# ---- design 1 ----
===== src/rtl/traffic_signal_pkg.sv =====
// Shared definitions for the traffic signal controller and its light-side
// monitor: light codes, monitor FSM states, fault codes and the per-channel
// colour transition rule.
package traffic_signal_pkg;

  localparam int NUM_CH = 2;  // channel 0 = highway, channel 1 = country road

  typedef enum logic [1:0] {
    RED     = 2'd0,
    YELLOW  = 2'd1,
    GREEN   = 2'd2,
    ILLEGAL = 2'd3
  } light_t;

  typedef enum logic [1:0] {
    MON_IDLE  = 2'd0,
    MON_RUN   = 2'd1,
    MON_FAULT = 2'd2
  } mon_state_t;

  typedef enum logic [2:0] {
    FC_NONE         = 3'd0,
    FC_ILLEGAL_CODE = 3'd1,
    FC_CONFLICT     = 3'd2,
    FC_BAD_SEQ      = 3'd3,
    FC_SHORT_YELLOW = 3'd4,
    FC_SHORT_ALLRED = 3'd5
  } fault_code_t;

  // Legal colour steps for one channel between consecutive samples.
  function automatic logic seq_ok(logic [1:0] prev, logic [1:0] cur);
    case ({prev, cur})
      {RED, RED}, {RED, GREEN}, {GREEN, GREEN},
      {GREEN, YELLOW}, {YELLOW, YELLOW}, {YELLOW, RED}: return 1'b1;
      default:                                          return 1'b0;
    endcase
  endfunction

endpackage


===== src/rtl/traffic_signal_monitor_if.sv =====
// Light-side bus between the signal controller (master) and the monitor (slave).
//  hwy/cntry           light codes presented by the controller
//  y2rdelay/r2gdelay   minimum yellow / all-red dwell in samples (0 disables)
//  fault_ack           clears a latched fault
//  fault/fault_code    latched fault flag and code
//  cycle_count         completed highway cycles
interface traffic_signal_monitor_if #(
  parameter int CNT_W = 3,
  parameter int CYC_W = 8
);
  logic [1:0]       hwy;
  logic [1:0]       cntry;
  logic [CNT_W-1:0] y2rdelay;
  logic [CNT_W-1:0] r2gdelay;
  logic             fault_ack;
  logic             fault;
  logic [2:0]       fault_code;
  logic [CYC_W-1:0] cycle_count;

  modport master (
    output hwy, cntry, y2rdelay, r2gdelay, fault_ack,
    input  fault, fault_code, cycle_count
  );

  modport slave (
    input  hwy, cntry, y2rdelay, r2gdelay, fault_ack,
    output fault, fault_code, cycle_count
  );
endinterface


===== src/rtl/signal_dwell_counter.sv =====
// Saturating dwell counter.
//  clock, clear_n  clock / async active-low reset
//  clr             restart the count this edge (with inc: count becomes 1)
//  inc             count one sample
//  count           current dwell, sticks at all-ones
module signal_dwell_counter #(
  parameter int CNT_W = 3
) (
  input  logic             clock,
  input  logic             clear_n,
  input  logic             clr,
  input  logic             inc,
  output logic [CNT_W-1:0] count
);

  always_ff @(posedge clock or negedge clear_n) begin
    if (!clear_n)                  count <= '0;
    else if (clr)                  count <= inc ? CNT_W'(1) : '0;
    else if (inc && count != '1)   count <= count + CNT_W'(1);
  end

endmodule


===== src/rtl/traffic_signal_monitor.sv =====
// Conflict / sequence monitor on the light side of the traffic controller.
// Samples hwy/cntry every clock, checks encoding, conflicts, colour sequence,
// minimum yellow and all-red dwell, latches the first fault and counts
// completed highway cycles (hwy RED->GREEN).
//  clock    single clock, rising edge
//  clear_n  async active-low reset
//  mon      light bus (slave side): inputs hwy, cntry, y2rdelay, r2gdelay,
//           fault_ack; outputs fault, fault_code, cycle_count
module traffic_signal_monitor
  import traffic_signal_pkg::*;
#(
  parameter int CNT_W = 3,
  parameter int CYC_W = 8
) (
  input  logic                     clock,
  input  logic                     clear_n,
  traffic_signal_monitor_if.slave  mon
);

  mon_state_t                       state, state_nx;
  fault_code_t                      code_q, code_nx, vcode;
  logic [CYC_W-1:0]                 cyc_q;
  logic                             cyc_inc;

  logic [NUM_CH-1:0][1:0]           cur, prev_q;
  logic [NUM_CH-1:0][CNT_W-1:0]     ycnt;
  logic [NUM_CH-1:0]                y_clr, y_inc, ill, bad, shy, g_ent;
  logic [CNT_W-1:0]                 rcnt;
  logic                             r_clr, r_inc, all_red, conflict, short_ar;
  logic                             active, idle;

  assign cur      = {mon.cntry, mon.hwy};
  assign active   = (state != MON_FAULT);  // counters and baseline frozen in fault
  assign idle     = (state == MON_IDLE);
  assign all_red  = (cur[0] == RED) && (cur[1] == RED);
  assign conflict = (cur[0] != RED) && (cur[1] != RED);

  // Per-channel checks and yellow-counter controls. The idle edge counts as
  // entering a fresh run since prev_q is not yet a valid baseline.
  for (genvar ch = 0; ch < NUM_CH; ch++) begin : g_ch
    assign ill[ch]   = (cur[ch] == ILLEGAL);
    assign bad[ch]   = !seq_ok(prev_q[ch], cur[ch]);
    // A zero delay can never exceed an unsigned count, so it disables the check.
    assign shy[ch]   = (prev_q[ch] == YELLOW) && (cur[ch] == RED) && (ycnt[ch] < mon.y2rdelay);
    assign g_ent[ch] = (prev_q[ch] == RED) && (cur[ch] == GREEN);
    assign y_inc[ch] = active && (cur[ch] == YELLOW);
    assign y_clr[ch] = active && (idle || cur[ch] != YELLOW || prev_q[ch] != YELLOW);
  end

  assign short_ar = (|g_ent) && (rcnt < mon.r2gdelay);
  assign r_inc    = active && all_red;
  assign r_clr    = active && (idle || !all_red);

  signal_dwell_counter #(.CNT_W(CNT_W)) u_ycnt [NUM_CH-1:0] (
    .clock   (clock),
    .clear_n (clear_n),
    .clr     (y_clr),
    .inc     (y_inc),
    .count   (ycnt)
  );

  signal_dwell_counter #(.CNT_W(CNT_W)) u_rcnt (
    .clock   (clock),
    .clear_n (clear_n),
    .clr     (r_clr),
    .inc     (r_inc),
    .count   (rcnt)
  );

  // Violation at this edge, lowest code wins. Only stateless checks apply
  // on the baseline (idle) edge.
  always_comb begin
    vcode = FC_NONE;
    if (|ill)            vcode = FC_ILLEGAL_CODE;
    else if (conflict)   vcode = FC_CONFLICT;
    else if (state == MON_RUN) begin
      if (|bad)          vcode = FC_BAD_SEQ;
      else if (|shy)     vcode = FC_SHORT_YELLOW;
      else if (short_ar) vcode = FC_SHORT_ALLRED;
    end
  end

  always_comb begin
    state_nx = state;
    code_nx  = code_q;
    cyc_inc  = 1'b0;
    unique case (state)
      MON_IDLE, MON_RUN: begin
        if (vcode != FC_NONE) begin
          state_nx = MON_FAULT;
          code_nx  = vcode;
        end else begin
          state_nx = MON_RUN;
          cyc_inc  = (state == MON_RUN) && g_ent[0];
        end
      end
      MON_FAULT: begin
        // Ack wins over any persisting violation; the idle edge re-checks.
        if (mon.fault_ack) begin
          state_nx = MON_IDLE;
          code_nx  = FC_NONE;
        end
      end
      default: state_nx = MON_IDLE;
    endcase
  end

  always_ff @(posedge clock or negedge clear_n) begin
    if (!clear_n) begin
      state  <= MON_IDLE;
      code_q <= FC_NONE;
      prev_q <= '0;  // RED on both channels
      cyc_q  <= '0;
    end else begin
      state  <= state_nx;
      code_q <= code_nx;
      if (active)                  prev_q <= cur;
      if (cyc_inc && cyc_q != '1)  cyc_q  <= cyc_q + CYC_W'(1);
    end
  end

  assign mon.fault       = (state == MON_FAULT);
  assign mon.fault_code  = code_q;
  assign mon.cycle_count = cyc_q;

endmodule

===== src/flat_wrapper.sv =====
// flat-port wrapper written by rule: the top's interface ports become plain ports
module traffic_signal_monitor_flat import traffic_signal_pkg::*;
#(
  parameter int CNT_W = 3,
  parameter int CYC_W = 8
)
  (clock, clear_n, mon_hwy, mon_cntry, mon_y2rdelay, mon_r2gdelay, mon_fault_ack, mon_fault, mon_fault_code, mon_cycle_count);
  traffic_signal_monitor_if #(.CNT_W(CNT_W), .CYC_W(CYC_W)) mon_i ();
  input  logic clock;
  input  logic clear_n;
  input wire logic [$bits(mon_i.hwy)-1:0] mon_hwy;
  input wire logic [$bits(mon_i.cntry)-1:0] mon_cntry;
  input wire logic [$bits(mon_i.y2rdelay)-1:0] mon_y2rdelay;
  input wire logic [$bits(mon_i.r2gdelay)-1:0] mon_r2gdelay;
  input wire logic [$bits(mon_i.fault_ack)-1:0] mon_fault_ack;
  output wire logic [$bits(mon_i.fault)-1:0] mon_fault;
  output wire logic [$bits(mon_i.fault_code)-1:0] mon_fault_code;
  output wire logic [$bits(mon_i.cycle_count)-1:0] mon_cycle_count;
  assign mon_i.hwy = mon_hwy;
  assign mon_i.cntry = mon_cntry;
  assign mon_i.y2rdelay = mon_y2rdelay;
  assign mon_i.r2gdelay = mon_r2gdelay;
  assign mon_i.fault_ack = mon_fault_ack;
  assign mon_fault = mon_i.fault;
  assign mon_fault_code = mon_i.fault_code;
  assign mon_cycle_count = mon_i.cycle_count;
  traffic_signal_monitor #(.CNT_W(CNT_W), .CYC_W(CYC_W)) u_core (.clock(clock), .clear_n(clear_n), .mon(mon_i));
endmodule

===== config.mk =====
export PLATFORM = sky130hd
export DESIGN_NAME = traffic_signal_monitor_flat
export DESIGN_NICKNAME = d
export VERILOG_FILES = /design/src/rtl/traffic_signal_pkg.sv /design/src/rtl/traffic_signal_monitor_if.sv /design/src/rtl/signal_dwell_counter.sv /design/src/rtl/traffic_signal_monitor.sv /design/src/flat_wrapper.sv
export SDC_FILE = /design/constraint.sdc
export NUM_CORES = 1
export LEC_CHECK = 0
export ABC_AREA = 1
export CORE_UTILIZATION = 45
export CTS_BUF_LIST = sky130_fd_sc_hd__clkbuf_4
export DETAILED_ROUTE_END_ITERATION = 10
export GPL_TIMING_DRIVEN = 1
export HOLD_SLACK_MARGIN = 0.08
export PLACE_DENSITY = 0.77
export SYNTH_ARGS = -nofsm -noshare
export SYNTH_HDL_FRONTEND = slang
export SYNTH_HIERARCHICAL = 1
export SYNTH_SLANG_ARGS = --single-unit

===== constraint.sdc =====
create_clock -name clock -period 1.8 [get_ports clock]
set_input_delay 0.27 -clock clock [delete_from_list [all_inputs] [get_ports clock]]
set_output_delay 0.27 -clock clock [all_outputs]
set_load 0.01 [all_outputs]

# ---- design 2 ----
### src/rtl/ad7476_decim_packer.sv
// Boxcar-averages 2^LOG2_N paired AD7476 samples per channel and queues
// {seq, avg1, avg0} words on a valid/ready stream through a 2-entry FWFT FIFO.
module ad7476_decim_packer #(
  parameter int LOG2_N = 3
) (
  input  logic        clk,
  input  logic        rst,
  input  logic        en,
  input  logic [11:0] adc_res0,
  input  logic [11:0] adc_res1,
  input  logic        adc_valid,
  output logic [31:0] m_data,
  output logic        m_valid,
  input  logic        m_ready,
  output logic        overflow,
  input  logic        clr_overflow
);

  localparam int ACC_W = 12 + LOG2_N;
  localparam int N     = 1 << LOG2_N;
  localparam int CNT_W = (LOG2_N > 0) ? LOG2_N : 1;
  localparam logic [CNT_W-1:0] CNT_LAST = CNT_W'(N - 1);

  logic [ACC_W-1:0] acc0_reg, acc1_reg;
  logic [ACC_W-1:0] sum0, sum1;
  logic [CNT_W-1:0] cnt_reg;
  logic [7:0]       seq_reg;
  logic [11:0]      avg0, avg1;
  logic [31:0]      word;
  logic             sample, last;

  logic [31:0] mem_reg [2];
  logic        wr_ptr_reg, rd_ptr_reg;
  logic [1:0]  count_reg;
  logic        full, pop, wr_ok, drop;

  assign sum0   = acc0_reg + ACC_W'(adc_res0);
  assign sum1   = acc1_reg + ACC_W'(adc_res1);
  // Truncating divide by N: drop the low LOG2_N bits of the full sum.
  assign avg0   = sum0[ACC_W-1:LOG2_N];
  assign avg1   = sum1[ACC_W-1:LOG2_N];
  assign word   = {seq_reg, avg1, avg0};
  assign sample = en & adc_valid;
  assign last   = sample & (cnt_reg == CNT_LAST);

  always_ff @(posedge clk) begin
    if (rst) begin
      acc0_reg <= '0;
      acc1_reg <= '0;
      cnt_reg  <= '0;
      seq_reg  <= '0;
    end else if (!en) begin
      acc0_reg <= '0;
      acc1_reg <= '0;
      cnt_reg  <= '0;
    end else if (adc_valid) begin
      if (last) begin
        acc0_reg <= '0;
        acc1_reg <= '0;
        cnt_reg  <= '0;
        // Advances even when the word is dropped so the gap is visible downstream.
        seq_reg  <= seq_reg + 8'd1;
      end else begin
        acc0_reg <= sum0;
        acc1_reg <= sum1;
        cnt_reg  <= cnt_reg + CNT_W'(1);
      end
    end
  end

  assign full    = (count_reg == 2'd2);
  assign m_valid = (count_reg != 2'd0);
  assign pop     = m_valid & m_ready;
  // A full FIFO still accepts a push when the head leaves in the same cycle.
  assign wr_ok   = last & (~full | pop);
  assign drop    = last & full & ~pop;
  assign m_data  = mem_reg[rd_ptr_reg];

  always_ff @(posedge clk) begin
    if (rst) begin
      for (int i = 0; i < 2; i++) mem_reg[i] <= '0;
      wr_ptr_reg <= 1'b0;
      rd_ptr_reg <= 1'b0;
      count_reg  <= 2'd0;
      overflow   <= 1'b0;
    end else begin
      if (wr_ok) begin
        mem_reg[wr_ptr_reg] <= word;
        wr_ptr_reg          <= ~wr_ptr_reg;
      end
      if (pop) rd_ptr_reg <= ~rd_ptr_reg;
      count_reg <= count_reg + 2'(wr_ok) - 2'(pop);
      if (drop)              overflow <= 1'b1;
      else if (clr_overflow) overflow <= 1'b0;
    end
  end

endmodule

### config.mk
export PLATFORM = sky130hd
export DESIGN_NAME = ad7476_decim_packer
export DESIGN_NICKNAME = d
export VERILOG_FILES = /design/src/rtl/ad7476_decim_packer.sv
export SDC_FILE = /design/constraint.sdc
export NUM_CORES = 1
export LEC_CHECK = 0
export CAP_MARGIN = 10
export CORE_MARGIN = 5
export CORE_UTILIZATION = 61
export CTS_CLUSTER_SIZE = 12
export DETAILED_ROUTE_END_ITERATION = 7
export GPL_ROUTABILITY_DRIVEN = 0
export PLACE_DENSITY_LB_ADDON = 0.15
export SYNTH_ARGS = -nofsm -noshare
export SYNTH_HDL_FRONTEND = slang
export SYNTH_SLANG_ARGS = --single-unit
export TNS_END_PERCENT = 5
### constraint.sdc
create_clock -name clk -period 5 [get_ports clk]
set_input_delay 1 -clock clk [delete_from_list [all_inputs] [get_ports clk]]
set_output_delay 1 -clock clk [all_outputs]
set_load 0.02 [all_outputs]
# ---- design 3 ----
`src/rtl/addsub_result_checker_sat_counter.sv`:
```
// Saturating up-counter with synchronous clear; holds at all-ones.
module sat_counter #(
  parameter int unsigned CNT_W = 8
) (
  input  logic             clk,
  input  logic             rst,
  input  logic             clr,
  input  logic             inc,
  output logic [CNT_W-1:0] q
);

  // Clear has priority over increment; increment stops at all-ones.
  always_ff @(posedge clk or posedge rst) begin
    if (rst) begin
      q <= '0;
    end else if (clr) begin
      q <= '0;
    end else if (inc && (q != {CNT_W{1'b1}})) begin
      q <= q + CNT_W'(1);
    end
  end

endmodule

```
`config.mk`:
```
export PLATFORM = sky130hd
export DESIGN_NAME = sat_counter
export DESIGN_NICKNAME = d
export VERILOG_FILES = /design/src/rtl/addsub_result_checker_sat_counter.sv
export SDC_FILE = /design/constraint.sdc
export NUM_CORES = 1
export LEC_CHECK = 0
export ABC_AREA = 1
export CAP_MARGIN = 0
export CORE_AREA = 10 10 47 49
export CTS_BUF_LIST = sky130_fd_sc_hd__clkbuf_2 sky130_fd_sc_hd__clkbuf_4 sky130_fd_sc_hd__clkbuf_8
export CTS_CLUSTER_SIZE = 24
export DETAILED_ROUTE_END_ITERATION = 6
export DIE_AREA = 0 0 57 59
export HOLD_SLACK_MARGIN = 0.06
export MAX_ROUTING_LAYER = met4
export PLACE_DENSITY = 0.66
export SLEW_MARGIN = 0
export SYNTH_ARGS = -nofsm -noshare
export SYNTH_HDL_FRONTEND = slang
export SYNTH_SLANG_ARGS = --single-unit
```
`constraint.sdc`:
```
create_clock -name clk -period 1.13 [get_ports clk]
set_input_delay 0.226 -clock clk [delete_from_list [all_inputs] [get_ports clk]]
set_output_delay 0.226 -clock clk [all_outputs]
set_load 0.005 [all_outputs]
```
# ---- design 4 ----
$ cat src/rtl/d2_uop_sequencer_if.sv
// Bundle between decode stage 2 and the micro-op sequencer.
// master: the side that drives decode/AG/flush inputs and observes the
//         control-store address.
// slave:  the sequencer itself.
interface d2_uop_sequencer_if #(
  parameter int ADDR_W = 8,
  parameter int NEXT_W = 7,
  parameter int CNT_W  = 4
);
  logic              D2_V;
  logic              AG_STALL_OUT_LD_D2_IN;
  logic              INT_EXIST;
  logic              WB_REPNE_TERMINATE_ALL;
  logic [ADDR_W-1:0] decode_address;
  logic              opcode_size;
  logic              CS_UOP_STALL_DE;
  logic [NEXT_W-1:0] CS_NEXT_MICRO_ADDRESS_DE;
  logic [ADDR_W-1:0] control_store_address;
  logic              control_store_op_size;
  logic              D2_UOP_STALL_OUT;
  logic [CNT_W-1:0]  uop_index;
  logic              seq_busy;
  logic              seq_abort;
  logic              seq_overflow;

  modport master (
    output D2_V, AG_STALL_OUT_LD_D2_IN, INT_EXIST, WB_REPNE_TERMINATE_ALL,
           decode_address, opcode_size, CS_UOP_STALL_DE, CS_NEXT_MICRO_ADDRESS_DE,
    input  control_store_address, control_store_op_size, D2_UOP_STALL_OUT,
           uop_index, seq_busy, seq_abort, seq_overflow
  );

  modport slave (
    input  D2_V, AG_STALL_OUT_LD_D2_IN, INT_EXIST, WB_REPNE_TERMINATE_ALL,
           decode_address, opcode_size, CS_UOP_STALL_DE, CS_NEXT_MICRO_ADDRESS_DE,
    output control_store_address, control_store_op_size, D2_UOP_STALL_OUT,
           uop_index, seq_busy, seq_abort, seq_overflow
  );
endinterface

$ cat src/rtl/d2_uop_sequencer.sv
// Decode-stage-2 micro-op sequencer.
// Picks the control-store address each cycle: the decoder's address for a
// new instruction (IDLE) or the latched successor address while walking a
// multi-uop instruction (SEQ). Holds on AG stall, aborts on interrupt or
// REPNE terminate.
// Optional build macro D2_UOP_WATCHDOG_EN: forces an exit and raises a sticky
// seq_overflow when a chain tries to go past uop index MAX_UOPS. Without it,
// uop_index simply wraps and seq_overflow is tied low.
module d2_uop_sequencer #(
  parameter int ADDR_W   = 8,
  parameter int NEXT_W   = 7,
  parameter int CNT_W    = 4,
  parameter int MAX_UOPS = 15
) (
  input logic               clk,
  input logic               reset,
  d2_uop_sequencer_if.slave bus
);

  typedef enum logic {IDLE = 1'b0, SEQ = 1'b1} state_t;

  // The largest legal index must be representable by the counter.
  if (MAX_UOPS > (2 ** CNT_W) - 1) begin : g_max_uops_range
    $error("MAX_UOPS does not fit in CNT_W bits");
  end

  state_t            state, state_n;
  logic [NEXT_W-1:0] next_addr, next_addr_n;
  logic [CNT_W-1:0]  uop_index, uop_index_n;
  logic              abort_q, abort_n;
  logic              overflow_q, overflow_n;
  logic              flush;
  logic              adv;

  assign flush = bus.INT_EXIST | bus.WB_REPNE_TERMINATE_ALL;
  assign adv   = bus.D2_V & bus.AG_STALL_OUT_LD_D2_IN;

  // State, successor address, index and status registers.
  always_ff @(posedge clk or posedge reset) begin
    if (reset) begin
      state      <= IDLE;
      next_addr  <= '0;
      uop_index  <= '0;
      abort_q    <= 1'b0;
      overflow_q <= 1'b0;
    end else begin
      state      <= state_n;
      next_addr  <= next_addr_n;
      uop_index  <= uop_index_n;
      abort_q    <= abort_n;
      overflow_q <= overflow_n;
    end
  end

  // Next-state logic and control-store address selection.
  always_comb begin
    state_n                   = state;
    next_addr_n               = next_addr;
    uop_index_n               = uop_index;
    abort_n                   = 1'b0;
    overflow_n                = overflow_q;
    bus.control_store_address = bus.decode_address;
    bus.control_store_op_size = bus.opcode_size;
    bus.D2_UOP_STALL_OUT      = bus.D2_V & bus.CS_UOP_STALL_DE & ~flush;

    case (state)
      IDLE: begin
        uop_index_n = '0;
        if (adv && bus.CS_UOP_STALL_DE && !flush) begin
          state_n     = SEQ;
          next_addr_n = bus.CS_NEXT_MICRO_ADDRESS_DE;
          uop_index_n = CNT_W'(1);
        end
      end
      SEQ: begin
        // Successor uops always use the 1-byte opcode half of the store.
        bus.control_store_address = ADDR_W'(next_addr);
        bus.control_store_op_size = 1'b0;
        if (flush) begin
          // Flush beats a same-cycle accept; report the kill next cycle.
          state_n     = IDLE;
          uop_index_n = '0;
          abort_n     = 1'b1;
        end else if (!adv) begin
          // AG stall or empty D2: everything holds, address stays stable.
          state_n = SEQ;
        end else if (bus.CS_UOP_STALL_DE) begin
`ifdef D2_UOP_WATCHDOG_EN
          if (uop_index == CNT_W'(MAX_UOPS)) begin
            // Runaway chain: bail out and latch the error until reset.
            state_n     = IDLE;
            uop_index_n = '0;
            overflow_n  = 1'b1;
          end else begin
            next_addr_n = bus.CS_NEXT_MICRO_ADDRESS_DE;
            uop_index_n = uop_index + CNT_W'(1);
          end
`else
          next_addr_n = bus.CS_NEXT_MICRO_ADDRESS_DE;
          uop_index_n = uop_index + CNT_W'(1);
`endif
        end else begin
          // Last uop of the instruction accepted.
          state_n     = IDLE;
          uop_index_n = '0;
        end
      end
      default: begin
        state_n     = IDLE;
        uop_index_n = '0;
      end
    endcase
  end

  assign bus.uop_index = uop_index;
  assign bus.seq_busy  = (state == SEQ);
  assign bus.seq_abort = abort_q;

`ifdef D2_UOP_WATCHDOG_EN
  assign bus.seq_overflow = overflow_q;
`else
  assign bus.seq_overflow = 1'b0;
`endif

endmodule

$ cat src/flat_wrapper.sv
// flat-port wrapper written by rule: the top's interface ports become plain ports
module d2_uop_sequencer_flat 
#(
  parameter int ADDR_W   = 8,
  parameter int NEXT_W   = 7,
  parameter int CNT_W    = 4,
  parameter int MAX_UOPS = 15
)
  (clk, reset, bus_D2_V, bus_AG_STALL_OUT_LD_D2_IN, bus_INT_EXIST, bus_WB_REPNE_TERMINATE_ALL, bus_decode_address, bus_opcode_size, bus_CS_UOP_STALL_DE, bus_CS_NEXT_MICRO_ADDRESS_DE, bus_control_store_address, bus_control_store_op_size, bus_D2_UOP_STALL_OUT, bus_uop_index, bus_seq_busy, bus_seq_abort, bus_seq_overflow);
  d2_uop_sequencer_if #(.ADDR_W(ADDR_W), .NEXT_W(NEXT_W), .CNT_W(CNT_W)) bus_i ();
  input logic clk;
  input logic reset;
  input wire logic [$bits(bus_i.D2_V)-1:0] bus_D2_V;
  input wire logic [$bits(bus_i.AG_STALL_OUT_LD_D2_IN)-1:0] bus_AG_STALL_OUT_LD_D2_IN;
  input wire logic [$bits(bus_i.INT_EXIST)-1:0] bus_INT_EXIST;
  input wire logic [$bits(bus_i.WB_REPNE_TERMINATE_ALL)-1:0] bus_WB_REPNE_TERMINATE_ALL;
  input wire logic [$bits(bus_i.decode_address)-1:0] bus_decode_address;
  input wire logic [$bits(bus_i.opcode_size)-1:0] bus_opcode_size;
  input wire logic [$bits(bus_i.CS_UOP_STALL_DE)-1:0] bus_CS_UOP_STALL_DE;
  input wire logic [$bits(bus_i.CS_NEXT_MICRO_ADDRESS_DE)-1:0] bus_CS_NEXT_MICRO_ADDRESS_DE;
  output wire logic [$bits(bus_i.control_store_address)-1:0] bus_control_store_address;
  output wire logic [$bits(bus_i.control_store_op_size)-1:0] bus_control_store_op_size;
  output wire logic [$bits(bus_i.D2_UOP_STALL_OUT)-1:0] bus_D2_UOP_STALL_OUT;
  output wire logic [$bits(bus_i.uop_index)-1:0] bus_uop_index;
  output wire logic [$bits(bus_i.seq_busy)-1:0] bus_seq_busy;
  output wire logic [$bits(bus_i.seq_abort)-1:0] bus_seq_abort;
  output wire logic [$bits(bus_i.seq_overflow)-1:0] bus_seq_overflow;
  assign bus_i.D2_V = bus_D2_V;
  assign bus_i.AG_STALL_OUT_LD_D2_IN = bus_AG_STALL_OUT_LD_D2_IN;
  assign bus_i.INT_EXIST = bus_INT_EXIST;
  assign bus_i.WB_REPNE_TERMINATE_ALL = bus_WB_REPNE_TERMINATE_ALL;
  assign bus_i.decode_address = bus_decode_address;
  assign bus_i.opcode_size = bus_opcode_size;
  assign bus_i.CS_UOP_STALL_DE = bus_CS_UOP_STALL_DE;
  assign bus_i.CS_NEXT_MICRO_ADDRESS_DE = bus_CS_NEXT_MICRO_ADDRESS_DE;
  assign bus_control_store_address = bus_i.control_store_address;
  assign bus_control_store_op_size = bus_i.control_store_op_size;
  assign bus_D2_UOP_STALL_OUT = bus_i.D2_UOP_STALL_OUT;
  assign bus_uop_index = bus_i.uop_index;
  assign bus_seq_busy = bus_i.seq_busy;
  assign bus_seq_abort = bus_i.seq_abort;
  assign bus_seq_overflow = bus_i.seq_overflow;
  d2_uop_sequencer #(.ADDR_W(ADDR_W), .NEXT_W(NEXT_W), .CNT_W(CNT_W), .MAX_UOPS(MAX_UOPS)) u_core (.clk(clk), .reset(reset), .bus(bus_i));
endmodule
$ cat config.mk
export PLATFORM = sky130hd
export DESIGN_NAME = d2_uop_sequencer_flat
export DESIGN_NICKNAME = d
export VERILOG_FILES = /design/src/rtl/d2_uop_sequencer_if.sv /design/src/rtl/d2_uop_sequencer.sv /design/src/flat_wrapper.sv
export SDC_FILE = /design/constraint.sdc
export NUM_CORES = 1
export LEC_CHECK = 0
export CAP_MARGIN = 10
export CORE_MARGIN = 2
export CORE_UTILIZATION = 39
export CTS_CLUSTER_DIAMETER = 60
export DETAILED_ROUTE_END_ITERATION = 10
export PLACE_DENSITY_LB_ADDON = 0.08
export SYNTH_ARGS = -nofsm -noshare
export SYNTH_HDL_FRONTEND = slang
export SYNTH_SLANG_ARGS = --single-unit
export TNS_END_PERCENT = 30
$ cat constraint.sdc
create_clock -name clk -period 3.1 [get_ports clk]
set_input_delay 0.465 -clock clk [delete_from_list [all_inputs] [get_ports clk]]
set_output_delay 0.465 -clock clk [all_outputs]
set_load 0.02 [all_outputs]
Design 4, sequential cells coloured by netlist name:
Other sequential cells in the stronger grey, the rest of the logic in the fainter grey.
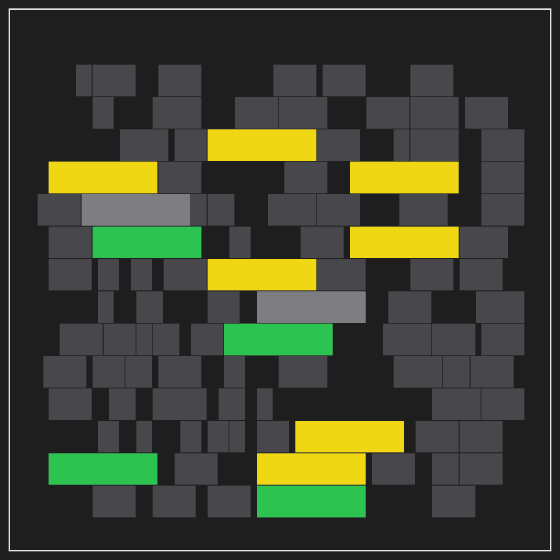
colour	name in the netlist	placed flops
yellow	u_core.next_addr	7
green	u_core.bus.uop_index	4
Seq area share: 30.09%
seq pwr: 202 µW

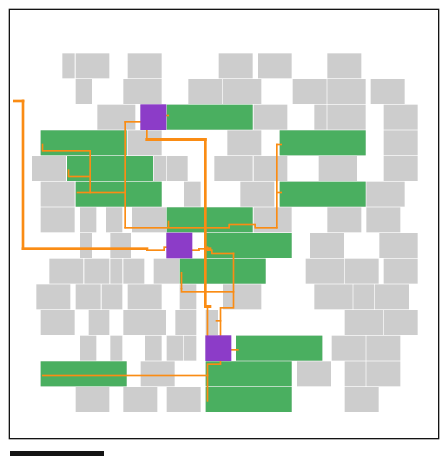
Design 4: clock network drawn from the DEF
Scale bar: 10 µm.
[green] flip-flops | count: 13
[orange] clock wires | length: 176 µm
[purple] clock-net drivers | count: 3
routed clock nets	4

==> impl_metrics.csv, design 4 <==
group,metric,value,unit
grt,antenna_found_initial,0,
setup_path,start_kind,"input port",
setup_path,rrSetupSlack,1840,ps
status,status,"completed",
final_layout,seq_cell_count,13,
route,top_layer,"met4",
synthesis,synth_cells,58,
final_layout,final-clk-cell-share,2.431,%
final_layout,drive_gt1_share,21.43,%
final_layout,inv_count,1,
die,rows,14,
synthesis,synthDistinctLibCells,21,
sta,fin_crit,2429,ps
cts,cts_hold_buf,0,
cts,clkSlewWorstSetupHoldPaths,80,ps
sta,holdWs,494.0,ps
setup_path,reg2reg_depth,3,
final_layout,areaGrowthSynthToFinish,62.10,%
cts,cts_sinks,13,
final_layout,lay_top_count,"clkdlybuf4s50_1",
synthesis,yosys-stat-area,666.9,µm²
synthesis,ys_warn_count,0,
## design 4: cell usage after synthesis, drive strengths merged
cell,instances,area [µm²]
a31oi,1,6.260
nand3b,1,7.510
nand4,1,6.260
nor2b,4,25.02
mux2,14,157.7
nor2,1,3.750
nand3,2,10.01
dfrtp,13,325.3
ha,1,12.51
nand2,6,27.52
or4b,1,10.01
a21oi,3,15.01
o21ai,1,5.000
inv,1,3.750
and3,2,15.01
mux2i,1,10.01
nor3,2,10.01
conb,1,3.750
buf,2,12.51
## design 4: power breakdown
part	internal (µW)	switching, µW
sequential	191	10.8
combinational	61.2	35.0
clock	49.9	55.1
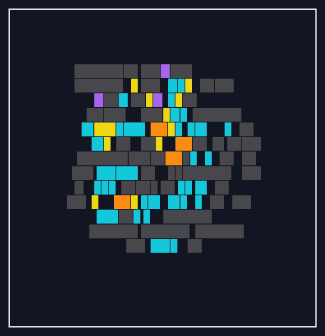
Design 3: gate families picked out
colour	family	cells	most used
orange	xor and xnor cells	4	xor2_1
cyan	nand cells	34	nand2_1
yellow	inv cells	11	inv_1
purple	aoi and oai cells	3	a21oi_1
Final Non-Filler Cells: 118
Comb/total area: 35.96%
most frequent logic cell in the layout: nand2_1

==> impl_metrics.csv, design 3 <==
group,metric,value,unit
status,status,"complete, but fails checks",
status,violations,"negative setup slack",
grt,antenna_found_initial,0,
route,dr.pass1.iters,3,
sta,worst_slack,-200.9,ps
cts,clock_path_buffers,2,
synthesis,top_cell,"nand2_1",
grt,track_usage,9.758,%
grt,overflow,0,
cts,numCtsBuffers,3,
setup_path,cp-end-kind,"flop",
final_layout,n_antenna_cell,0,
sta,finClkSkew,5.651,ps
die,core-area,1401,µm²
die,initial_core_util,36.16,%
sta,setup_viol,9,
sta,fmax,0.7514,GHz
synthesis,top_cell_area_share,39.51,%
final_layout,drive_gt1_share,40.20,%
setup_path,rrSetupSlack,-200,ps
setup_path,crit_chain,"buf_6 > ha_4 > nand2_4 > nor2_4 > nand2_2 > nand2_4 > nand2_4 > inv_8 > nand2_1 > nand2_1",
==> design 3: logic make-up (layout without fill, tap and decap cells) <==
logic type,Yosys count,in the layout,share of synthesized area [%]
compound gates,3,3,2.962
simple gates,42,42,39.01
buf+inv,11,44,9.137
flops,8,8,39.51
fa+ha+maj,1,1,2.469
xor+xnor,4,4,6.915
==> design 3: power by group <==
| group | switching [µW] | internal (µW) | leakage, µW | total, µW |
|---|---|---|---|---|
| sequential | 9.10 | 296 | 0.000108 | 305 |
| combinational | 61.2 | 61.4 | 0.000355 | 123 |
| clock | 103 | 122 | 0.0000138 | 225 |
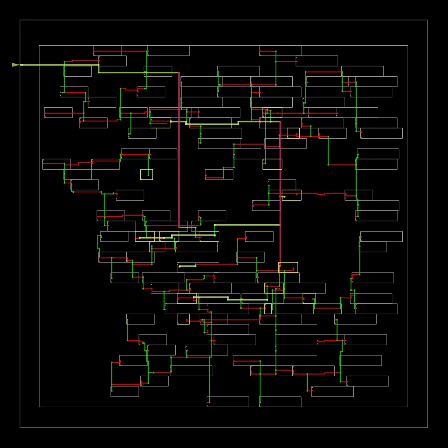
Design 2: clock routing
total CTS buffers: 9
final worst clock skew: 8.396 ps
FF+latch count: 111
clock sink total: 111
Clk power: 524 µW

==> impl_metrics.csv, design 2 <==
group,metric,value,unit
grt,grt_pass1_wl,20620,µm
setup_path,start_kind,"flop",
cts,cts_hold_buf,0,
power_and_ir_drop,p_leak,0.002586,µW
final_layout,areaGrowthSynthToFinish,16.43,%
synthesis,yosys-stat-area,5781,µm²
synthesis,syn-num-nets,609,
final_layout,stdcell_area,6730,µm²
sta,setup_viol,0,
setup_path,cp_max_fo,23,
route,routed_wl,12440,µm
power_and_ir_drop,seqPwrFrac,56.5,%
final_layout,final_core_util,72.84,%
die,io-pin-count,64,
synthesis,yosys_register_bits,111,
place,dpl_cell_area,6541,µm²
final_layout,instances_no_fill,741,
synthesis,common_cells,"nor2_1, edfxtp_1, dfxtp_1",
power_and_ir_drop,p_total,1787,µW
setup_path,setup.worst_path.end,"m_data[24]",
status,status,"completed",
setup_path,rrSetupSlack,2380,ps
route,vias,4295,
==> design 2: per-layer routing <==
layer | part of all wire (%) | track usage, % | vias up
met1 | 46 | 31.45 | 2057
li1 | - | - | 2082
met2 | 47 | 36.37 | 143
met4 | 1.2 | 5.320 | 0
met3 | 6.3 | 3.719 | 13
met5 | 0 | 0 | -
==> design 2: logic make-up after synthesis <==
family	after synthesis	share of synthesized area, %
multiplexers	34	6.667
flip-flops	111	49.52
AND-OR/OR-AND	104	13.14
XOR/XNOR	31	4.697
AND/OR/NAND/NOR	198	16.39
buffers and inverters	39	2.619
adder cells (fa/ha/maj)	31	6.970
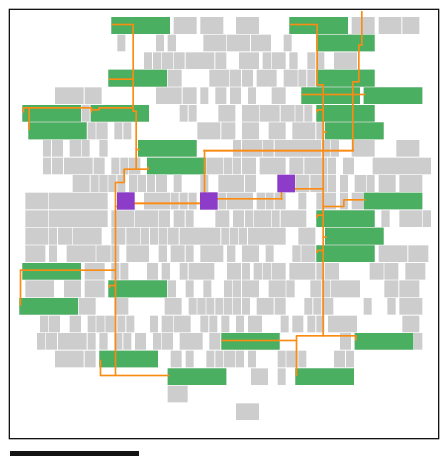
Design 1: clock network drawn from the DEF
Scale bar: 20 µm.
[green] flip-flops | count: 26
[orange] clock wires | length: 316 µm
[purple] clock-net drivers | count: 3
flops lie	spread over the die
routed clock nets	4

==> impl_metrics.csv, design 1 <==
group,metric,value,unit
die,taps,50,
final_layout,final_core_util,62.15,%
sta,worst_slack,-39.51,ps
route,route.detailed.drc,1,
setup_path,cp.required,2030,ps
sta,worst_slew_pin_slew,402.9,ps
synthesis,yosysCellCount,263,
place,hpwl,3068,µm
final_layout,fill_cells,349,
setup_path,cp_slowest_cell,"dfrtp_1",
setup_path,reg2reg_from,"u_core/u_ycnt[0]/count[2]",
power_and_ir_drop,irDropWorstVdd,608.9,µV
status,violations,"design-rule violations, negative setup slack",
grt,grt_max_degree,27,
status,status,"complete, but fails checks",
sta,setup_viol,2,
synthesis,syn-num-nets,289,
power_and_ir_drop,p_leak,0.001325,µW
[design 1: cell families (layout without fill, tap and decap cells)]
kind of cell	count (synthesis)	after routing	synth area share, %
AOI/OAI and AO/OA	15	15	4.973
xor gates and xnor gates	5	5	2.352
adders and majority gates	13	13	8.737
buffers and inverters	44	93	9.274
DFF	26	26	34.95
and+or+nand+nor	160	160	39.72
[design 1: power by group]
group	leakage (µW)	internal (µW)	switching (µW)
logic	0.000969	464	694
registers	0.000341	717	130
clock network	0.0000154	81.2	170

# ---- design 5 ----
Design 5, clock network drawn from the DEF:
Scale bar: 20 µm.
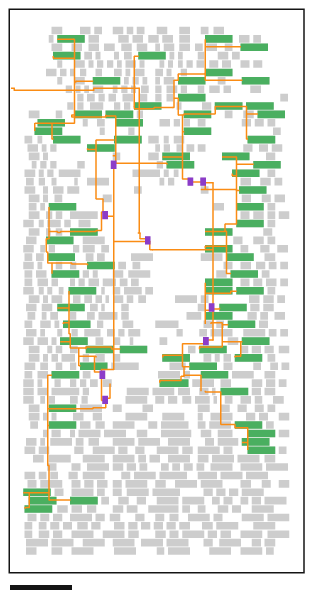

## src/rtl/mem_port_arbiter.sv

```systemverilog
// -----------------------------------------------------------------------------
// mem_port_arbiter
//
// Lets the fetch (IF) stage and the load/store (MEM) stage share one
// single-ported unified memory. The block picks a winner, latches its request,
// and drives a req/gnt/rvalid handshake to memory. Only one transaction is in
// flight at a time. The memory response is steered back to the port that owns
// the transaction.
//
// The data port normally wins. A saturating counter tracks how many data
// grants in a row were given while a fetch was waiting. Once that counter
// reaches STARVE_LIMIT, fetch wins the next arbitration, so fetch always makes
// progress.
//
// Ports
//   clk, rst_n          clock, asynchronous active-low reset
//   instr_req_i         fetch request, held until instr_gnt_o
//   instr_addr_i        fetch byte address
//   instr_gnt_o         fetch accepted (combinational pulse)
//   instr_rvalid_o      fetch data valid (pulse)
//   instr_rdata_o       fetch data, zero outside its response cycle
//   data_req_i          load/store request, held until data_gnt_o
//   data_we_i           1 = store
//   data_be_i           byte enables
//   data_addr_i         data byte address
//   data_wdata_i        store data
//   data_gnt_o          data request accepted (combinational pulse)
//   data_rvalid_o       load data valid / store acknowledge (pulse)
//   data_rdata_o        load data, zero outside its response cycle
//   mem_req_o           memory request, held until mem_gnt_i
//   mem_we_o .. mem_wdata_o  latched transaction fields
//   mem_gnt_i           memory accepted the request
//   mem_rvalid_i        memory response valid (reads and writes)
//   mem_rdata_i         memory read data
//   busy_o              a transaction is in progress
// -----------------------------------------------------------------------------
module mem_port_arbiter #(
  parameter int unsigned MEM_ADDR_WIDTH = 32,
  parameter int unsigned DATA_WIDTH     = 32,
  parameter int unsigned STARVE_LIMIT   = 4
) (
  input  logic                      clk,
  input  logic                      rst_n,

  // Instruction fetch port
  input  logic                      instr_req_i,
  input  logic [MEM_ADDR_WIDTH-1:0] instr_addr_i,
  output logic                      instr_gnt_o,
  output logic                      instr_rvalid_o,
  output logic [DATA_WIDTH-1:0]     instr_rdata_o,

  // Load/store port
  input  logic                      data_req_i,
  input  logic                      data_we_i,
  input  logic [DATA_WIDTH/8-1:0]   data_be_i,
  input  logic [MEM_ADDR_WIDTH-1:0] data_addr_i,
  input  logic [DATA_WIDTH-1:0]     data_wdata_i,
  output logic                      data_gnt_o,
  output logic                      data_rvalid_o,
  output logic [DATA_WIDTH-1:0]     data_rdata_o,

  // Memory port
  output logic                      mem_req_o,
  output logic                      mem_we_o,
  output logic [DATA_WIDTH/8-1:0]   mem_be_o,
  output logic [MEM_ADDR_WIDTH-1:0] mem_addr_o,
  output logic [DATA_WIDTH-1:0]     mem_wdata_o,
  input  logic                      mem_gnt_i,
  input  logic                      mem_rvalid_i,
  input  logic [DATA_WIDTH-1:0]     mem_rdata_i,

  output logic                      busy_o
);

  localparam int unsigned BE_WIDTH  = DATA_WIDTH / 8;
  localparam int unsigned CNT_WIDTH = $clog2(STARVE_LIMIT + 1);
  localparam logic [CNT_WIDTH-1:0] CNT_MAX = CNT_WIDTH'(STARVE_LIMIT);

  typedef enum logic [1:0] {
    ST_IDLE = 2'd0,  // no transaction
    ST_REQ  = 2'd1,  // mem_req_o high, waiting for mem_gnt_i
    ST_RESP = 2'd2   // waiting for mem_rvalid_i
  } state_e;

  typedef enum logic {
    OWNER_INSTR = 1'b0,
    OWNER_DATA  = 1'b1
  } owner_e;

  // ---------------------------------------------------------------------------
  // State
  // ---------------------------------------------------------------------------
  state_e                    state_q,      state_d;
  owner_e                    owner_q,      owner_d;
  logic [CNT_WIDTH-1:0]      starve_cnt_q, starve_cnt_d;
  logic                      mem_we_q,     mem_we_d;
  logic [BE_WIDTH-1:0]       mem_be_q,     mem_be_d;
  logic [MEM_ADDR_WIDTH-1:0] mem_addr_q,   mem_addr_d;
  logic [DATA_WIDTH-1:0]     mem_wdata_q,  mem_wdata_d;

  // ---------------------------------------------------------------------------
  // Arbitration
  // ---------------------------------------------------------------------------
  logic resp_fire;   // memory response accepted this cycle
  logic arb_en;      // a new request may be granted this cycle
  logic starved;     // fetch has waited through STARVE_LIMIT data grants
  logic data_win;
  logic instr_win;

  // A response is taken only in RESP. An rvalid seen in IDLE or REQ is a
  // stale response (for example one left over from before a reset) and is
  // dropped here.
  assign resp_fire = (state_q == ST_RESP) && mem_rvalid_i;

  // Arbitration runs in IDLE, and also in the response cycle so that
  // transactions can run back to back. The grant is Mealy on the request
  // inputs. It is also gated with rst_n so that no grant escapes while the
  // block is held in reset.
  assign arb_en    = rst_n && ((state_q == ST_IDLE) || resp_fire);
  assign starved   = instr_req_i && (starve_cnt_q == CNT_MAX);
  assign data_win  = arb_en && data_req_i && !starved;
  assign instr_win = arb_en && instr_req_i && !data_win;

  // ---------------------------------------------------------------------------
  // Next-state logic
  // ---------------------------------------------------------------------------
  always_comb begin
    // NOTE: every signal this block writes gets a default first. With that
    // default, no path leaves a signal unassigned, so no latch is inferred.
    state_d      = state_q;
    owner_d      = owner_q;
    starve_cnt_d = starve_cnt_q;
    mem_we_d     = mem_we_q;
    mem_be_d     = mem_be_q;
    mem_addr_d   = mem_addr_q;
    mem_wdata_d  = mem_wdata_q;

    unique case (state_q)
      ST_IDLE: begin
        if (data_win || instr_win) begin
          state_d = ST_REQ;
        end
      end
      ST_REQ: begin
        // mem_rvalid_i in the same cycle as the grant is not taken.
        if (mem_gnt_i) begin
          state_d = ST_RESP;
        end
      end
      ST_RESP: begin
        if (mem_rvalid_i) begin
          state_d = (data_win || instr_win) ? ST_REQ : ST_IDLE;
        end
      end
      default: begin
        state_d = ST_IDLE;
      end
    endcase

    // Latch the winning request. The memory-side fields then stay stable
    // through REQ and RESP until the next grant.
    if (data_win) begin
      owner_d     = OWNER_DATA;
      mem_we_d    = data_we_i;
      mem_be_d    = data_be_i;
      mem_addr_d  = data_addr_i;
      mem_wdata_d = data_wdata_i;
    end else if (instr_win) begin
      owner_d     = OWNER_INSTR;
      mem_we_d    = 1'b0;
      mem_be_d    = '1;
      mem_addr_d  = instr_addr_i;
      mem_wdata_d = '0;
    end

    // The starvation counter only moves on a grant. It counts data grants
    // that are given while a fetch is waiting, and it saturates. Any fetch
    // grant clears it. A data grant with no fetch waiting also clears it.
    if (data_win) begin
      if (instr_req_i) begin
        starve_cnt_d = (starve_cnt_q == CNT_MAX) ? CNT_MAX
                                                 : starve_cnt_q + CNT_WIDTH'(1);
      end else begin
        starve_cnt_d = '0;
      end
    end else if (instr_win) begin
      starve_cnt_d = '0;
    end
  end

  // ---------------------------------------------------------------------------
  // State registers
  // ---------------------------------------------------------------------------
  // NOTE: the registers use non-blocking assignments. All of them then update
  // together at the clock edge and none sees another's new value.
  always_ff @(posedge clk or negedge rst_n) begin
    if (!rst_n) begin
      // NOTE: the latched transaction fields are reset too, not only the
      // control state. The memory bus then reads all-zero after reset and
      // never shows stale contents.
      state_q      <= ST_IDLE;
      owner_q      <= OWNER_INSTR;
      starve_cnt_q <= '0;
      mem_we_q     <= 1'b0;
      mem_be_q     <= '0;
      mem_addr_q   <= '0;
      mem_wdata_q  <= '0;
    end else begin
      state_q      <= state_d;
      owner_q      <= owner_d;
      starve_cnt_q <= starve_cnt_d;
      mem_we_q     <= mem_we_d;
      mem_be_q     <= mem_be_d;
      mem_addr_q   <= mem_addr_d;
      mem_wdata_q  <= mem_wdata_d;
    end
  end

  // ---------------------------------------------------------------------------
  // Outputs
  // ---------------------------------------------------------------------------
  assign instr_gnt_o    = instr_win;
  assign data_gnt_o     = data_win;

  assign mem_req_o      = (state_q == ST_REQ);
  assign mem_we_o       = mem_we_q;
  assign mem_be_o       = mem_be_q;
  assign mem_addr_o     = mem_addr_q;
  assign mem_wdata_o    = mem_wdata_q;

  assign busy_o         = (state_q != ST_IDLE);

  // The response goes only to the owner. Read data is forced to zero
  // everywhere else, so neither stage can pick up a stray value.
  assign instr_rvalid_o = resp_fire && (owner_q == OWNER_INSTR);
  assign data_rvalid_o  = resp_fire && (owner_q == OWNER_DATA);
  assign instr_rdata_o  = instr_rvalid_o ? mem_rdata_i : '0;
  assign data_rdata_o   = data_rvalid_o  ? mem_rdata_i : '0;

endmodule

```

## config.mk

```make
export PLATFORM = sky130hd
export DESIGN_NAME = mem_port_arbiter
export DESIGN_NICKNAME = d
export VERILOG_FILES = /design/src/rtl/mem_port_arbiter.sv
export SDC_FILE = /design/constraint.sdc
export NUM_CORES = 1
export LEC_CHECK = 0
export ABC_AREA = 0
export CAP_MARGIN = 20
export CELL_PAD_IN_SITES_DETAIL_PLACEMENT = 1
export CELL_PAD_IN_SITES_GLOBAL_PLACEMENT = 1
export CORE_ASPECT_RATIO = 2
export CORE_MARGIN = 4
export CORE_UTILIZATION = 25
export CTS_BUF_LIST = sky130_fd_sc_hd__clkbuf_2
export CTS_CLUSTER_DIAMETER = 60
export DETAILED_ROUTE_END_ITERATION = 16
export PLACE_DENSITY = 0.95
export SYNTH_ARGS = -nofsm -noshare
export SYNTH_HDL_FRONTEND = slang
export SYNTH_SLANG_ARGS = --single-unit
```

## constraint.sdc

```tcl
create_clock -name clk -period 1.8 [get_ports clk]
set_input_delay 0.45 -clock clk [delete_from_list [all_inputs] [get_ports clk]]
set_output_delay 0.45 -clock clk [all_outputs]
set_load 0.05 [all_outputs]
```

# ---- design 6 ----
`config.mk`:
```
export PLATFORM = sky130hd
export DESIGN_NAME = display_snapshot_ctrl
export DESIGN_NICKNAME = d
export VERILOG_FILES = /design/src/rtl/display_pkg.sv /design/src/rtl/key_debounce.sv /design/src/rtl/display_snapshot_ctrl.sv
export SDC_FILE = /design/constraint.sdc
export NUM_CORES = 1
export LEC_CHECK = 0
export ABC_AREA = 1
export ABC_CLOCK_PERIOD_IN_PS = 1460
export CORE_AREA = 10 10 102 104
export CTS_CLUSTER_DIAMETER = 80
export DETAILED_ROUTE_END_ITERATION = 8
export DIE_AREA = 0 0 112 114
export HOLD_SLACK_MARGIN = 0.05
export PLACE_DENSITY = 0.8
export SYNTH_ARGS = -nofsm -noshare
export SYNTH_HDL_FRONTEND = slang
export SYNTH_SLANG_ARGS = --single-unit
```
`constraint.sdc`:
```
create_clock -name clk -period 1.46 [get_ports clk]
set_input_delay 0.292 -clock clk [delete_from_list [all_inputs] [get_ports clk]]
set_output_delay 0.292 -clock clk [all_outputs]
set_load 0.01 [all_outputs]
```
`src/rtl/display_pkg.sv`:
```
// Shared types and default constants for the display snapshot controller.
package display_pkg;

   typedef enum logic {DISP_RUN, DISP_HOLD} disp_state_t;

   localparam int NUM_DIGITS       = 6;
   localparam int DEF_TICK_DIV     = 5000000;
   localparam int DEF_DEBOUNCE_CYC = 500000;

endpackage

```
`src/rtl/key_debounce.sv`:
```
// Push-button synchroniser and debouncer with a one-cycle press event.
// Reusable for any active-low KEY input.
module key_debounce
   import display_pkg::*;
#(
   parameter int DEBOUNCE_CYC = DEF_DEBOUNCE_CYC
)(
   input  logic clk,
   input  logic rst_n,
   input  logic i_key_n,
   output logic o_level,
   output logic o_press
);

   localparam int DW = (DEBOUNCE_CYC > 2) ? $clog2(DEBOUNCE_CYC) : 1;
   localparam logic [DW-1:0] C_LAST = DW'(DEBOUNCE_CYC - 1);

   logic          r_sync1;
   logic          r_sync2;
   logic          r_level;
   logic [DW-1:0] r_cnt;
   logic          w_differ;
   logic          w_accept;

   assign w_differ = (r_sync2 != r_level);
   assign w_accept = w_differ && (r_cnt == C_LAST);

   always_ff @(posedge clk or negedge rst_n) begin
      if (!rst_n) begin
         r_sync1 <= 1'b1;
         r_sync2 <= 1'b1;
      end else begin
         r_sync1 <= i_key_n;
         r_sync2 <= r_sync1;
      end
   end

   always_ff @(posedge clk or negedge rst_n) begin
      if (!rst_n) begin
         r_level <= 1'b1;
         r_cnt   <= '0;
      end else if (!w_differ) begin
         r_cnt   <= '0;
      end else if (w_accept) begin
         r_level <= r_sync2;
         r_cnt   <= '0;
      end else begin
         r_cnt   <= r_cnt + 1'b1;
      end
   end

   // Press fires on the edge where the level is about to fall
   assign o_level = r_level;
   assign o_press = w_accept & ~r_sync2;

endmodule

```
`src/rtl/display_snapshot_ctrl.sv`:
```
// Samples the core value at a slow rate and freezes it on a key press.
// Define DISPLAY_LZB_EN for leading-zero blanking on the hex digits.
module display_snapshot_ctrl
   import display_pkg::*;
#(
   parameter int TICK_DIV     = DEF_TICK_DIV,
   parameter int DEBOUNCE_CYC = DEF_DEBOUNCE_CYC
)(
   input  logic                    clk,
   input  logic                    rst_n,
   input  logic [31:0]             value_i,
   input  logic                    hold_key_n,
   output logic [4*NUM_DIGITS-1:0] digits_o,
   output logic [NUM_DIGITS-1:0]   blank_o,
   output logic [9:0]              leds_o,
   output logic                    hold_o,
   output logic                    update_o
);

   localparam int TW = (TICK_DIV > 2) ? $clog2(TICK_DIV) : 1;
   localparam logic [TW-1:0] T_LAST = TW'(TICK_DIV - 1);

   logic [TW-1:0] r_tick_cnt;
   logic          w_tick;
   disp_state_t   r_state;
   disp_state_t   w_state_nxt;
   logic          w_load;
   logic          w_press;
   logic          w_unused_level;
   logic          w_unused_hi;
   logic [31:0]   r_snap;
   logic          r_update;

   key_debounce #(
      .DEBOUNCE_CYC (DEBOUNCE_CYC)
   ) u_key (
      .clk     (clk),
      .rst_n   (rst_n),
      .i_key_n (hold_key_n),
      .o_level (w_unused_level),
      .o_press (w_press)
   );

   assign w_tick = (r_tick_cnt == T_LAST);

   always_ff @(posedge clk or negedge rst_n) begin
      if (!rst_n)
         r_tick_cnt <= '0;
      else if (w_tick)
         r_tick_cnt <= '0;
      else
         r_tick_cnt <= r_tick_cnt + 1'b1;
   end

   always_ff @(posedge clk or negedge rst_n) begin
      if (!rst_n)
         r_state <= DISP_RUN;
      else
         r_state <= w_state_nxt;
   end

   // Sampling looks at the current state, so a press on a tick still captures
   always_comb begin
      w_state_nxt = r_state;
      w_load      = 1'b0;
      unique case (r_state)
         DISP_RUN: begin
            w_load = w_tick;
            if (w_press)
               w_state_nxt = DISP_HOLD;
         end
         DISP_HOLD: begin
            if (w_press)
               w_state_nxt = DISP_RUN;
         end
      endcase
   end

   always_ff @(posedge clk or negedge rst_n) begin
      if (!rst_n) begin
         r_snap   <= '0;
         r_update <= 1'b0;
      end else begin
         r_update <= w_load;
         if (w_load)
            r_snap <= value_i;
      end
   end

   assign digits_o    = r_snap[4*NUM_DIGITS-1:0];
   assign leds_o      = r_snap[9:0];
   assign hold_o      = (r_state == DISP_HOLD);
   assign update_o    = r_update;
   assign w_unused_hi = ^r_snap[31:24];

`ifdef DISPLAY_LZB_EN
   logic [NUM_DIGITS-1:0] w_blank;
   logic                  w_zero_run;

   // Digit 0 always shows so a zero value reads as "0"
   always_comb begin
      w_blank    = '0;
      w_zero_run = 1'b1;
      for (int i = NUM_DIGITS - 1; i >= 1; i--) begin
         w_zero_run = w_zero_run & (r_snap[4*i +: 4] == 4'h0);
         w_blank[i] = w_zero_run;
      end
   end

   assign blank_o = w_blank;
`else
   assign blank_o = '0;
`endif

endmodule

```
# ---- design 7 ----
### src/rtl/hash_arbiter_pkg.sv
// Shared definitions for the hash arbiter slice: digest width, lane/result records and FSM states.
package hash_arbiter_pkg;

  localparam int DIGEST_W = 256;
  localparam int IDX_W    = 3;

  typedef struct packed {
    logic [63:0] data;
    logic        last;
    logic [2:0]  bytes;
  } packet_input;

  typedef struct packed {
    logic [DIGEST_W-1:0] digest;
    logic [IDX_W-1:0]    id;
  } packet_output;

  typedef enum logic [2:0] {
    ST_IDLE     = 3'd0,
    ST_PRIME    = 3'd1,
    ST_STREAM   = 3'd2,
    ST_WAIT_DIG = 3'd3,
    ST_DELIVER  = 3'd4
  } arb_state_e;

endpackage

### src/rtl/hash_arbiter_rr_select.sv
// Round-robin lane selector: picks the first requesting lane after last_grant, wrapping at NREQ.
module rr_select #(
  parameter int NREQ = 4
) (
  input  logic [NREQ-1:0] req,
  input  logic [2:0]      last_grant,
  output logic [2:0]      grant,
  output logic            any
);

  logic [7:0] req_pad_s;
  logic [3:0] sum_s;
  logic [2:0] idx_s;
  logic       hit_s;

  assign req_pad_s = 8'(req);

  // Scan from the farthest lane to the nearest so the nearest requester after last_grant wins.
  always_comb begin
    grant = 3'd0;
    any   = 1'b0;
    sum_s = 4'd0;
    idx_s = 3'd0;
    hit_s = 1'b0;
    for (int i = NREQ; i >= 1; i--) begin
      sum_s = 4'(last_grant) + 4'(i);
      sum_s = (sum_s >= 4'(NREQ)) ? (sum_s - 4'(NREQ)) : sum_s;
      idx_s = sum_s[2:0];
      hit_s = req_pad_s[idx_s];
      grant = hit_s ? idx_s : grant;
      any   = any | hit_s;
    end
  end

endmodule

### src/rtl/hash_arbiter.sv
// Round-robin arbiter streaming one message at a time from NREQ lanes into a hash core.
// Define HASH_ARB_TIMEOUT_EN to compile in the STREAM stall watchdog (abort after TIMEOUT_CYCLES).
module hash_arbiter
  import hash_arbiter_pkg::*;
#(
  parameter int NREQ           = 4,
  parameter int TIMEOUT_CYCLES = 256
) (
  input  logic                  clk,
  input  logic                  reset,
  input  logic [NREQ-1:0]       req_valid,
  input  logic [NREQ*64-1:0]    req_data,
  input  logic [NREQ-1:0]       req_last,
  input  logic [NREQ*3-1:0]     req_bytes,
  output logic [NREQ-1:0]       req_ready,
  output logic                  core_reset,
  output logic [63:0]           core_in,
  output logic                  core_in_ready,
  output logic                  core_is_last,
  output logic [2:0]            core_byte_num,
  input  logic                  core_buffer_full,
  input  logic [DIGEST_W-1:0]   core_out,
  input  logic                  core_out_ready,
  output logic                  res_valid,
  output logic [2:0]            res_id,
  output logic [DIGEST_W-1:0]   res_digest,
  input  logic                  res_ack,
  output logic                  abort
);

  arb_state_e      state_r, state_nxt_s;
  logic [2:0]      last_grant_r;
  logic [2:0]      sel_grant_s;
  logic            sel_any_s;
  packet_input     lane_s;
  packet_output    res_r;
  logic            res_valid_r;
  logic            stream_s;
  logic            xfer_s;
  logic            timeout_s;
  logic [NREQ-1:0] ready_s;

  rr_select #(.NREQ(NREQ)) u_rr_select (
    .req        (req_valid),
    .last_grant (last_grant_r),
    .grant      (sel_grant_s),
    .any        (sel_any_s)
  );

  // Lane mux and ready generation for the granted lane; reset forces everything quiet.
  always_comb begin
    lane_s   = '0;
    ready_s  = '0;
    stream_s = (state_r == ST_STREAM) && !reset;
    for (int i = 0; i < NREQ; i++) begin
      if (last_grant_r == 3'(i)) begin
        lane_s.data  = req_data[64*i +: 64];
        lane_s.last  = req_last[i];
        lane_s.bytes = req_bytes[3*i +: 3];
        ready_s[i]   = stream_s & ~core_buffer_full;
      end else begin
        ready_s[i]   = 1'b0;
      end
    end
    xfer_s = |(ready_s & req_valid);
  end

`ifdef HASH_ARB_TIMEOUT_EN
  localparam int TO_W = $clog2(TIMEOUT_CYCLES + 1);
  logic [TO_W-1:0] stall_cnt_r;

  assign timeout_s = stream_s & ~xfer_s & ~core_buffer_full &
                     (stall_cnt_r == TO_W'(TIMEOUT_CYCLES - 1));

  // Consecutive idle STREAM cycles; a full core pauses the count rather than clearing it.
  always_ff @(posedge clk) begin
    if (reset) begin
      stall_cnt_r <= '0;
    end else if (!stream_s || xfer_s) begin
      stall_cnt_r <= '0;
    end else if (!core_buffer_full) begin
      stall_cnt_r <= stall_cnt_r + TO_W'(1);
    end else begin
      stall_cnt_r <= stall_cnt_r;
    end
  end
`else
  assign timeout_s = 1'b0;
`endif

  // Next-state logic.
  always_comb begin
    state_nxt_s = state_r;
    case (state_r)
      ST_IDLE:     state_nxt_s = sel_any_s ? ST_PRIME : ST_IDLE;
      ST_PRIME:    state_nxt_s = ST_STREAM;
      ST_STREAM: begin
        if (timeout_s) begin
          state_nxt_s = ST_IDLE;
        end else if (xfer_s && lane_s.last) begin
          state_nxt_s = ST_WAIT_DIG;
        end else begin
          state_nxt_s = ST_STREAM;
        end
      end
      ST_WAIT_DIG: state_nxt_s = core_out_ready ? ST_DELIVER : ST_WAIT_DIG;
      ST_DELIVER:  state_nxt_s = res_ack ? ST_IDLE : ST_DELIVER;
      default:     state_nxt_s = ST_IDLE;
    endcase
  end

  // State, grant history and held result.
  always_ff @(posedge clk) begin
    if (reset) begin
      state_r      <= ST_IDLE;
      last_grant_r <= 3'(NREQ - 1);
      res_valid_r  <= 1'b0;
      res_r        <= '0;
    end else begin
      state_r <= state_nxt_s;
      if (state_r == ST_IDLE && sel_any_s) begin
        last_grant_r <= sel_grant_s;
      end
      if (state_r == ST_WAIT_DIG && core_out_ready) begin
        res_r.digest <= core_out;
        res_r.id     <= last_grant_r;
        res_valid_r  <= 1'b1;
      end else if (state_r == ST_DELIVER && res_ack) begin
        res_valid_r  <= 1'b0;
      end
    end
  end

  assign req_ready     = ready_s;
  assign core_in_ready = xfer_s;
  assign core_in       = xfer_s ? lane_s.data  : 64'd0;
  assign core_is_last  = xfer_s ? lane_s.last  : 1'b0;
  assign core_byte_num = xfer_s ? lane_s.bytes : 3'd0;
  assign core_reset    = reset | (state_r == ST_PRIME) | timeout_s;
  assign abort         = timeout_s;
  assign res_valid     = res_valid_r;
  assign res_id        = res_r.id;
  assign res_digest    = res_r.digest;

endmodule

### config.mk
export PLATFORM = sky130hd
export DESIGN_NAME = hash_arbiter
export DESIGN_NICKNAME = d
export VERILOG_FILES = /design/src/rtl/hash_arbiter_pkg.sv /design/src/rtl/hash_arbiter_rr_select.sv /design/src/rtl/hash_arbiter.sv
export SDC_FILE = /design/constraint.sdc
export NUM_CORES = 1
export LEC_CHECK = 0
export CAP_MARGIN = 20
export CORE_AREA = 10 10 330 332
export CTS_CLUSTER_SIZE = 12
export DETAILED_ROUTE_END_ITERATION = 6
export DIE_AREA = 0 0 340 342
export DONT_BUFFER_PORTS = 1
export GPL_TIMING_DRIVEN = 0
export REMOVE_ABC_BUFFERS = 1
export SYNTH_ARGS = -nofsm -noshare
export SYNTH_HDL_FRONTEND = slang
export SYNTH_HIERARCHICAL = 1
export SYNTH_SLANG_ARGS = --single-unit
### constraint.sdc
create_clock -name clk -period 2.93 [get_ports clk]
set_input_delay 0.879 -clock clk [delete_from_list [all_inputs] [get_ports clk]]
set_output_delay 0.879 -clock clk [all_outputs]
set_load 0.05 [all_outputs]
# ---- design 8 ----
===== src/rtl/vend_pkg.sv =====
// Shared definitions for the vending transaction controller.
// Holds the controller state encoding, the coin value constants and the
// default pricing/sizing parameters used by vend_ctrl.
package vend_pkg;

  typedef enum logic [2:0] {
    S_IDLE   = 3'd0,
    S_ACC    = 3'd1,
    S_VEND   = 3'd2,
    S_CHANGE = 3'd3,
    S_FAULT  = 3'd4
  } vend_state_t;

  // Coin values in 10-unit steps
  localparam int COIN_A_VAL = 1;
  localparam int DEF_B_VAL  = 5;

  // Default sizing
  localparam int DEF_PRICE  = 5;
  localparam int DEF_CW     = 4;
  localparam int DEF_TMO    = 15;

endpackage


===== src/rtl/vend_hs_timer.sv =====
// hs_timer: handshake watchdog, a TMO-cycle down-counter.
// Ports:
//   clk, rst     - clock, synchronous active-high reset
//   i_clr        - reload the counter to TMO (handshake start / progress)
//   i_en         - count down while a handshake is outstanding
//   o_expired    - high in the cycle whose edge would bring the count to 0,
//                  i.e. the TMO-th consecutive enabled cycle without a clear
module hs_timer #(
  parameter int TMO = 15
) (
  input  logic clk,
  input  logic rst,
  input  logic i_clr,
  input  logic i_en,
  output logic o_expired
);

  localparam int TW = $clog2(TMO + 1);

  logic [TW-1:0] r_cnt;

  always_ff @(posedge clk) begin
    if (rst)
      r_cnt <= '0;
    else if (i_clr)
      r_cnt <= TW'(TMO);
    else if (i_en && (r_cnt != '0))
      r_cnt <= r_cnt - TW'(1);
  end

  assign o_expired = i_en && (r_cnt == TW'(1));

endmodule


===== src/rtl/vend_ctrl.sv =====
// vend_ctrl: coin accumulation, dispense handshake and one-coin-at-a-time
// change payout, with a watchdog on each actuator handshake.
// Ports:
//   clk, rst            - clock, synchronous active-high reset
//   a, b                - 10-unit / B_VAL-unit coin pulses
//   ret                 - refund request pulse (honoured in ACC only)
//   disp_ack            - dispenser done pulse
//   pay_done            - hopper ejected one coin pulse
//   disp_req, pay_req   - actuator request levels (registered)
//   credit              - current credit in 10-unit steps
//   coin_rej            - registered reject pulse, cycle after the coin
//   busy                - high in VEND, CHANGE and FAULT
//   fault               - sticky handshake timeout, cleared only by rst
module vend_ctrl
  import vend_pkg::*;
#(
  parameter int PRICE = DEF_PRICE,
  parameter int B_VAL = DEF_B_VAL,
  parameter int CW    = DEF_CW,
  parameter int TMO   = DEF_TMO
) (
  input  logic          clk,
  input  logic          rst,
  input  logic          a,
  input  logic          b,
  input  logic          ret,
  input  logic          disp_ack,
  input  logic          pay_done,
  output logic          disp_req,
  output logic          pay_req,
  output logic [CW-1:0] credit,
  output logic          coin_rej,
  output logic          busy,
  output logic          fault
);

  localparam int CW1 = CW + 1;
  localparam logic [CW:0] MAX_CRED = {1'b0, {CW{1'b1}}};

  vend_state_t   r_state;
  logic [CW-1:0] r_credit;
  logic          r_disp_req;
  logic          r_pay_req;
  logic          r_coin_rej;
  logic          r_fault;

  logic          w_open;
  logic          w_accept;
  logic          w_rej;
  logic          w_go_refund;
  logic          w_go_vend;
  logic          w_tmr_en;
  logic          w_tmr_clr;
  logic          w_expired;
  logic [CW:0]   w_add;
  logic [CW:0]   w_sum;
  logic [CW-1:0] w_cred_in;
  logic [CW-1:0] w_cred_vend;

  always_comb begin
    w_open    = (r_state == S_IDLE) || (r_state == S_ACC);
    w_add     = a ? CW1'(COIN_A_VAL) : CW1'(B_VAL);
    // One extra bit so an overflowing sum is visible before truncation
    w_sum     = {1'b0, r_credit} + w_add;
    w_accept  = w_open && (a ^ b) && (w_sum <= MAX_CRED);
    w_rej     = (a || b) && !w_accept;
    w_cred_in = w_accept ? w_sum[CW-1:0] : r_credit;
    // A coin arriving with ret is credited first, then fully refunded
    w_go_refund = (r_state == S_ACC) && ret && (w_cred_in != '0);
    w_go_vend   = w_accept && !w_go_refund && (w_cred_in >= CW'(PRICE));
    w_cred_vend = r_credit - CW'(PRICE);
    w_tmr_en    = (r_state == S_VEND) || (r_state == S_CHANGE);
    w_tmr_clr   = w_go_refund || w_go_vend ||
                  ((r_state == S_VEND)   && disp_ack) ||
                  ((r_state == S_CHANGE) && pay_done);
  end

  hs_timer #(.TMO(TMO)) u_tmr (
    .clk       (clk),
    .rst       (rst),
    .i_clr     (w_tmr_clr),
    .i_en      (w_tmr_en),
    .o_expired (w_expired)
  );

  always_ff @(posedge clk) begin
    if (rst) begin
      r_state    <= S_IDLE;
      r_credit   <= '0;
      r_disp_req <= 1'b0;
      r_pay_req  <= 1'b0;
      r_coin_rej <= 1'b0;
      r_fault    <= 1'b0;
    end else begin
      r_coin_rej <= w_rej;
      unique case (r_state)
        S_IDLE, S_ACC: begin
          r_credit <= w_cred_in;
          if (w_go_refund) begin
            r_state   <= S_CHANGE;
            r_pay_req <= 1'b1;
          end else if (w_go_vend) begin
            r_state    <= S_VEND;
            r_disp_req <= 1'b1;
          end else if (w_accept) begin
            r_state <= S_ACC;
          end
        end
        S_VEND: begin
          if (disp_ack) begin
            r_credit   <= w_cred_vend;
            r_disp_req <= 1'b0;
            if (w_cred_vend != '0) begin
              r_state   <= S_CHANGE;
              r_pay_req <= 1'b1;
            end else begin
              r_state <= S_IDLE;
            end
          end else if (w_expired) begin
            r_state    <= S_FAULT;
            r_disp_req <= 1'b0;
            r_fault    <= 1'b1;
          end
        end
        S_CHANGE: begin
          if (pay_done) begin
            r_credit <= r_credit - CW'(1);
            // Last coin: request drops on the same edge credit hits 0
            if (r_credit == CW'(1)) begin
              r_state   <= S_IDLE;
              r_pay_req <= 1'b0;
            end
          end else if (w_expired) begin
            r_state   <= S_FAULT;
            r_pay_req <= 1'b0;
            r_fault   <= 1'b1;
          end
        end
        default: begin
          // FAULT: everything frozen until rst
        end
      endcase
    end
  end

  assign disp_req = r_disp_req;
  assign pay_req  = r_pay_req;
  assign credit   = r_credit;
  assign coin_rej = r_coin_rej;
  assign fault    = r_fault;
  assign busy     = (r_state == S_VEND) || (r_state == S_CHANGE) ||
                    (r_state == S_FAULT);

endmodule


===== config.mk =====
export PLATFORM = sky130hd
export DESIGN_NAME = vend_ctrl
export DESIGN_NICKNAME = d
export VERILOG_FILES = /design/src/rtl/vend_pkg.sv /design/src/rtl/vend_hs_timer.sv /design/src/rtl/vend_ctrl.sv
export SDC_FILE = /design/constraint.sdc
export NUM_CORES = 1
export LEC_CHECK = 0
export CORE_AREA = 2 2 50 52
export CTS_CLUSTER_DIAMETER = 50
export DETAILED_ROUTE_END_ITERATION = 10
export DIE_AREA = 0 0 52 54
export PLACE_DENSITY = 0.77
export SLEW_MARGIN = 25
export SYNTH_ARGS = -nofsm -noshare
export SYNTH_HDL_FRONTEND = slang
export SYNTH_SLANG_ARGS = --single-unit

===== constraint.sdc =====
create_clock -name clk -period 6.05 [get_ports clk]
set_input_delay 0.605 -clock clk [delete_from_list [all_inputs] [get_ports clk]]
set_output_delay 0.605 -clock clk [all_outputs]
set_load 0.02 [all_outputs]

Design 6, clock network drawn from the DEF:
Scale bar: 20 µm.
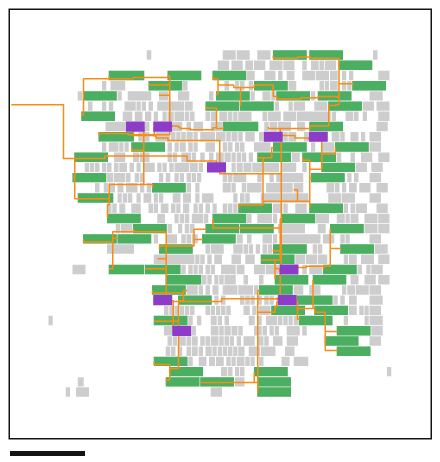
[orange] clock wires | length: 895 µm
[purple] clock-net drivers | count: 9
[green] flip-flops | count: 71
routed clock nets	10

==> impl_metrics.csv, design 6 <==
group,metric,value,unit
sta,setup_viol,1,
synthesis,top_area_cell,"dfrtp_1",
cts,clkSlewWorstSetupHoldPaths,80,ps
power_and_ir_drop,p_comb_share,4.6,%
sta,worst_slack,-0.1825,ps
synthesis,edf_count,0,
grt,grt_use_met3,4.462,%
sta,finalHoldViolations,0,
setup_path,cp_max_fo,12,
grt,grt_pass1_vias,3308,
hold_path,hold_depth,1,
synthesis,synth_cells,481,
setup_path,cp_slowest_cell,"dfrtp_1",
route,dr_wl_met2,4591,µm
final_layout,nNetsFinal,600,
grt,overflow,0,
status,status,"complete, but fails checks",
status,violations,"negative setup slack",
-- design 6: what timing repair did --
action,CTS,global route
hold endpoints to repair,13,0
hold buffers,1,0
setup buffers,3,1
gates cloned,0,1
setup endpoints to repair,62,59
pin swaps,3,5
gates resized,39,35
-- design 6: logic make-up after synthesis --
group,count (synthesis)
compound gates,10
flops,71
xor+xnor,20
simple gates,300
fa+ha+maj,2
buf+inv,77
other cells,1
-- design 6: sequential cells by signal, indices dropped and copies added (netlist names) --
name           flops
update_o           1
u_key.r_cnt       19
u_key.o_level      1
hold_o             1
u_key.r_sync2      1
r_tick_cnt        23
r_snap            24
u_key.r_sync1      1
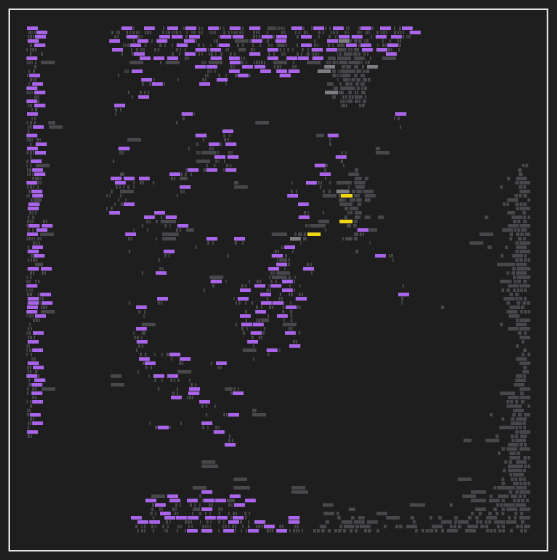
Design 7: sequential cells coloured by netlist name
Other sequential cells in the stronger grey, the rest of the logic in the fainter grey.
colour	name in the netlist	placed flops
purple	res_digest	256
yellow	state_r	3
not coloured	7
seq pwr: 4800 µW
Seq area share: 32.49%

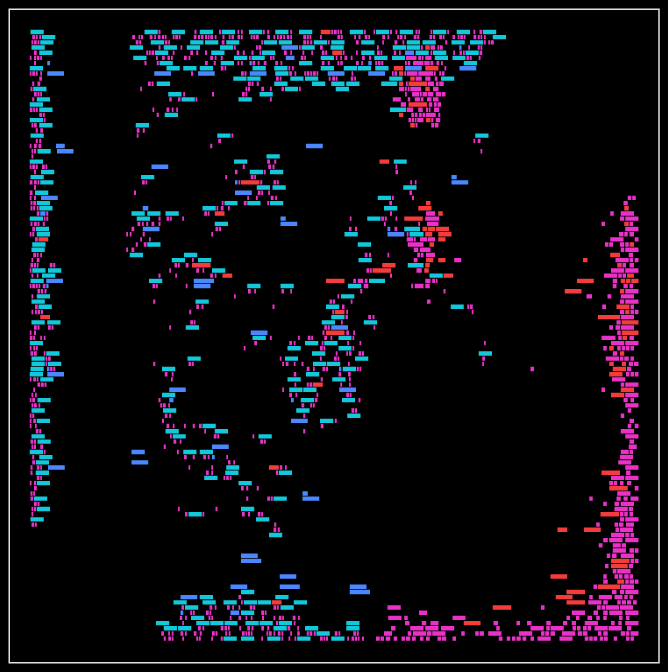
Design 7: cell classes on the final placement
colour	class	cells
cyan	sequential cells	266
blue	clock drivers and dummy loads	62
magenta	remaining logic cells	1134
red	remaining buffers and delay cells	87
Core Util, Final: 16.03%
design area: 16450 µm²

==> impl_metrics.csv, design 7 <==
group,metric,value,unit
status,status,"complete, but fails checks",
status,violations,"negative setup slack",
synthesis,top_cell_area_share,45.68,%
synthesis,yosys-stat-area,11660,µm²
synthesis,synthXorXnorAreaFrac,0,%
sta,worst_slack,-450.0,ps
final_layout,fill_cells,11560,
synthesis,yosys_register_bits,266,
grt,track_usage,14.46,%
grt,grt_pass1_vias,11170,
final_layout,buffers,87,
sta,tns,-26420,ps
sta,rsz0062_at_grt,"true",
power_and_ir_drop,irDropWorstVdd,420.2,µV
cts,cts_sinks,266,
synthesis,top_logic_kind,"AND-OR/OR-AND gates",
synthesis,synthDistinctLibCells,45,
die,initial_core_util,11.36,%
final_layout,lay_top_count,"nand2_1",
setup_path,reg2reg_depth,11,
final_layout,final-nonclk-buf-share,8.685,%
cts,cts_tree,"done",
synthesis,yosysCellCount,1545,
place,routabilityCongestion,0.9195,
sta,setup_viol,73,
sta,fin_crit,3380,ps
final_layout,inv_count,6,
sta,worst_slew_pin_slew,809.7,ps
==> design 7: report_power, final <==
group	internal, µW	switching [µW]	leakage [µW]
sequential	3850	949	0.00215
combinational	1700	3020	0.00205
clock	2680	1840	0.000582
total	8240	5810	0.00478
==> design 7: per-layer routing <==
layer	up-vias	share of wire [%]	global-route usage (%)
met5	-	0.84	0
met4	126	2.9	3.477
met3	276	15	10.35
met2	804	50	25.63
met1	5701	31	13.24
li1	5215	-	-
==> design 7: what timing repair did <==
action,4_1_cts,5_1_grt
gates cloned,9,11
setup endpoints to repair,73,75
gates resized,100,21
buffers inserted,31,14
hold buffers,0,0
pin swaps,23,33
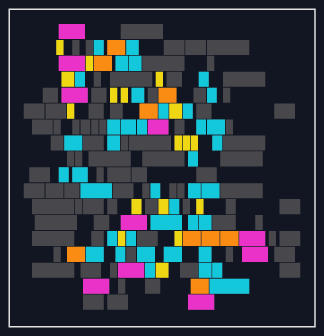
Design 8: gate families picked out
colour	family	cells	most used
magenta	fa/ha/maj cells	10	ha_1
cyan	aoi and oai cells	40	a21oi_1
yellow	nand cells	17	nand2_1
orange	xor and xnor cells	9	xnor2_1

==> impl_metrics.csv, design 8 <==
group,metric,value,unit
power_and_ir_drop,power.internal,373.4,µW
status,status,"completed",
hold_path,hold_path_startpoint,"fault",
final_layout,lay_top_count,"nor2_1",
die,die_area,2808,µm²
power_and_ir_drop,irDropWorstVdd,398.9,µV
sta,finalHoldViolations,0,
power_and_ir_drop,p_sw_share,50.06,%
setup_path,rrSetupSlack,3370,ps
final_layout,n_antenna_cell,0,
synthesis,synthAoiAreaFrac,28.80,%
place,port_buffers,15,
synthesis,edf_count,0,
sta,maxSlewViolCount,0,
route,wl_per_cell,14.25,µm
grt,grt_pass1_vias,1080,
power_and_ir_drop,p_leak,0.0005194,µW
setup_path,crit_chain,"clkdlybuf4s50_1 > inv_1 > ha_1 > or3b_4 > o21bai_4 > o32ai_1 > a41oi_1 > nor2_1 > a31oi_1",
setup_path,r2r_end,"u_tmr.r_cnt[3]",
==> design 8: layout make-up <==
class / instances / area (µm²)
inverter: 9 / 33.78
clock inverter: 1 / 5.005
fill: 212 / 969.7
timing repair buffer: 15 / 150.1
clock buffer: 3 / 22.52
sequential: 15 / 300.3
multi-input combinational: 117 / 800.8
tap: 30 / 37.54
==> design 8: per-stage QoR <==
| stage | total power (µW) | util, % |
|---|---|---|
| CTS | 740.8 | 58.20 |
| global route | 812.1 | 58.20 |
| floorplan | 567.9 | - |
| finish | 747.6 | 58.20 |
| global placement | 668.8 | 57.01 |
| detailed placement | 680.0 | 57.01 |
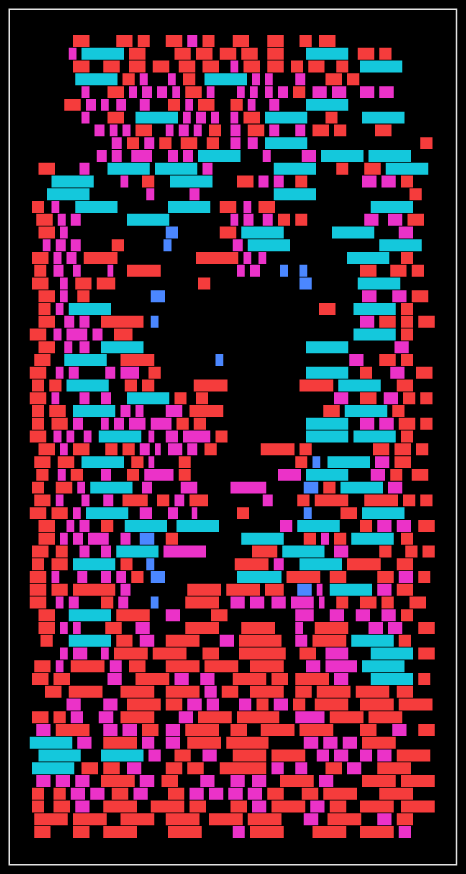
Design 5: cell classes on the final placement
colour	class	cells
cyan	sequential cells	75
magenta	remaining logic cells	265
blue	clock drivers and dummy loads	16
red	remaining buffers and delay cells	333

Notes on 'clock network drawn from the DEF' of design 5 above:
[orange] clock wires | length: 1040 µm
[purple] clock-net drivers | count: 9
[green] flip-flops | count: 75
routed clock nets	10
flops lie	spread over the die
Clk power: 883 µW
final worst clock skew: 61.86 ps

==> impl_metrics.csv, design 5 <==
group,metric,value,unit
status,status,"complete, but fails checks",
status,violations,"negative setup slack",
route,routed_via_density,5.074,
power_and_ir_drop,p_leak,0.003499,µW
cts,cts_sinks,75,
sta,holdWs,423.8,ps
hold_path,hold_path.class,"input port to flop",
die,taps,195,
die,fp.dieW,95.04,µm
sta,slew_headroom,63.01,%
synthesis,ys_sh_mux,0,%
power_and_ir_drop,p_total,9136,µW
cts,cts_hold_buf,1,
run,drv_cap,0,
sta,setup_viol,85,
final_layout,n_antenna_cell,0,
die,fp.dieH,182.1,µm
cts,clock_path_buffers,2,
cts,clk_latency,560,ps
sta,worst_slack,-636.5,ps
power_and_ir_drop,seqPwrFrac,28.8,%
place,dpl_cell_area,7555,µm²
[design 5: power groups by stage]
stage          registers, µW  logic, µW  clock network, µW
2_1_floorplan           4470       1260                  0
3_3_place_gp            2600       5100                  0
3_5_place_dp            2650       5270                  0
4_1_cts                 2620       5460                926
5_1_grt                 2700       5850               1000
6_report                2630       5620                883
[design 5: layer usage]
layer  vias to the layer above  GRT usage [%]  wire length, µm
li1                       2020              -                -
met2                       200          43.16            11800
met3                        48          3.589             1088
met1                      2217          22.54             6666
met4                         0          10.58              977
met5                         -              0                0

==> notes/layouts.md <==
Pictures saved along the way, in no particular order.

Clock routing.
picture 1
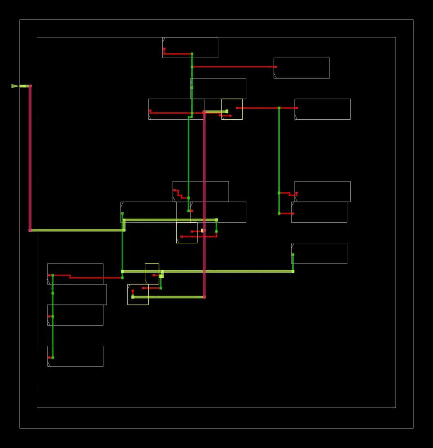
picture 2
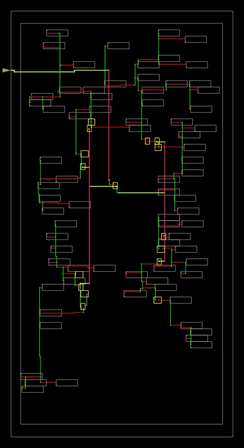
picture 3
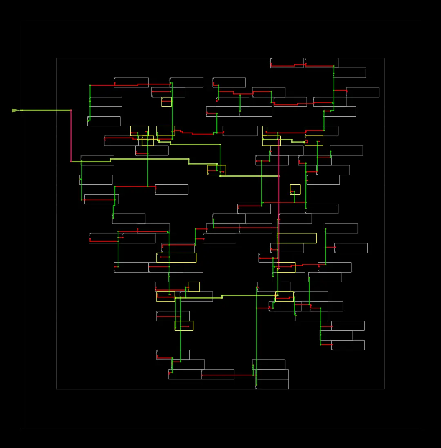
picture 4
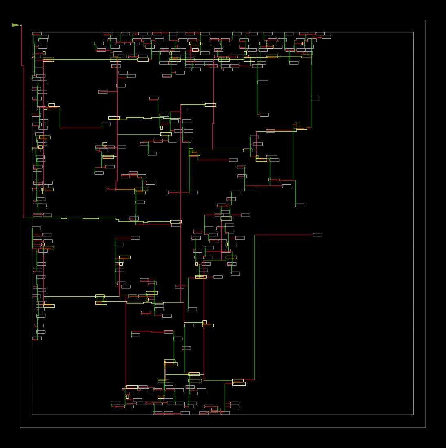
| picture | from |
|---|---|
| picture 3 | design 6 |
| picture 4 | design 7 |
| picture 1 | design 8 |
| picture 2 | design 5 |
The one with the fewest clock buffers is picture 1.
The one with the fewest sequential cells is picture 1.


# ---- design 9 ----
===== src/rtl/fir_pkg.sv =====
// Shared FSM encoding, address-width helper and the round/saturate output function.
package fir_pkg;

    typedef logic [1:0] fsm_state_t;

    localparam fsm_state_t ST_IDLE  = 2'd0;
    localparam fsm_state_t ST_MAC   = 2'd1;
    localparam fsm_state_t ST_DRAIN = 2'd2;
    localparam fsm_state_t ST_OUT   = 2'd3;

    typedef struct packed {
        logic               sat;
        logic signed [63:0] val;
    } rs_t;

    function automatic int addr_w(input int n);
        return (n <= 1) ? 1 : $clog2(n);
    endfunction

    // Round half up, arithmetic shift, then clamp to a signed out_w range.
    function automatic rs_t round_sat(input logic signed [63:0] acc, input int shift, input int out_w);
        logic signed [63:0] r;
        logic signed [63:0] hi;
        logic signed [63:0] lo;
        rs_t                res;
        r = acc;
        if (shift > 0)
            r = r + (64'sd1 <<< (shift - 1));
        r = r >>> shift;
        hi = (64'sd1 <<< (out_w - 1)) - 64'sd1;
        lo = -(64'sd1 <<< (out_w - 1));
        res.sat = (r > hi) || (r < lo);
        res.val = (r > hi) ? hi : ((r < lo) ? lo : r);
        return res;
    endfunction

endpackage


===== src/rtl/fir_mac_dp.sv =====
// Signed multiply-accumulate: registered product, then sign-extended accumulate.
// Latency: operand to accumulator 2 cycles.
// No backpressure; every op_vld operand is consumed.
module fir_mac_dp #(
    parameter int A_W   = 16,
    parameter int B_W   = 16,
    parameter int ACC_W = 40
) (
    input  logic                    clk,
    input  logic                    reset,
    input  logic                    op_vld,
    input  logic                    clr,
    input  logic signed [A_W-1:0]   a,
    input  logic signed [B_W-1:0]   b,
    output logic signed [ACC_W-1:0] acc
);

    logic signed [A_W+B_W-1:0] prod;
    logic                      prod_vld;

    always_ff @(posedge clk or posedge reset) begin
        if (reset) begin
            prod     <= '0;
            prod_vld <= 1'b0;
            acc      <= '0;
        end else begin
            prod_vld <= op_vld;
            if (op_vld)
                prod <= a * b;
            if (clr)
                acc <= '0;
            else if (prod_vld)
                acc <= acc + {{(ACC_W-A_W-B_W){prod[A_W+B_W-1]}}, prod};
        end
    end

endmodule


===== src/rtl/fir_mac_engine.sv =====
// Time-multiplexed FIR: one sample in, NTAPS MAC cycles, one rounded/saturated result out.
// Latency: out_valid the cycle after edge accept+NTAPS+3.
// sample_ready only in IDLE/OUT; coefficient writes dropped while busy.
module fir_mac_engine
    import fir_pkg::*;
#(
    parameter int NTAPS     = 128,
    parameter int DATA_W    = 16,
    parameter int COEF_W    = 16,
    parameter int ACC_W     = 40,
    parameter int OUT_W     = 32,
    parameter int OUT_SHIFT = 15
) (
    input  logic                     clk,
    input  logic                     reset,
    input  logic                     sample_valid,
    output logic                     sample_ready,
    input  logic [DATA_W-1:0]        sample_in,
    input  logic                     coef_we,
    input  logic [$clog2(NTAPS)-1:0] coef_addr,
    input  logic [COEF_W-1:0]        coef_wdata,
    input  logic                     sat_clr,
    output logic                     out_valid,
    output logic [OUT_W-1:0]         out_data,
    output logic                     busy,
    output logic                     overflow
);

    localparam int                ADDR_W = addr_w(NTAPS);
    localparam logic [ADDR_W:0]   HMAX   = (ADDR_W+1)'(NTAPS);
    localparam logic [ADDR_W-1:0] TLAST  = ADDR_W'(NTAPS - 1);

    if (ACC_W < DATA_W + COEF_W + $clog2(NTAPS)) begin : g_acc_chk
        $error("fir_mac_engine: ACC_W too narrow for DATA_W+COEF_W+clog2(NTAPS)");
    end
    if (ACC_W >= 64 || OUT_W >= 64) begin : g_width_chk
        $error("fir_mac_engine: ACC_W and OUT_W must be below 64");
    end
    if (NTAPS < 4 || (NTAPS & (NTAPS - 1)) != 0) begin : g_ntaps_chk
        $error("fir_mac_engine: NTAPS must be a power of two >= 4");
    end

    fsm_state_t                 state;
    logic [ADDR_W-1:0]          wr_ptr;
    logic [ADDR_W-1:0]          tap;
    logic [ADDR_W:0]            hist_cnt;
    logic [DATA_W-1:0]          ring [NTAPS];
    logic [COEF_W-1:0]          coef [NTAPS];
    logic                       op_vld;
    logic signed [DATA_W-1:0]   op_a;
    logic signed [COEF_W-1:0]   op_b;
    logic signed [ACC_W-1:0]    acc;
    logic [ADDR_W-1:0]          rd_ptr;
    logic                       accept;
    logic [OUT_W-1:0]           out_nxt;
    logic                       sat_nxt;

    assign sample_ready = (state == ST_IDLE) || (state == ST_OUT);
    assign busy         = (state == ST_MAC) || (state == ST_DRAIN);
    assign accept       = sample_valid & sample_ready;
    // Newest sample sits at wr_ptr-1 once the accept has landed.
    assign rd_ptr       = wr_ptr - 1'b1 - tap;

    always_ff @(posedge clk or posedge reset) begin
        if (reset) begin
            state    <= ST_IDLE;
            wr_ptr   <= '0;
            tap      <= '0;
            hist_cnt <= '0;
            op_vld   <= 1'b0;
            op_a     <= '0;
            op_b     <= '0;
        end else begin
            op_vld <= (state == ST_MAC);
            case (state)
                ST_IDLE, ST_OUT: begin
                    state <= ST_IDLE;
                    if (accept) begin
                        state  <= ST_MAC;
                        tap    <= '0;
                        wr_ptr <= wr_ptr + 1'b1;
                        if (hist_cnt != HMAX)
                            hist_cnt <= hist_cnt + 1'b1;
                    end
                end
                ST_MAC: begin
                    op_a <= ({1'b0, tap} < hist_cnt) ? ring[rd_ptr] : '0;
                    op_b <= coef[tap];
                    tap  <= tap + 1'b1;
                    if (tap == TLAST)
                        state <= ST_DRAIN;
                end
                ST_DRAIN: begin
                    // Two cycles: product register, then final accumulate.
                    tap <= tap + 1'b1;
                    if (tap == ADDR_W'(1))
                        state <= ST_OUT;
                end
                default: state <= ST_IDLE;
            endcase
        end
    end

    always_ff @(posedge clk) begin
        if (accept)
            ring[wr_ptr] <= sample_in;
        if (coef_we && !busy)
            coef[coef_addr] <= coef_wdata;
    end

    fir_mac_dp #(
        .A_W   (DATA_W),
        .B_W   (COEF_W),
        .ACC_W (ACC_W)
    ) u_dp (
        .clk    (clk),
        .reset  (reset),
        .op_vld (op_vld),
        .clr    (accept),
        .a      (op_a),
        .b      (op_b),
        .acc    (acc)
    );

    always_comb begin
        rs_t r;
        r       = round_sat({{(64-ACC_W){acc[ACC_W-1]}}, acc}, OUT_SHIFT, OUT_W);
        out_nxt = r.val[OUT_W-1:0];
        sat_nxt = r.sat;
    end

    always_ff @(posedge clk or posedge reset) begin
        if (reset) begin
            out_valid <= 1'b0;
            out_data  <= '0;
            overflow  <= 1'b0;
        end else begin
            out_valid <= (state == ST_OUT);
            if (state == ST_OUT)
                out_data <= out_nxt;
            if (state == ST_OUT && sat_nxt)
                overflow <= 1'b1;
            else if (sat_clr)
                overflow <= 1'b0;
        end
    end

endmodule

===== config.mk =====
export PLATFORM = sky130hd
export DESIGN_NAME = fir_mac_engine
export DESIGN_NICKNAME = d
export VERILOG_FILES = /design/src/rtl/fir_pkg.sv /design/src/rtl/fir_mac_dp.sv /design/src/rtl/fir_mac_engine.sv
export SDC_FILE = /design/constraint.sdc
export NUM_CORES = 2
export LEC_CHECK = 0
export CORE_MARGIN = 2
export CORE_UTILIZATION = 60
export DETAILED_ROUTE_END_ITERATION = 12
export GPL_TIMING_DRIVEN = 0
export PLACE_DENSITY = 0.78
export SYNTH_ARGS = -nofsm -noshare
export SYNTH_HDL_FRONTEND = slang
export SYNTH_SLANG_ARGS = --single-unit

===== constraint.sdc =====
create_clock -name clk -period 9.8 [get_ports clk]
set_input_delay 2.94 -clock clk [delete_from_list [all_inputs] [get_ports clk]]
set_output_delay 2.94 -clock clk [all_outputs]
set_load 0.02 [all_outputs]

# ---- design 10 ----
--- src/rtl/mul_seq_pkg.sv ---
// Package shared by the sequential multiplier slice.
//   mul_state_t : control state of the iterative multiplier
//   MUL_W       : default operand / result width
package mul_seq_pkg;

  typedef enum logic [1:0] {
    IDLE = 2'd0,
    RUN  = 2'd1,
    DONE = 2'd2
  } mul_state_t;

  localparam int MUL_W = 64;

endpackage

--- src/rtl/mul_seq_64_or_n.sv ---
// OR_N: wide OR-reduction gate.
//   data : GATE_WIDTH-bit input vector
//   any  : 1 when at least one bit of data is set
module OR_N #(
  parameter int GATE_WIDTH = 64
) (
  input  logic [GATE_WIDTH-1:0] data,
  output logic                  any
);

  assign any = |data;

endmodule

--- src/rtl/mul_seq_64.sv ---
// mul_seq_64: iterative shift-add unsigned WIDTH x WIDTH multiplier.
// One partial product per clock. MUL returns the low half of the
// 2*WIDTH product and UMULH returns the high half.
//
// Ports:
//   clk_i      rising-edge clock
//   reset_n_i  synchronous active-low reset
//   start_i    request; a_i, b_i, hi_sel_i are captured when accepted
//   a_i, b_i   multiplicand / multiplier
//   hi_sel_i   0 = low product half, 1 = high product half
//   ack_i      consumer has taken the result
//   busy_o     iteration in progress
//   done_o     result_o valid, held stable until acknowledged
//   result_o   selected product half (last value kept outside DONE)
//
// Build option:
//   MUL_SEQ_EARLY_TERM_EN - finish as soon as the remaining multiplier
//   bits are all zero instead of always running WIDTH iterations.
module mul_seq_64
  import mul_seq_pkg::*;
#(
  parameter int WIDTH = MUL_W,
  parameter int CNT_W = $clog2(WIDTH)
) (
  input  logic             clk_i,
  input  logic             reset_n_i,
  input  logic             start_i,
  input  logic [WIDTH-1:0] a_i,
  input  logic [WIDTH-1:0] b_i,
  input  logic             hi_sel_i,
  input  logic             ack_i,
  output logic             busy_o,
  output logic             done_o,
  output logic [WIDTH-1:0] result_o
);

  localparam int PW = 2 * WIDTH;

  mul_state_t       state_reg, state_next;
  logic [PW-1:0]    mcand_reg, mcand_next;
  logic [PW-1:0]    prod_reg, prod_next;
  logic [PW-1:0]    sum;
  logic [WIDTH-1:0] mplier_reg, mplier_next;
  logic [WIDTH-1:0] result_reg, result_next;
  logic [CNT_W-1:0] cnt_reg, cnt_next;
  logic             hi_sel_reg, hi_sel_next;
  logic             mplier_nz;

  function automatic logic [WIDTH-1:0] pick_half(input logic [PW-1:0] p, input logic hi);
    return hi ? p[PW-1:WIDTH] : p[WIDTH-1:0];
  endfunction

`ifdef MUL_SEQ_EARLY_TERM_EN
  OR_N #(
    .GATE_WIDTH(WIDTH)
  ) u_mplier_or (
    .data(mplier_reg),
    .any (mplier_nz)
  );
`else
  // Without early termination the loop never looks at the remaining bits.
  assign mplier_nz = 1'b1;
`endif

  // Partial-product accumulation for the current multiplier LSB.
  assign sum = mplier_reg[0] ? (prod_reg + mcand_reg) : prod_reg;

  always_comb begin
    state_next  = state_reg;
    mcand_next  = mcand_reg;
    mplier_next = mplier_reg;
    prod_next   = prod_reg;
    cnt_next    = cnt_reg;
    hi_sel_next = hi_sel_reg;
    result_next = result_reg;

    case (state_reg)
      IDLE: begin
        if (start_i) begin
          mcand_next  = {{WIDTH{1'b0}}, a_i};
          mplier_next = b_i;
          prod_next   = '0;
          cnt_next    = '0;
          hi_sel_next = hi_sel_i;
          state_next  = RUN;
        end
      end

      RUN: begin
        if (!mplier_nz) begin
          // No set bits left: the accumulated product is already final.
          state_next  = DONE;
          result_next = pick_half(prod_reg, hi_sel_reg);
        end else begin
          prod_next   = sum;
          mcand_next  = mcand_reg << 1;
          mplier_next = mplier_reg >> 1;
          cnt_next    = cnt_reg + CNT_W'(1);
          if (cnt_reg == CNT_W'(WIDTH - 1)) begin
            state_next  = DONE;
            // Capture from the final sum so result_o is valid with done_o.
            result_next = pick_half(sum, hi_sel_reg);
          end
        end
      end

      DONE: begin
        if (ack_i) begin
          if (start_i) begin
            // Back-to-back request: skip IDLE.
            mcand_next  = {{WIDTH{1'b0}}, a_i};
            mplier_next = b_i;
            prod_next   = '0;
            cnt_next    = '0;
            hi_sel_next = hi_sel_i;
            state_next  = RUN;
          end else begin
            state_next = IDLE;
          end
        end
      end

      default: state_next = IDLE;
    endcase
  end

  always_ff @(posedge clk_i) begin
    if (!reset_n_i) begin
      state_reg  <= IDLE;
      mcand_reg  <= '0;
      mplier_reg <= '0;
      prod_reg   <= '0;
      cnt_reg    <= '0;
      hi_sel_reg <= 1'b0;
      result_reg <= '0;
    end else begin
      state_reg  <= state_next;
      mcand_reg  <= mcand_next;
      mplier_reg <= mplier_next;
      prod_reg   <= prod_next;
      cnt_reg    <= cnt_next;
      hi_sel_reg <= hi_sel_next;
      result_reg <= result_next;
    end
  end

  assign busy_o   = (state_reg == RUN);
  assign done_o   = (state_reg == DONE);
  assign result_o = result_reg;

endmodule

--- config.mk ---
export PLATFORM = sky130hd
export DESIGN_NAME = mul_seq_64
export DESIGN_NICKNAME = d
export VERILOG_FILES = /design/src/rtl/mul_seq_pkg.sv /design/src/rtl/mul_seq_64_or_n.sv /design/src/rtl/mul_seq_64.sv
export SDC_FILE = /design/constraint.sdc
export NUM_CORES = 1
export LEC_CHECK = 0
export CORE_MARGIN = 5
export CORE_UTILIZATION = 45
export CTS_BUF_LIST = sky130_fd_sc_hd__clkbuf_8 sky130_fd_sc_hd__clkbuf_16
export DETAILED_ROUTE_END_ITERATION = 12
export GPL_TIMING_DRIVEN = 0
export PLACE_DENSITY = 0.74
export SLEW_MARGIN = 20
export SYNTH_ARGS = -nofsm -noshare
export SYNTH_HDL_FRONTEND = slang
export SYNTH_HIERARCHICAL = 1
export SYNTH_SLANG_ARGS = --single-unit
export TNS_END_PERCENT = 30
--- constraint.sdc ---
create_clock -name clk_i -period 5 [get_ports clk_i]
set_input_delay 0.5 -clock clk_i [delete_from_list [all_inputs] [get_ports clk_i]]
set_output_delay 0.5 -clock clk_i [all_outputs]
set_load 0.005 [all_outputs]
# ---- design 11 ----
## config.mk

```make
export PLATFORM = sky130hd
export DESIGN_NAME = game_tick_scheduler
export DESIGN_NICKNAME = d
export VERILOG_FILES = /design/src/rtl/game_tick_scheduler.sv
export SDC_FILE = /design/constraint.sdc
export NUM_CORES = 1
export LEC_CHECK = 0
export ABC_CLOCK_PERIOD_IN_PS = 2300
export CORE_MARGIN = 3
export CORE_UTILIZATION = 53
export DETAILED_ROUTE_END_ITERATION = 8
export PLACE_DENSITY = 0.76
export SLEW_MARGIN = 20
export SYNTH_ARGS = -nofsm -noshare
export SYNTH_HDL_FRONTEND = slang
export SYNTH_SLANG_ARGS = --single-unit
```

## constraint.sdc

```tcl
create_clock -name clk -period 2.3 [get_ports clk]
set_clock_uncertainty 0.1 [all_clocks]
set_input_delay 0.46 -clock clk [delete_from_list [all_inputs] [get_ports clk]]
set_output_delay 0.46 -clock clk [all_outputs]
set_load 0.01 [all_outputs]
```

## src/rtl/game_tick_scheduler.sv

```systemverilog
// game_tick_scheduler
// Single-clock timing sequencer for the crossy-road game. Replaces divided
// clocks with one-cycle enable strobes on clk, runs the start/pause/stop/
// timeout state machine, schedules car movement from the difficulty level
// and counts down the round timer. The display scan index free-runs.
//
// Ports:
//   clk, rst_n        system clock, asynchronous active-low reset
//   start/pause/stop  one-cycle control pulses (priority stop > start > pause)
//   level[2:0]        difficulty level, sampled at start and at each tick_move
//   state[1:0]        IDLE=0, RUN=1, PAUSE=2, DONE=3
//   run               high while state is RUN
//   tick_100          100 Hz strobe, only generated from RUN cycles
//   tick_sec          1 Hz strobe, coincides with a tick_100
//   tick_move         car-movement strobe, coincides with a tick_100
//   scan[1:0]         free-running display digit index
//   time_left[6:0]    seconds remaining in the round
//   timeout           one-cycle pulse on entry to DONE
module game_tick_scheduler #(
  parameter int BASE_DIV   = 1000000,
  parameter int SEC_DIV    = 100,
  parameter int SCAN_DIV   = 32768,
  parameter int MOVE_BASE  = 40,
  parameter int MOVE_STEP  = 4,
  parameter int TIME_LIMIT = 99
) (
  input  logic       clk,
  input  logic       rst_n,
  input  logic       start,
  input  logic       pause,
  input  logic       stop,
  input  logic [2:0] level,
  output logic [1:0] state,
  output logic       run,
  output logic       tick_100,
  output logic       tick_sec,
  output logic       tick_move,
  output logic [1:0] scan,
  output logic [6:0] time_left,
  output logic       timeout
);

  localparam logic [1:0] ST_IDLE  = 2'd0;
  localparam logic [1:0] ST_RUN   = 2'd1;
  localparam logic [1:0] ST_PAUSE = 2'd2;
  localparam logic [1:0] ST_DONE  = 2'd3;

  localparam int BASE_W = (BASE_DIV > 1) ? $clog2(BASE_DIV) : 1;
  localparam int SEC_W  = (SEC_DIV  > 1) ? $clog2(SEC_DIV)  : 1;
  localparam int SCAN_W = (SCAN_DIV > 1) ? $clog2(SCAN_DIV) : 1;

  localparam logic [BASE_W-1:0] BASE_LAST = BASE_W'(BASE_DIV - 1);
  localparam logic [SEC_W-1:0]  SEC_LAST  = SEC_W'(SEC_DIV - 1);
  localparam logic [SCAN_W-1:0] SCAN_LAST = SCAN_W'(SCAN_DIV - 1);
  localparam logic [6:0]        TL_INIT   = 7'(TIME_LIMIT);

  logic [BASE_W-1:0] base_cnt;
  logic [SEC_W-1:0]  sec_cnt;
  logic [7:0]        move_cnt;
  logic [7:0]        move_period;
  logic [SCAN_W-1:0] scan_cnt;
  logic [1:0]        state_next;
  logic [7:0]        level_period;

  logic advance;
  logic base_wrap;
  logic sec_wrap;
  logic move_wrap;
  logic expire;

  // A RUN cycle advances the counters unless start/stop restarts them;
  // a pause sampled in the same cycle still lets this last edge count.
  assign advance   = (state == ST_RUN) && !start && !stop;
  assign base_wrap = advance && (base_cnt == BASE_LAST);
  assign sec_wrap  = base_wrap && (sec_cnt == SEC_LAST);
  assign move_wrap = base_wrap && (move_cnt == move_period - 8'd1);
  assign expire    = sec_wrap && (time_left == 7'd1);

  assign level_period = 8'(MOVE_BASE) - 8'(MOVE_STEP) * {5'd0, level};

  // Expiry outranks a coincident pause so a round cannot freeze at zero.
  always_comb begin
    state_next = state;
    if (stop) begin
      state_next = ST_IDLE;
    end else if (start) begin
      state_next = ST_RUN;
    end else if (expire) begin
      state_next = ST_DONE;
    end else if (pause && (state == ST_RUN)) begin
      state_next = ST_PAUSE;
    end else if (pause && (state == ST_PAUSE)) begin
      state_next = ST_RUN;
    end
  end

  // The move period is relatched only at start and at each tick_move, so a
  // level change never disturbs a period already in progress.
  always_ff @(posedge clk or negedge rst_n) begin
    if (!rst_n) begin
      state       <= ST_IDLE;
      run         <= 1'b0;
      tick_100    <= 1'b0;
      tick_sec    <= 1'b0;
      tick_move   <= 1'b0;
      timeout     <= 1'b0;
      time_left   <= TL_INIT;
      move_period <= 8'(MOVE_BASE);
    end else begin
      state     <= state_next;
      run       <= (state_next == ST_RUN);
      tick_100  <= base_wrap;
      tick_sec  <= sec_wrap;
      tick_move <= move_wrap;
      timeout   <= expire;
      if (stop || start) begin
        time_left <= TL_INIT;
      end else if (sec_wrap && (time_left != 7'd0)) begin
        time_left <= time_left - 7'd1;
      end
      if ((start && !stop) || move_wrap) begin
        move_period <= level_period;
      end
    end
  end

  // Game-rate counters: advance in RUN, hold in PAUSE, cleared otherwise.
  always_ff @(posedge clk or negedge rst_n) begin
    if (!rst_n) begin
      base_cnt <= '0;
      sec_cnt  <= '0;
      move_cnt <= '0;
    end else if (start || stop || (state == ST_IDLE) || (state == ST_DONE)) begin
      base_cnt <= '0;
      sec_cnt  <= '0;
      move_cnt <= '0;
    end else if (advance) begin
      base_cnt <= base_wrap ? '0 : base_cnt + BASE_W'(1);
      if (base_wrap) begin
        sec_cnt  <= sec_wrap  ? '0 : sec_cnt + SEC_W'(1);
        move_cnt <= move_wrap ? '0 : move_cnt + 8'd1;
      end
    end
  end

  // Display scan runs in every state, independent of the game.
  always_ff @(posedge clk or negedge rst_n) begin
    if (!rst_n) begin
      scan_cnt <= '0;
      scan     <= 2'd0;
    end else if (scan_cnt == SCAN_LAST) begin
      scan_cnt <= '0;
      scan     <= scan + 2'd1;
    end else begin
      scan_cnt <= scan_cnt + SCAN_W'(1);
    end
  end

endmodule
```

# ---- design 12 ----
## config.mk

```make
export PLATFORM = sky130hd
export DESIGN_NAME = counter_updown_mod_flat
export DESIGN_NICKNAME = d
export VERILOG_FILES = /design/src/rtl/counters_pkg.sv /design/src/rtl/counter_updown_mod_if.sv /design/src/rtl/counter_next.sv /design/src/rtl/counter_updown_mod.sv /design/src/flat_wrapper.sv
export SDC_FILE = /design/constraint.sdc
export NUM_CORES = 1
export LEC_CHECK = 0
export CAP_MARGIN = 20
export CORE_AREA = 2 2 39 41
export CTS_BUF_LIST = sky130_fd_sc_hd__clkbuf_16
export DETAILED_ROUTE_END_ITERATION = 7
export DIE_AREA = 0 0 41 43
export GPL_TIMING_DRIVEN = 0
export SLEW_MARGIN = 10
export SYNTH_ARGS = -nofsm -noshare
export SYNTH_HDL_FRONTEND = slang
export SYNTH_HIERARCHICAL = 1
export SYNTH_SLANG_ARGS = --single-unit
```

## constraint.sdc

```tcl
create_clock -name C -period 4 [get_ports C]
set_clock_uncertainty 0.1 [all_clocks]
set_input_delay 0.8 -clock C [delete_from_list [all_inputs] [get_ports C]]
set_output_delay 0.8 -clock C [all_outputs]
set_load 0.05 [all_outputs]
```

## src/rtl/counters_pkg.sv

```systemverilog
// Shared constants and helpers for the counters family.
package counters_pkg;

    localparam bit CNT_WRAP = 1'b0;
    localparam bit CNT_SAT  = 1'b1;

    // Out-of-range load values are pinned to the top of the count range.
    function automatic logic [31:0] clamp_load(input logic [31:0] d, input logic [31:0] max_val);
        return (d > max_val) ? max_val : d;
    endfunction

endpackage

```

## src/rtl/counter_updown_mod_if.sv

```systemverilog
// Control/status bundle of the up/down modulo counter.
interface counter_updown_mod_if #(
    parameter int WIDTH = 4
);
    logic             CE;
    logic             UP;
    logic             SLOAD;
    logic [WIDTH-1:0] D;
    logic [WIDTH-1:0] Q;
    logic             TC;
    logic             OVF;

    modport master (output CE, UP, SLOAD, D, input Q, TC, OVF);
    modport slave  (input CE, UP, SLOAD, D, output Q, TC, OVF);
endinterface

```

## src/rtl/counter_next.sv

```systemverilog
// Combinational next-count for one enabled step, plus end-of-range detection.
module counter_next
    import counters_pkg::*;
#(
    parameter int          WIDTH    = 4,
    parameter int unsigned MAX_VAL  = (1 << WIDTH) - 1,
    parameter bit          SATURATE = CNT_WRAP
) (
    input  logic [WIDTH-1:0] q,
    input  logic             up,
    output logic [WIDTH-1:0] nxt,
    output logic             end_event
);

    localparam logic [WIDTH:0]   MAX_EXT = (WIDTH+1)'(MAX_VAL);
    localparam logic [WIDTH-1:0] MAX_Q   = WIDTH'(MAX_VAL);

    logic [WIDTH:0] q_ext;
    logic [WIDTH:0] step;

    // The extra bit on the down path is the borrow, i.e. q was zero.
    always_comb begin
        q_ext     = {1'b0, q};
        step      = up ? (q_ext + (WIDTH+1)'(1)) : (q_ext - (WIDTH+1)'(1));
        nxt       = step[WIDTH-1:0];
        end_event = 1'b0;
        if (up && (q_ext == MAX_EXT)) begin
            end_event = 1'b1;
            nxt       = SATURATE ? q : '0;
        end else if (!up && step[WIDTH]) begin
            end_event = 1'b1;
            nxt       = SATURATE ? q : MAX_Q;
        end
    end

endmodule

```

## src/rtl/counter_updown_mod.sv

```systemverilog
// Parametrised up/down modulo counter with load, wrap/saturate mode, TC and sticky OVF.
module counter_updown_mod
    import counters_pkg::*;
#(
    parameter int          WIDTH    = 4,
    parameter int unsigned MAX_VAL  = (1 << WIDTH) - 1,
    parameter bit          SATURATE = CNT_WRAP,
    parameter int unsigned INIT     = 0
) (
    input logic               C,
    input logic               CLR,
    counter_updown_mod_if.slave bus
);

    if (WIDTH < 1 || WIDTH > 31) begin : g_bad_width
        $error("counter_updown_mod: WIDTH must be in 1..31");
    end
    if (MAX_VAL == 0 || MAX_VAL > ((1 << WIDTH) - 1)) begin : g_bad_max
        $error("counter_updown_mod: MAX_VAL must satisfy 0 < MAX_VAL <= 2**WIDTH-1");
    end
    if (INIT > MAX_VAL) begin : g_bad_init
        $error("counter_updown_mod: INIT must not exceed MAX_VAL");
    end

    localparam logic [WIDTH-1:0] INIT_Q = WIDTH'(INIT);

    logic [WIDTH-1:0] q;
    logic             ovf;
    logic [WIDTH-1:0] nxt;
    logic             end_event;
    logic [WIDTH-1:0] load_val;

    counter_next #(
        .WIDTH    (WIDTH),
        .MAX_VAL  (MAX_VAL),
        .SATURATE (SATURATE)
    ) u_next (
        .q         (q),
        .up        (bus.UP),
        .nxt       (nxt),
        .end_event (end_event)
    );

    assign load_val = WIDTH'(clamp_load(32'(bus.D), 32'(MAX_VAL)));

    // Priority: CLR (async) > SLOAD > CE; OVF only ever set by a counted end event.
    always_ff @(posedge C or posedge CLR) begin
        if (CLR) begin
            q   <= INIT_Q;
            ovf <= 1'b0;
        end else if (bus.SLOAD) begin
            q   <= load_val;
            ovf <= 1'b0;
        end else if (bus.CE) begin
            q <= nxt;
            if (end_event) begin
                ovf <= 1'b1;
            end
        end
    end

    assign bus.Q   = q;
    assign bus.OVF = ovf;
    assign bus.TC  = bus.CE & end_event;

endmodule

```

## src/flat_wrapper.sv

```systemverilog
// flat-port wrapper written by rule: the top's interface ports become plain ports
module counter_updown_mod_flat import counters_pkg::*;
#(
    parameter int          WIDTH    = 4,
    parameter int unsigned MAX_VAL  = (1 << WIDTH) - 1,
    parameter bit          SATURATE = CNT_WRAP,
    parameter int unsigned INIT     = 0
)
  (C, CLR, bus_CE, bus_UP, bus_SLOAD, bus_D, bus_Q, bus_TC, bus_OVF);
  counter_updown_mod_if #(.WIDTH(WIDTH)) bus_i ();
  input logic C;
  input logic CLR;
  input wire logic [$bits(bus_i.CE)-1:0] bus_CE;
  input wire logic [$bits(bus_i.UP)-1:0] bus_UP;
  input wire logic [$bits(bus_i.SLOAD)-1:0] bus_SLOAD;
  input wire logic [$bits(bus_i.D)-1:0] bus_D;
  output wire logic [$bits(bus_i.Q)-1:0] bus_Q;
  output wire logic [$bits(bus_i.TC)-1:0] bus_TC;
  output wire logic [$bits(bus_i.OVF)-1:0] bus_OVF;
  assign bus_i.CE = bus_CE;
  assign bus_i.UP = bus_UP;
  assign bus_i.SLOAD = bus_SLOAD;
  assign bus_i.D = bus_D;
  assign bus_Q = bus_i.Q;
  assign bus_TC = bus_i.TC;
  assign bus_OVF = bus_i.OVF;
  counter_updown_mod #(.WIDTH(WIDTH), .MAX_VAL(MAX_VAL), .SATURATE(SATURATE), .INIT(INIT)) u_core (.C(C), .CLR(CLR), .bus(bus_i));
endmodule
```

Design 11, clock network drawn from the DEF:
Scale bar: 20 µm.
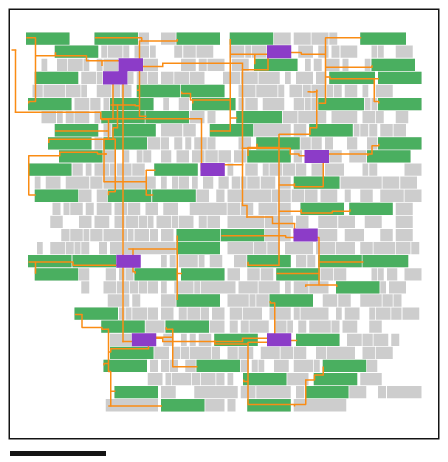
[orange] clock wires | length: 936 µm
[green] flip-flops | count: 70
[purple] clock-net drivers | count: 9
flops lie	spread over the die

==> impl_metrics.csv, design 11 <==
group,metric,value,unit
final_layout,sh_seq_area,35.26,%
synthesis,syn_area_per_cell,9.951,µm²
status,violations,"negative setup slack",
cts,clkSlewWorstSetupHoldPaths,80,ps
sta,worst_slack,-74.33,ps
sta,finalHoldViolations,0,
status,status,"complete, but fails checks",
synthesis,yosys-stat-area,3642,µm²
place,port_buffers,23,
final_layout,n_antenna_cell,0,
final_layout,final-nonclk-buf-share,16.23,%
final_layout,regMostFlops,"base_cnt",
setup_path,reg2reg_from,"base_cnt[15]",
sta,rsz0062_at_grt,"true",
setup_path,max_stage_delay,570,ps
synthesis,synthAoiAreaFrac,12.95,%
final_layout,fill_cells,415,
setup_path,crit_chain,"or4b_4 > nor4_4 > buf_4 > buf_6 > nand4_1 > buf_4 > o21ai_0 > a21oi_1",
sta,setup_viol,9,
sta,fmax,0.4212,GHz
setup_path,cp_max_fo,4,
final_layout,buffers,91,
final_layout,logic_gate_count,273,
final_layout,clkbuf_count,10,
final_layout,area_dominant_class,"combinational gates",
final_layout,sh_comb_area,40.06,%
setup_path,cp.depth,8,
-- design 11: placed cells by master, fill, tap and decap left out, drive strengths merged, types with 4 or more instances in the layout --
cell,count
a211oi,5
a21oi,18
a31oi,6
and3,8
and4,6
buf,68
bufinv,4
clkbuf,11
clkdlybuf4s50,22
dfrtp,64
dfstp,6
ha,9
inv,16
nand2,30
nand3,17
nand4,8
nor2,30
nor3,12
nor4,7
o21ai,21
o31ai,5
or3,11
or4,6
or4b,5
xnor2,16
xor2,14
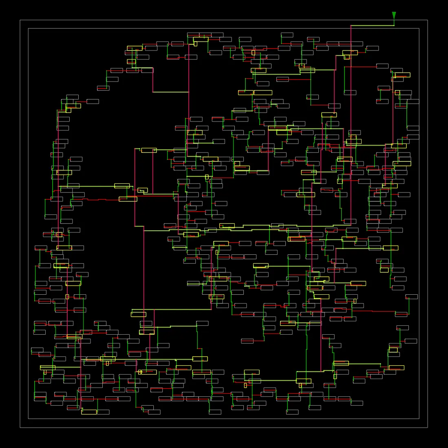
Design 10: clock routing
clock buf count: 53
clock sink total: 393
final worst clock skew: 28.39 ps
total CTS buffers: 48

==> impl_metrics.csv, design 10 <==
group,metric,value,unit
status,status,"completed",
sta,worst_slew_pin_slew,1229,ps
final_layout,final_core_util,53.20,%
route,ant_nets,0,
hold_path,hold_path_startpoint,"result_o[35]",
synthesis,ys_sh_adder,6.261,%
synthesis,simple_gate_share,21.28,%
final_layout,drive_gt1_share,4.348,%
synthesis,ys_warn_count,6,
sta,worst_slack,51.37,ps
route,met1Wirelength,46990,µm
sta,setup_viol,0,
route,drtIter0Drc,3540,
sta,tns,0,ps
cts,clk_latency,620,ps
cts,post_cts_resized,1,
setup_path,setup.worst_path.end,"result_o[26]",
hold_path,holdPathEnd,"result_o[35]",
synthesis,top_cell_area_share,30.38,%
synthesis,top_cells_by_area,"dfxtp_1, nand2_1, ha_1",
die,core-area,57370,µm²
synthesis,postSynth.asyncResetShare,0,%
final_layout,n_antenna_cell,3,
-- design 10: synth_stat cells, drive strengths merged (16+ instances only) --
cell	instances
nand2	527
dfxtp	393
a21oi	259
clkbuf	230
o21ai	219
nand3	172
nor2	166
a21boi	156
ha	128
a22oi	118
a21o	88
nor2b	79
nand4	71
xnor2	69
o211a	63
inv	52
xor2	51
o21bai	50
mux2i	46
nor3	43
and2	38
o21a	28
a31oi	27
buf	23
mux2	23
o211ai	20
or3	20
a22o	17
o221ai	17
or2	17
a211oi	16
and3	16
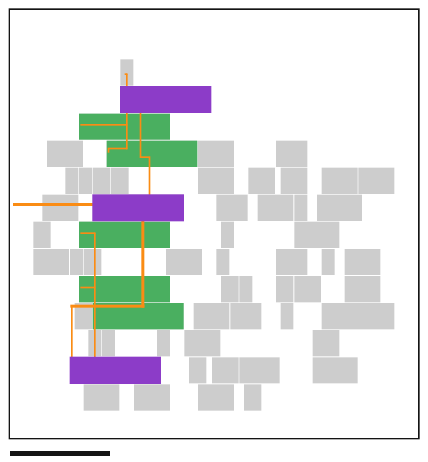
Design 12: clock network drawn from the DEF
Scale bar: 10 µm.
[purple] clock-net drivers | count: 3
[green] flip-flops | count: 5
[orange] clock wires | length: 88.4 µm
flops lie	left middle
routed clock nets	4

==> impl_metrics.csv, design 12 <==
group,metric,value,unit
grt,grt_pass1_vias,329,
cts,ctsRootBufferMaster,"clkbuf_16",
place,dp.cells,72,
route,dr_wl_met3,47,µm
grt,grt_pass1_wl,1311,µm
synthesis,syn-num-nets,57,
setup_path,reg2reg_from,"u_core/bus.Q[0]",
status,status,"completed",
final_layout,final_core_util,44.48,%
setup_path,r2r_end,"u_core/bus.Q[1]",
final_layout,sh_comb_area,40.45,%
route,ant_nets,0,
grt,grt_use_met1,12.46,%
synthesis,ys_sh_mux,9.969,%
place,hpwl,641.2,µm
synthesis,syn_area_per_cell,9.128,µm²
cts,clkSlewWorstSetupHoldPaths,30,ps
final_layout,stdcell_area,615.6,µm²
grt,grt_max_degree,10,
route,dr.pass1.iters,2,
grt,grtUsageMet2,16.88,%
grt,antenna_found_initial,0,
design 12: sequential cells by signal, summed over array words and instances (netlist names):
| name | flops |
|---|---|
| u_core/bus.OVF | 1 |
| u_core/bus.Q | 4 |
design 12: timing repair:
action	CTS	global route
resized	3	2
setup buffers	0	0
pin swaps	0	0
setup endpoints to repair	1	1
hold buffers	0	0
design 12: placed cells by master, fill, tap and decap left out, types with 2 or more instances in the layout:
master / instances
a21oi_2: 2
clkbuf_16: 3
clkdlybuf4s50_1: 11
dfrtp_1: 5
ha_1: 3
inv_1: 4
mux2i_1: 4
nand2_1: 6
nor2_1: 3
o21ai_1: 4
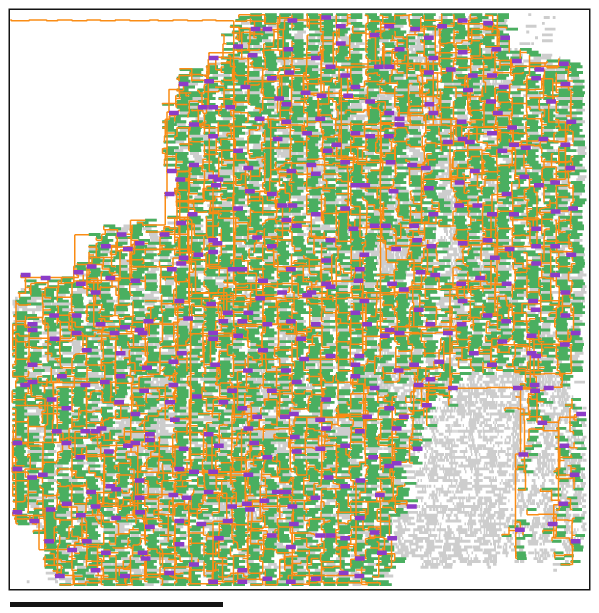
Design 9: clock network drawn from the DEF
Scale bar: 200 µm.
[green] flip-flops | count: 4255
[purple] clock-net drivers | count: 408
[orange] clock wires | length: 47.4 mm
routed clock nets	409
flops lie	spread over the die
Late-Pin Clk Latency: 1010 ps

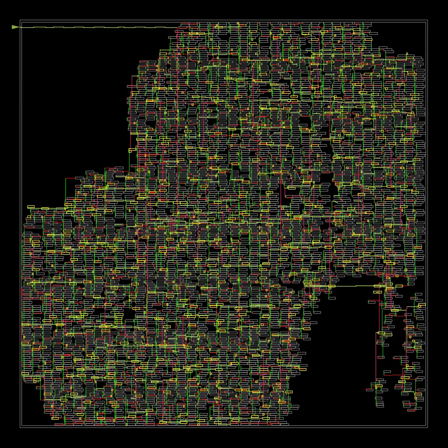
Design 9: clock routing
total CTS buffers: 408
clock buf count: 501
final worst clock skew: 134.6 ps
FF+latch count: 4255

==> impl_metrics.csv, design 9 <==
group,metric,value,unit
place,dp.cells,12420,
setup_path,path_buffers,7,
synthesis,ys_warn_count,0,
cts,clock_path_buffers,4,
hold_path,hold_path_startpoint,"op_vld",
final_layout,seq_area,127000,µm²
die,fp.dieH,544.3,µm
status,status,"complete, but fails checks",
hold_path,hold_depth,0,
run,drv_cap,3,
setup_path,cp.required,10610,ps
synthesis,ys_sh_mux,17.27,%
synthesis,synthAoiAreaFrac,1.269,%
synthesis,ys_sh_adder,4.032,%
sta,slew_headroom,-8.122,%
cts,ctsRootBufferMaster,"clkbuf_16",
sta,fin_crit_sh,81.87,%
die,taps,3900,
route,drtIter0Drc,14700,
place,hpwl,289500,µm
final_layout,nNetsFinal,9382,
status,violations,"max-capacitance violations, max-slew violations",
sta,maxSlewViolCount,33,
-- design 9: sequential cells by signal, indices dropped and copies added, names as in the netlist, 2 cells and up --
| signal | cells |
|---|---|
| ring | 2048 |
| state | 2 |
| op_b | 16 |
| hist_cnt | 8 |
| u_dp.prod | 32 |
| wr_ptr | 7 |
| u_dp.acc | 40 |
| tap | 7 |
| out_data | 27 |
| op_a | 16 |
| coef | 2048 |

==> notes/layouts.md <==
Pictures saved along the way, in no particular order.

Cell classes on the final placement.
shot_01.png
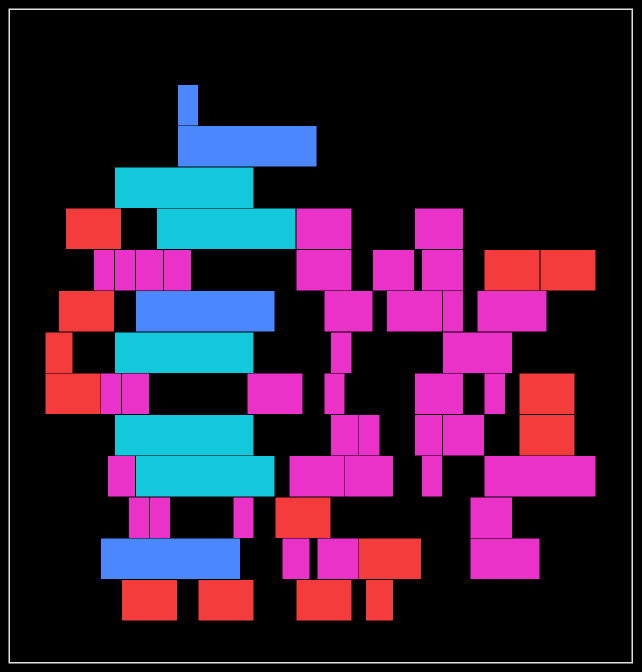
shot_02.png
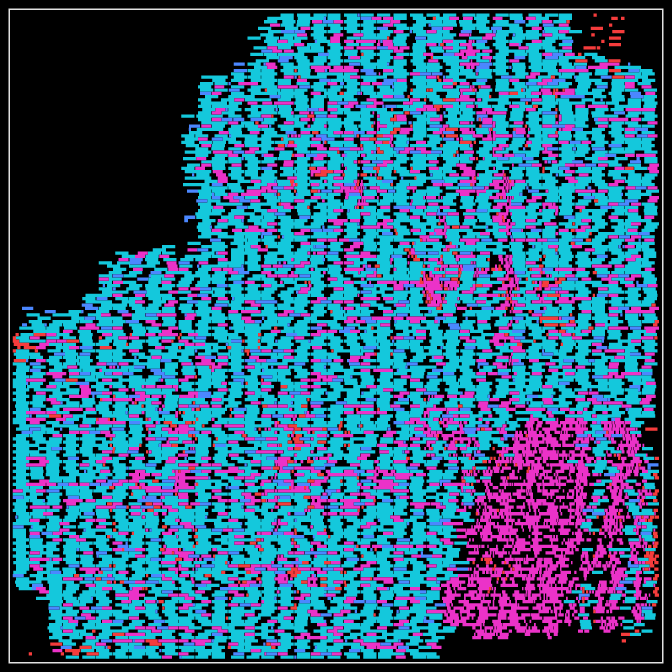
shot_03.png
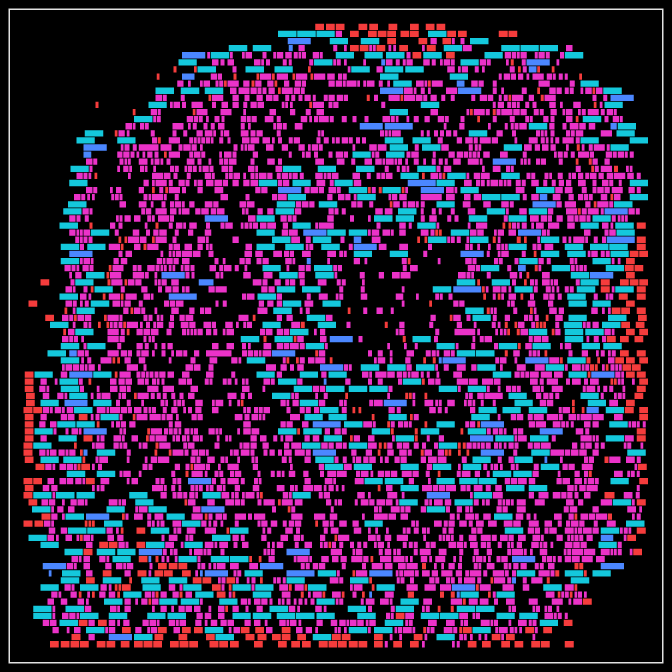
shot_04.png
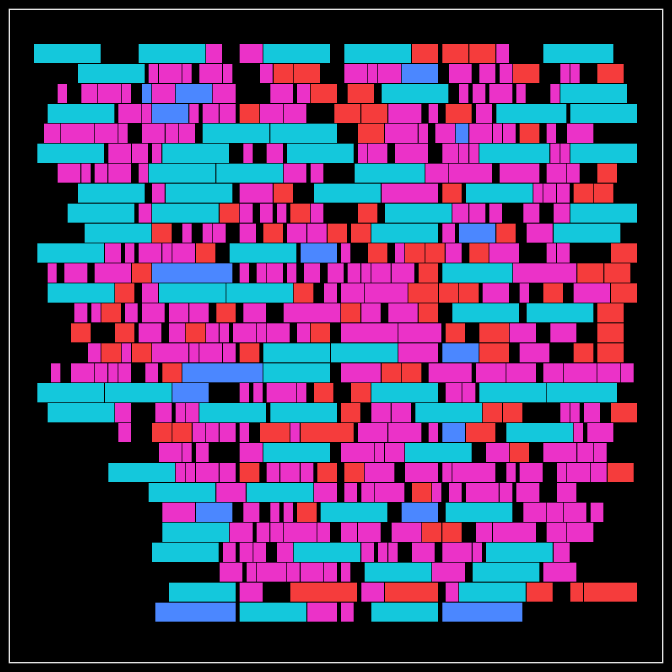
- fewest sequential cells: shot_01.png
- fewest cells: shot_01.png
| from | picture |
|---|---|
| design 12 | shot_01.png |
| design 10 | shot_03.png |
| design 11 | shot_04.png |
| design 9 | shot_02.png |

Key to shot_01.png:
colour	class	cells
magenta	remaining logic cells	37
cyan	sequential cells	5
blue	clock drivers and dummy loads	4
red	remaining buffers and delay cells	14



==> screenshots <==
Cell classes on the final placement.
(a)
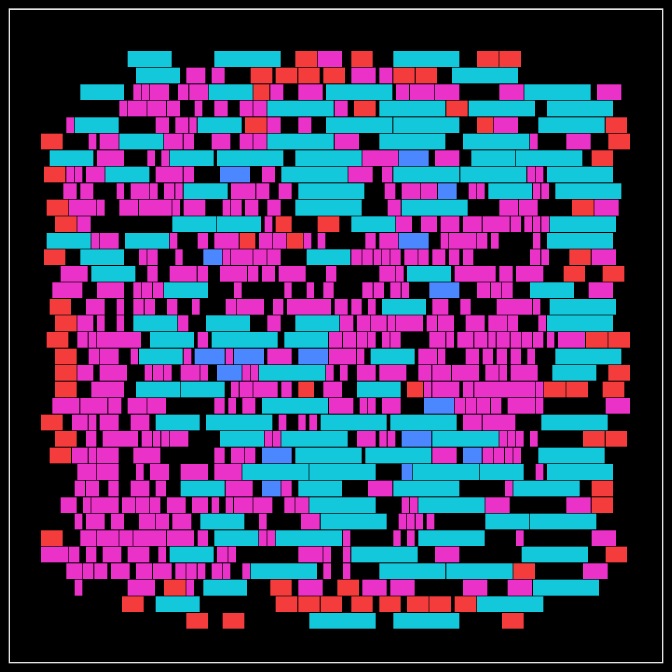
(b)
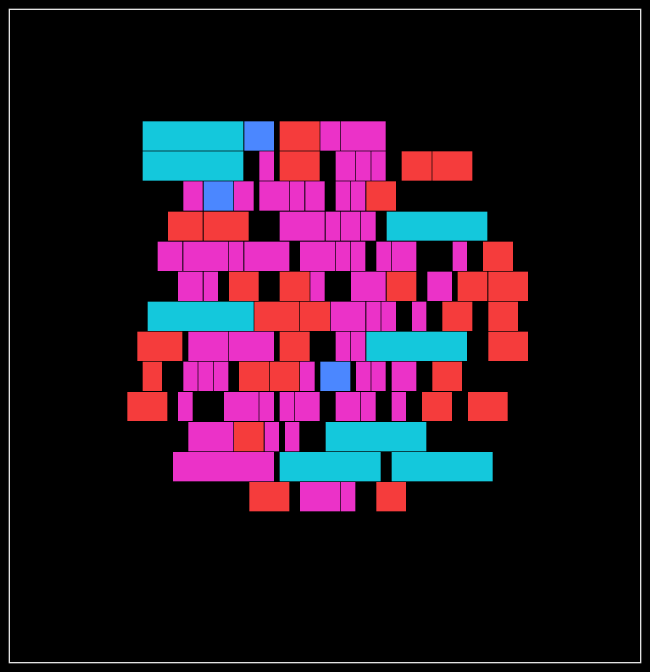
(c)
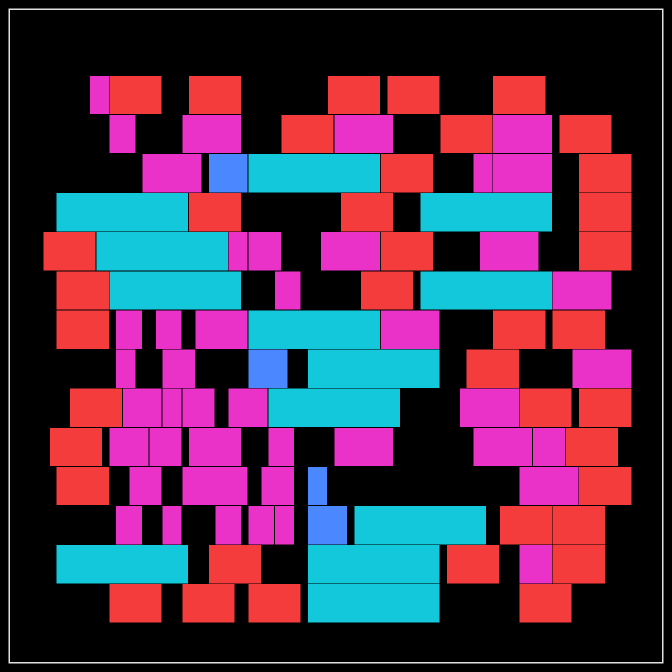
(d)
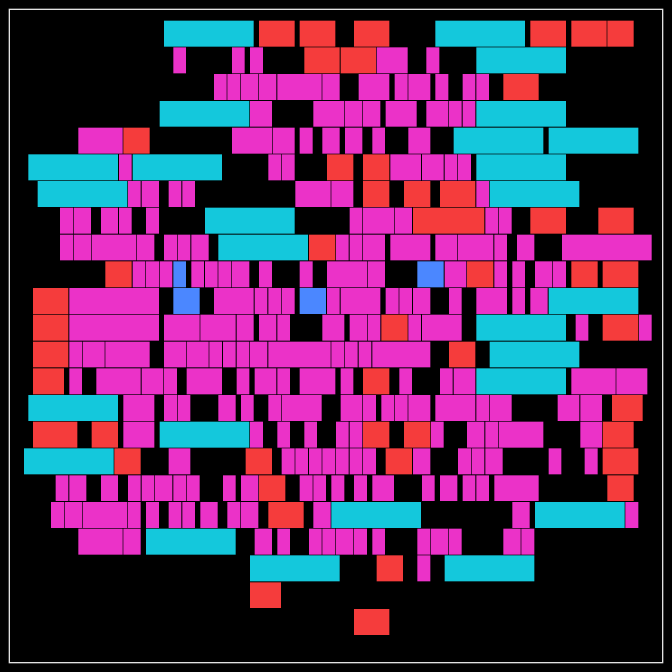
(e)
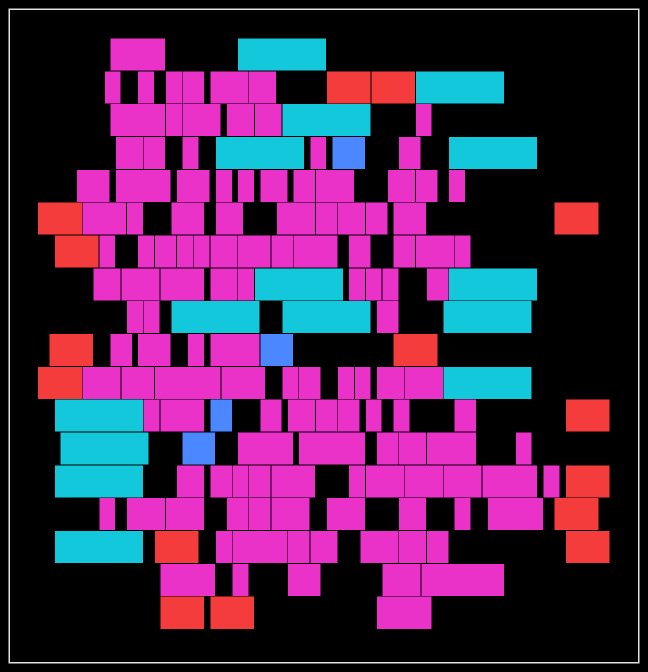
(f)
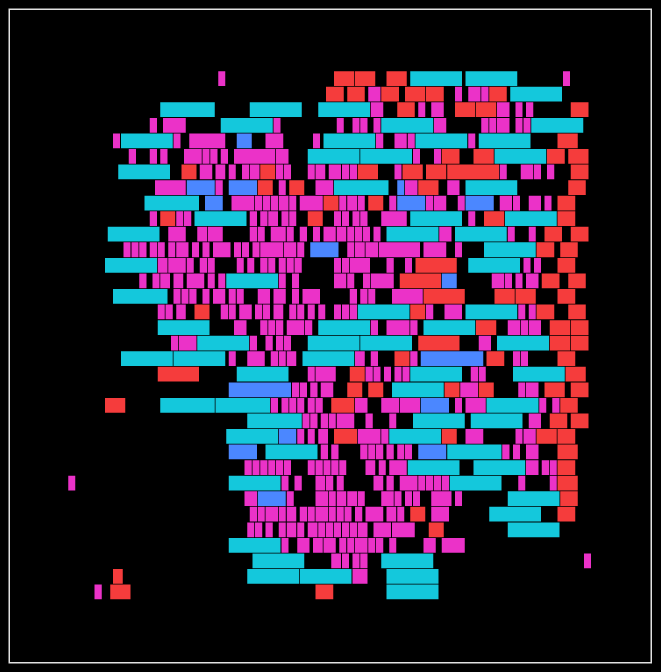
- (d) = design 1
- (c) = design 4
- (e) = design 8
- (a) = design 2
- (b) = design 3
- (f) = design 6


==> notes/layouts.md <==
Pictures saved along the way, in no particular order.

Gate families picked out.
image #1
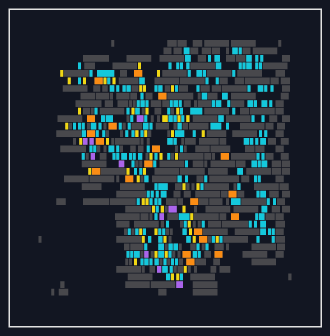
image #2
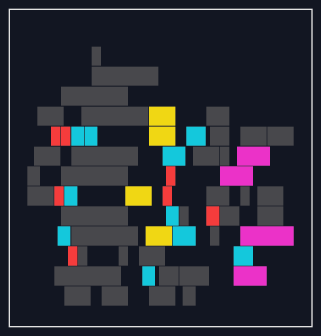
image #3
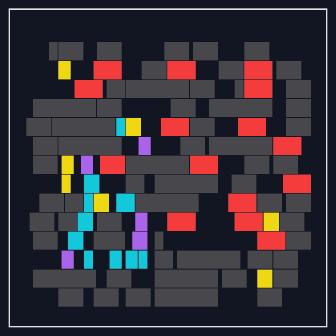
image #4
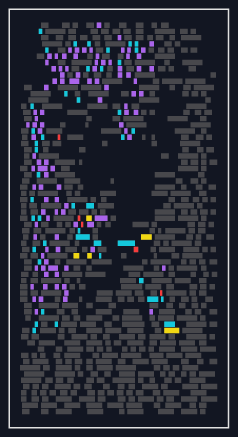
image #5
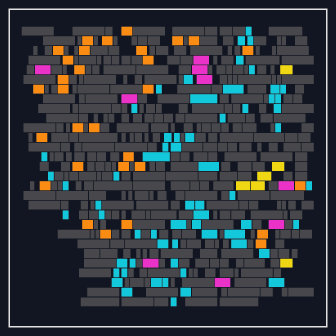
image #6
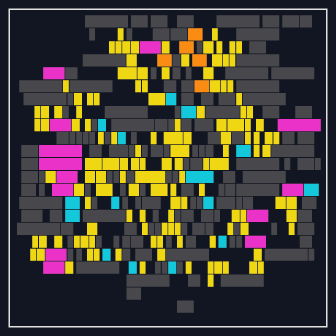
Image #2 comes from design 12.
Image #6 comes from design 1.
Image #4 comes from design 5.
Image #3 comes from design 4.
Image #1 comes from design 6.
Image #5 comes from design 11.
The one with the fewest cells is image #2.
The one with the most cells is image #4.

Power is estimated from default activity; no workload was simulated.
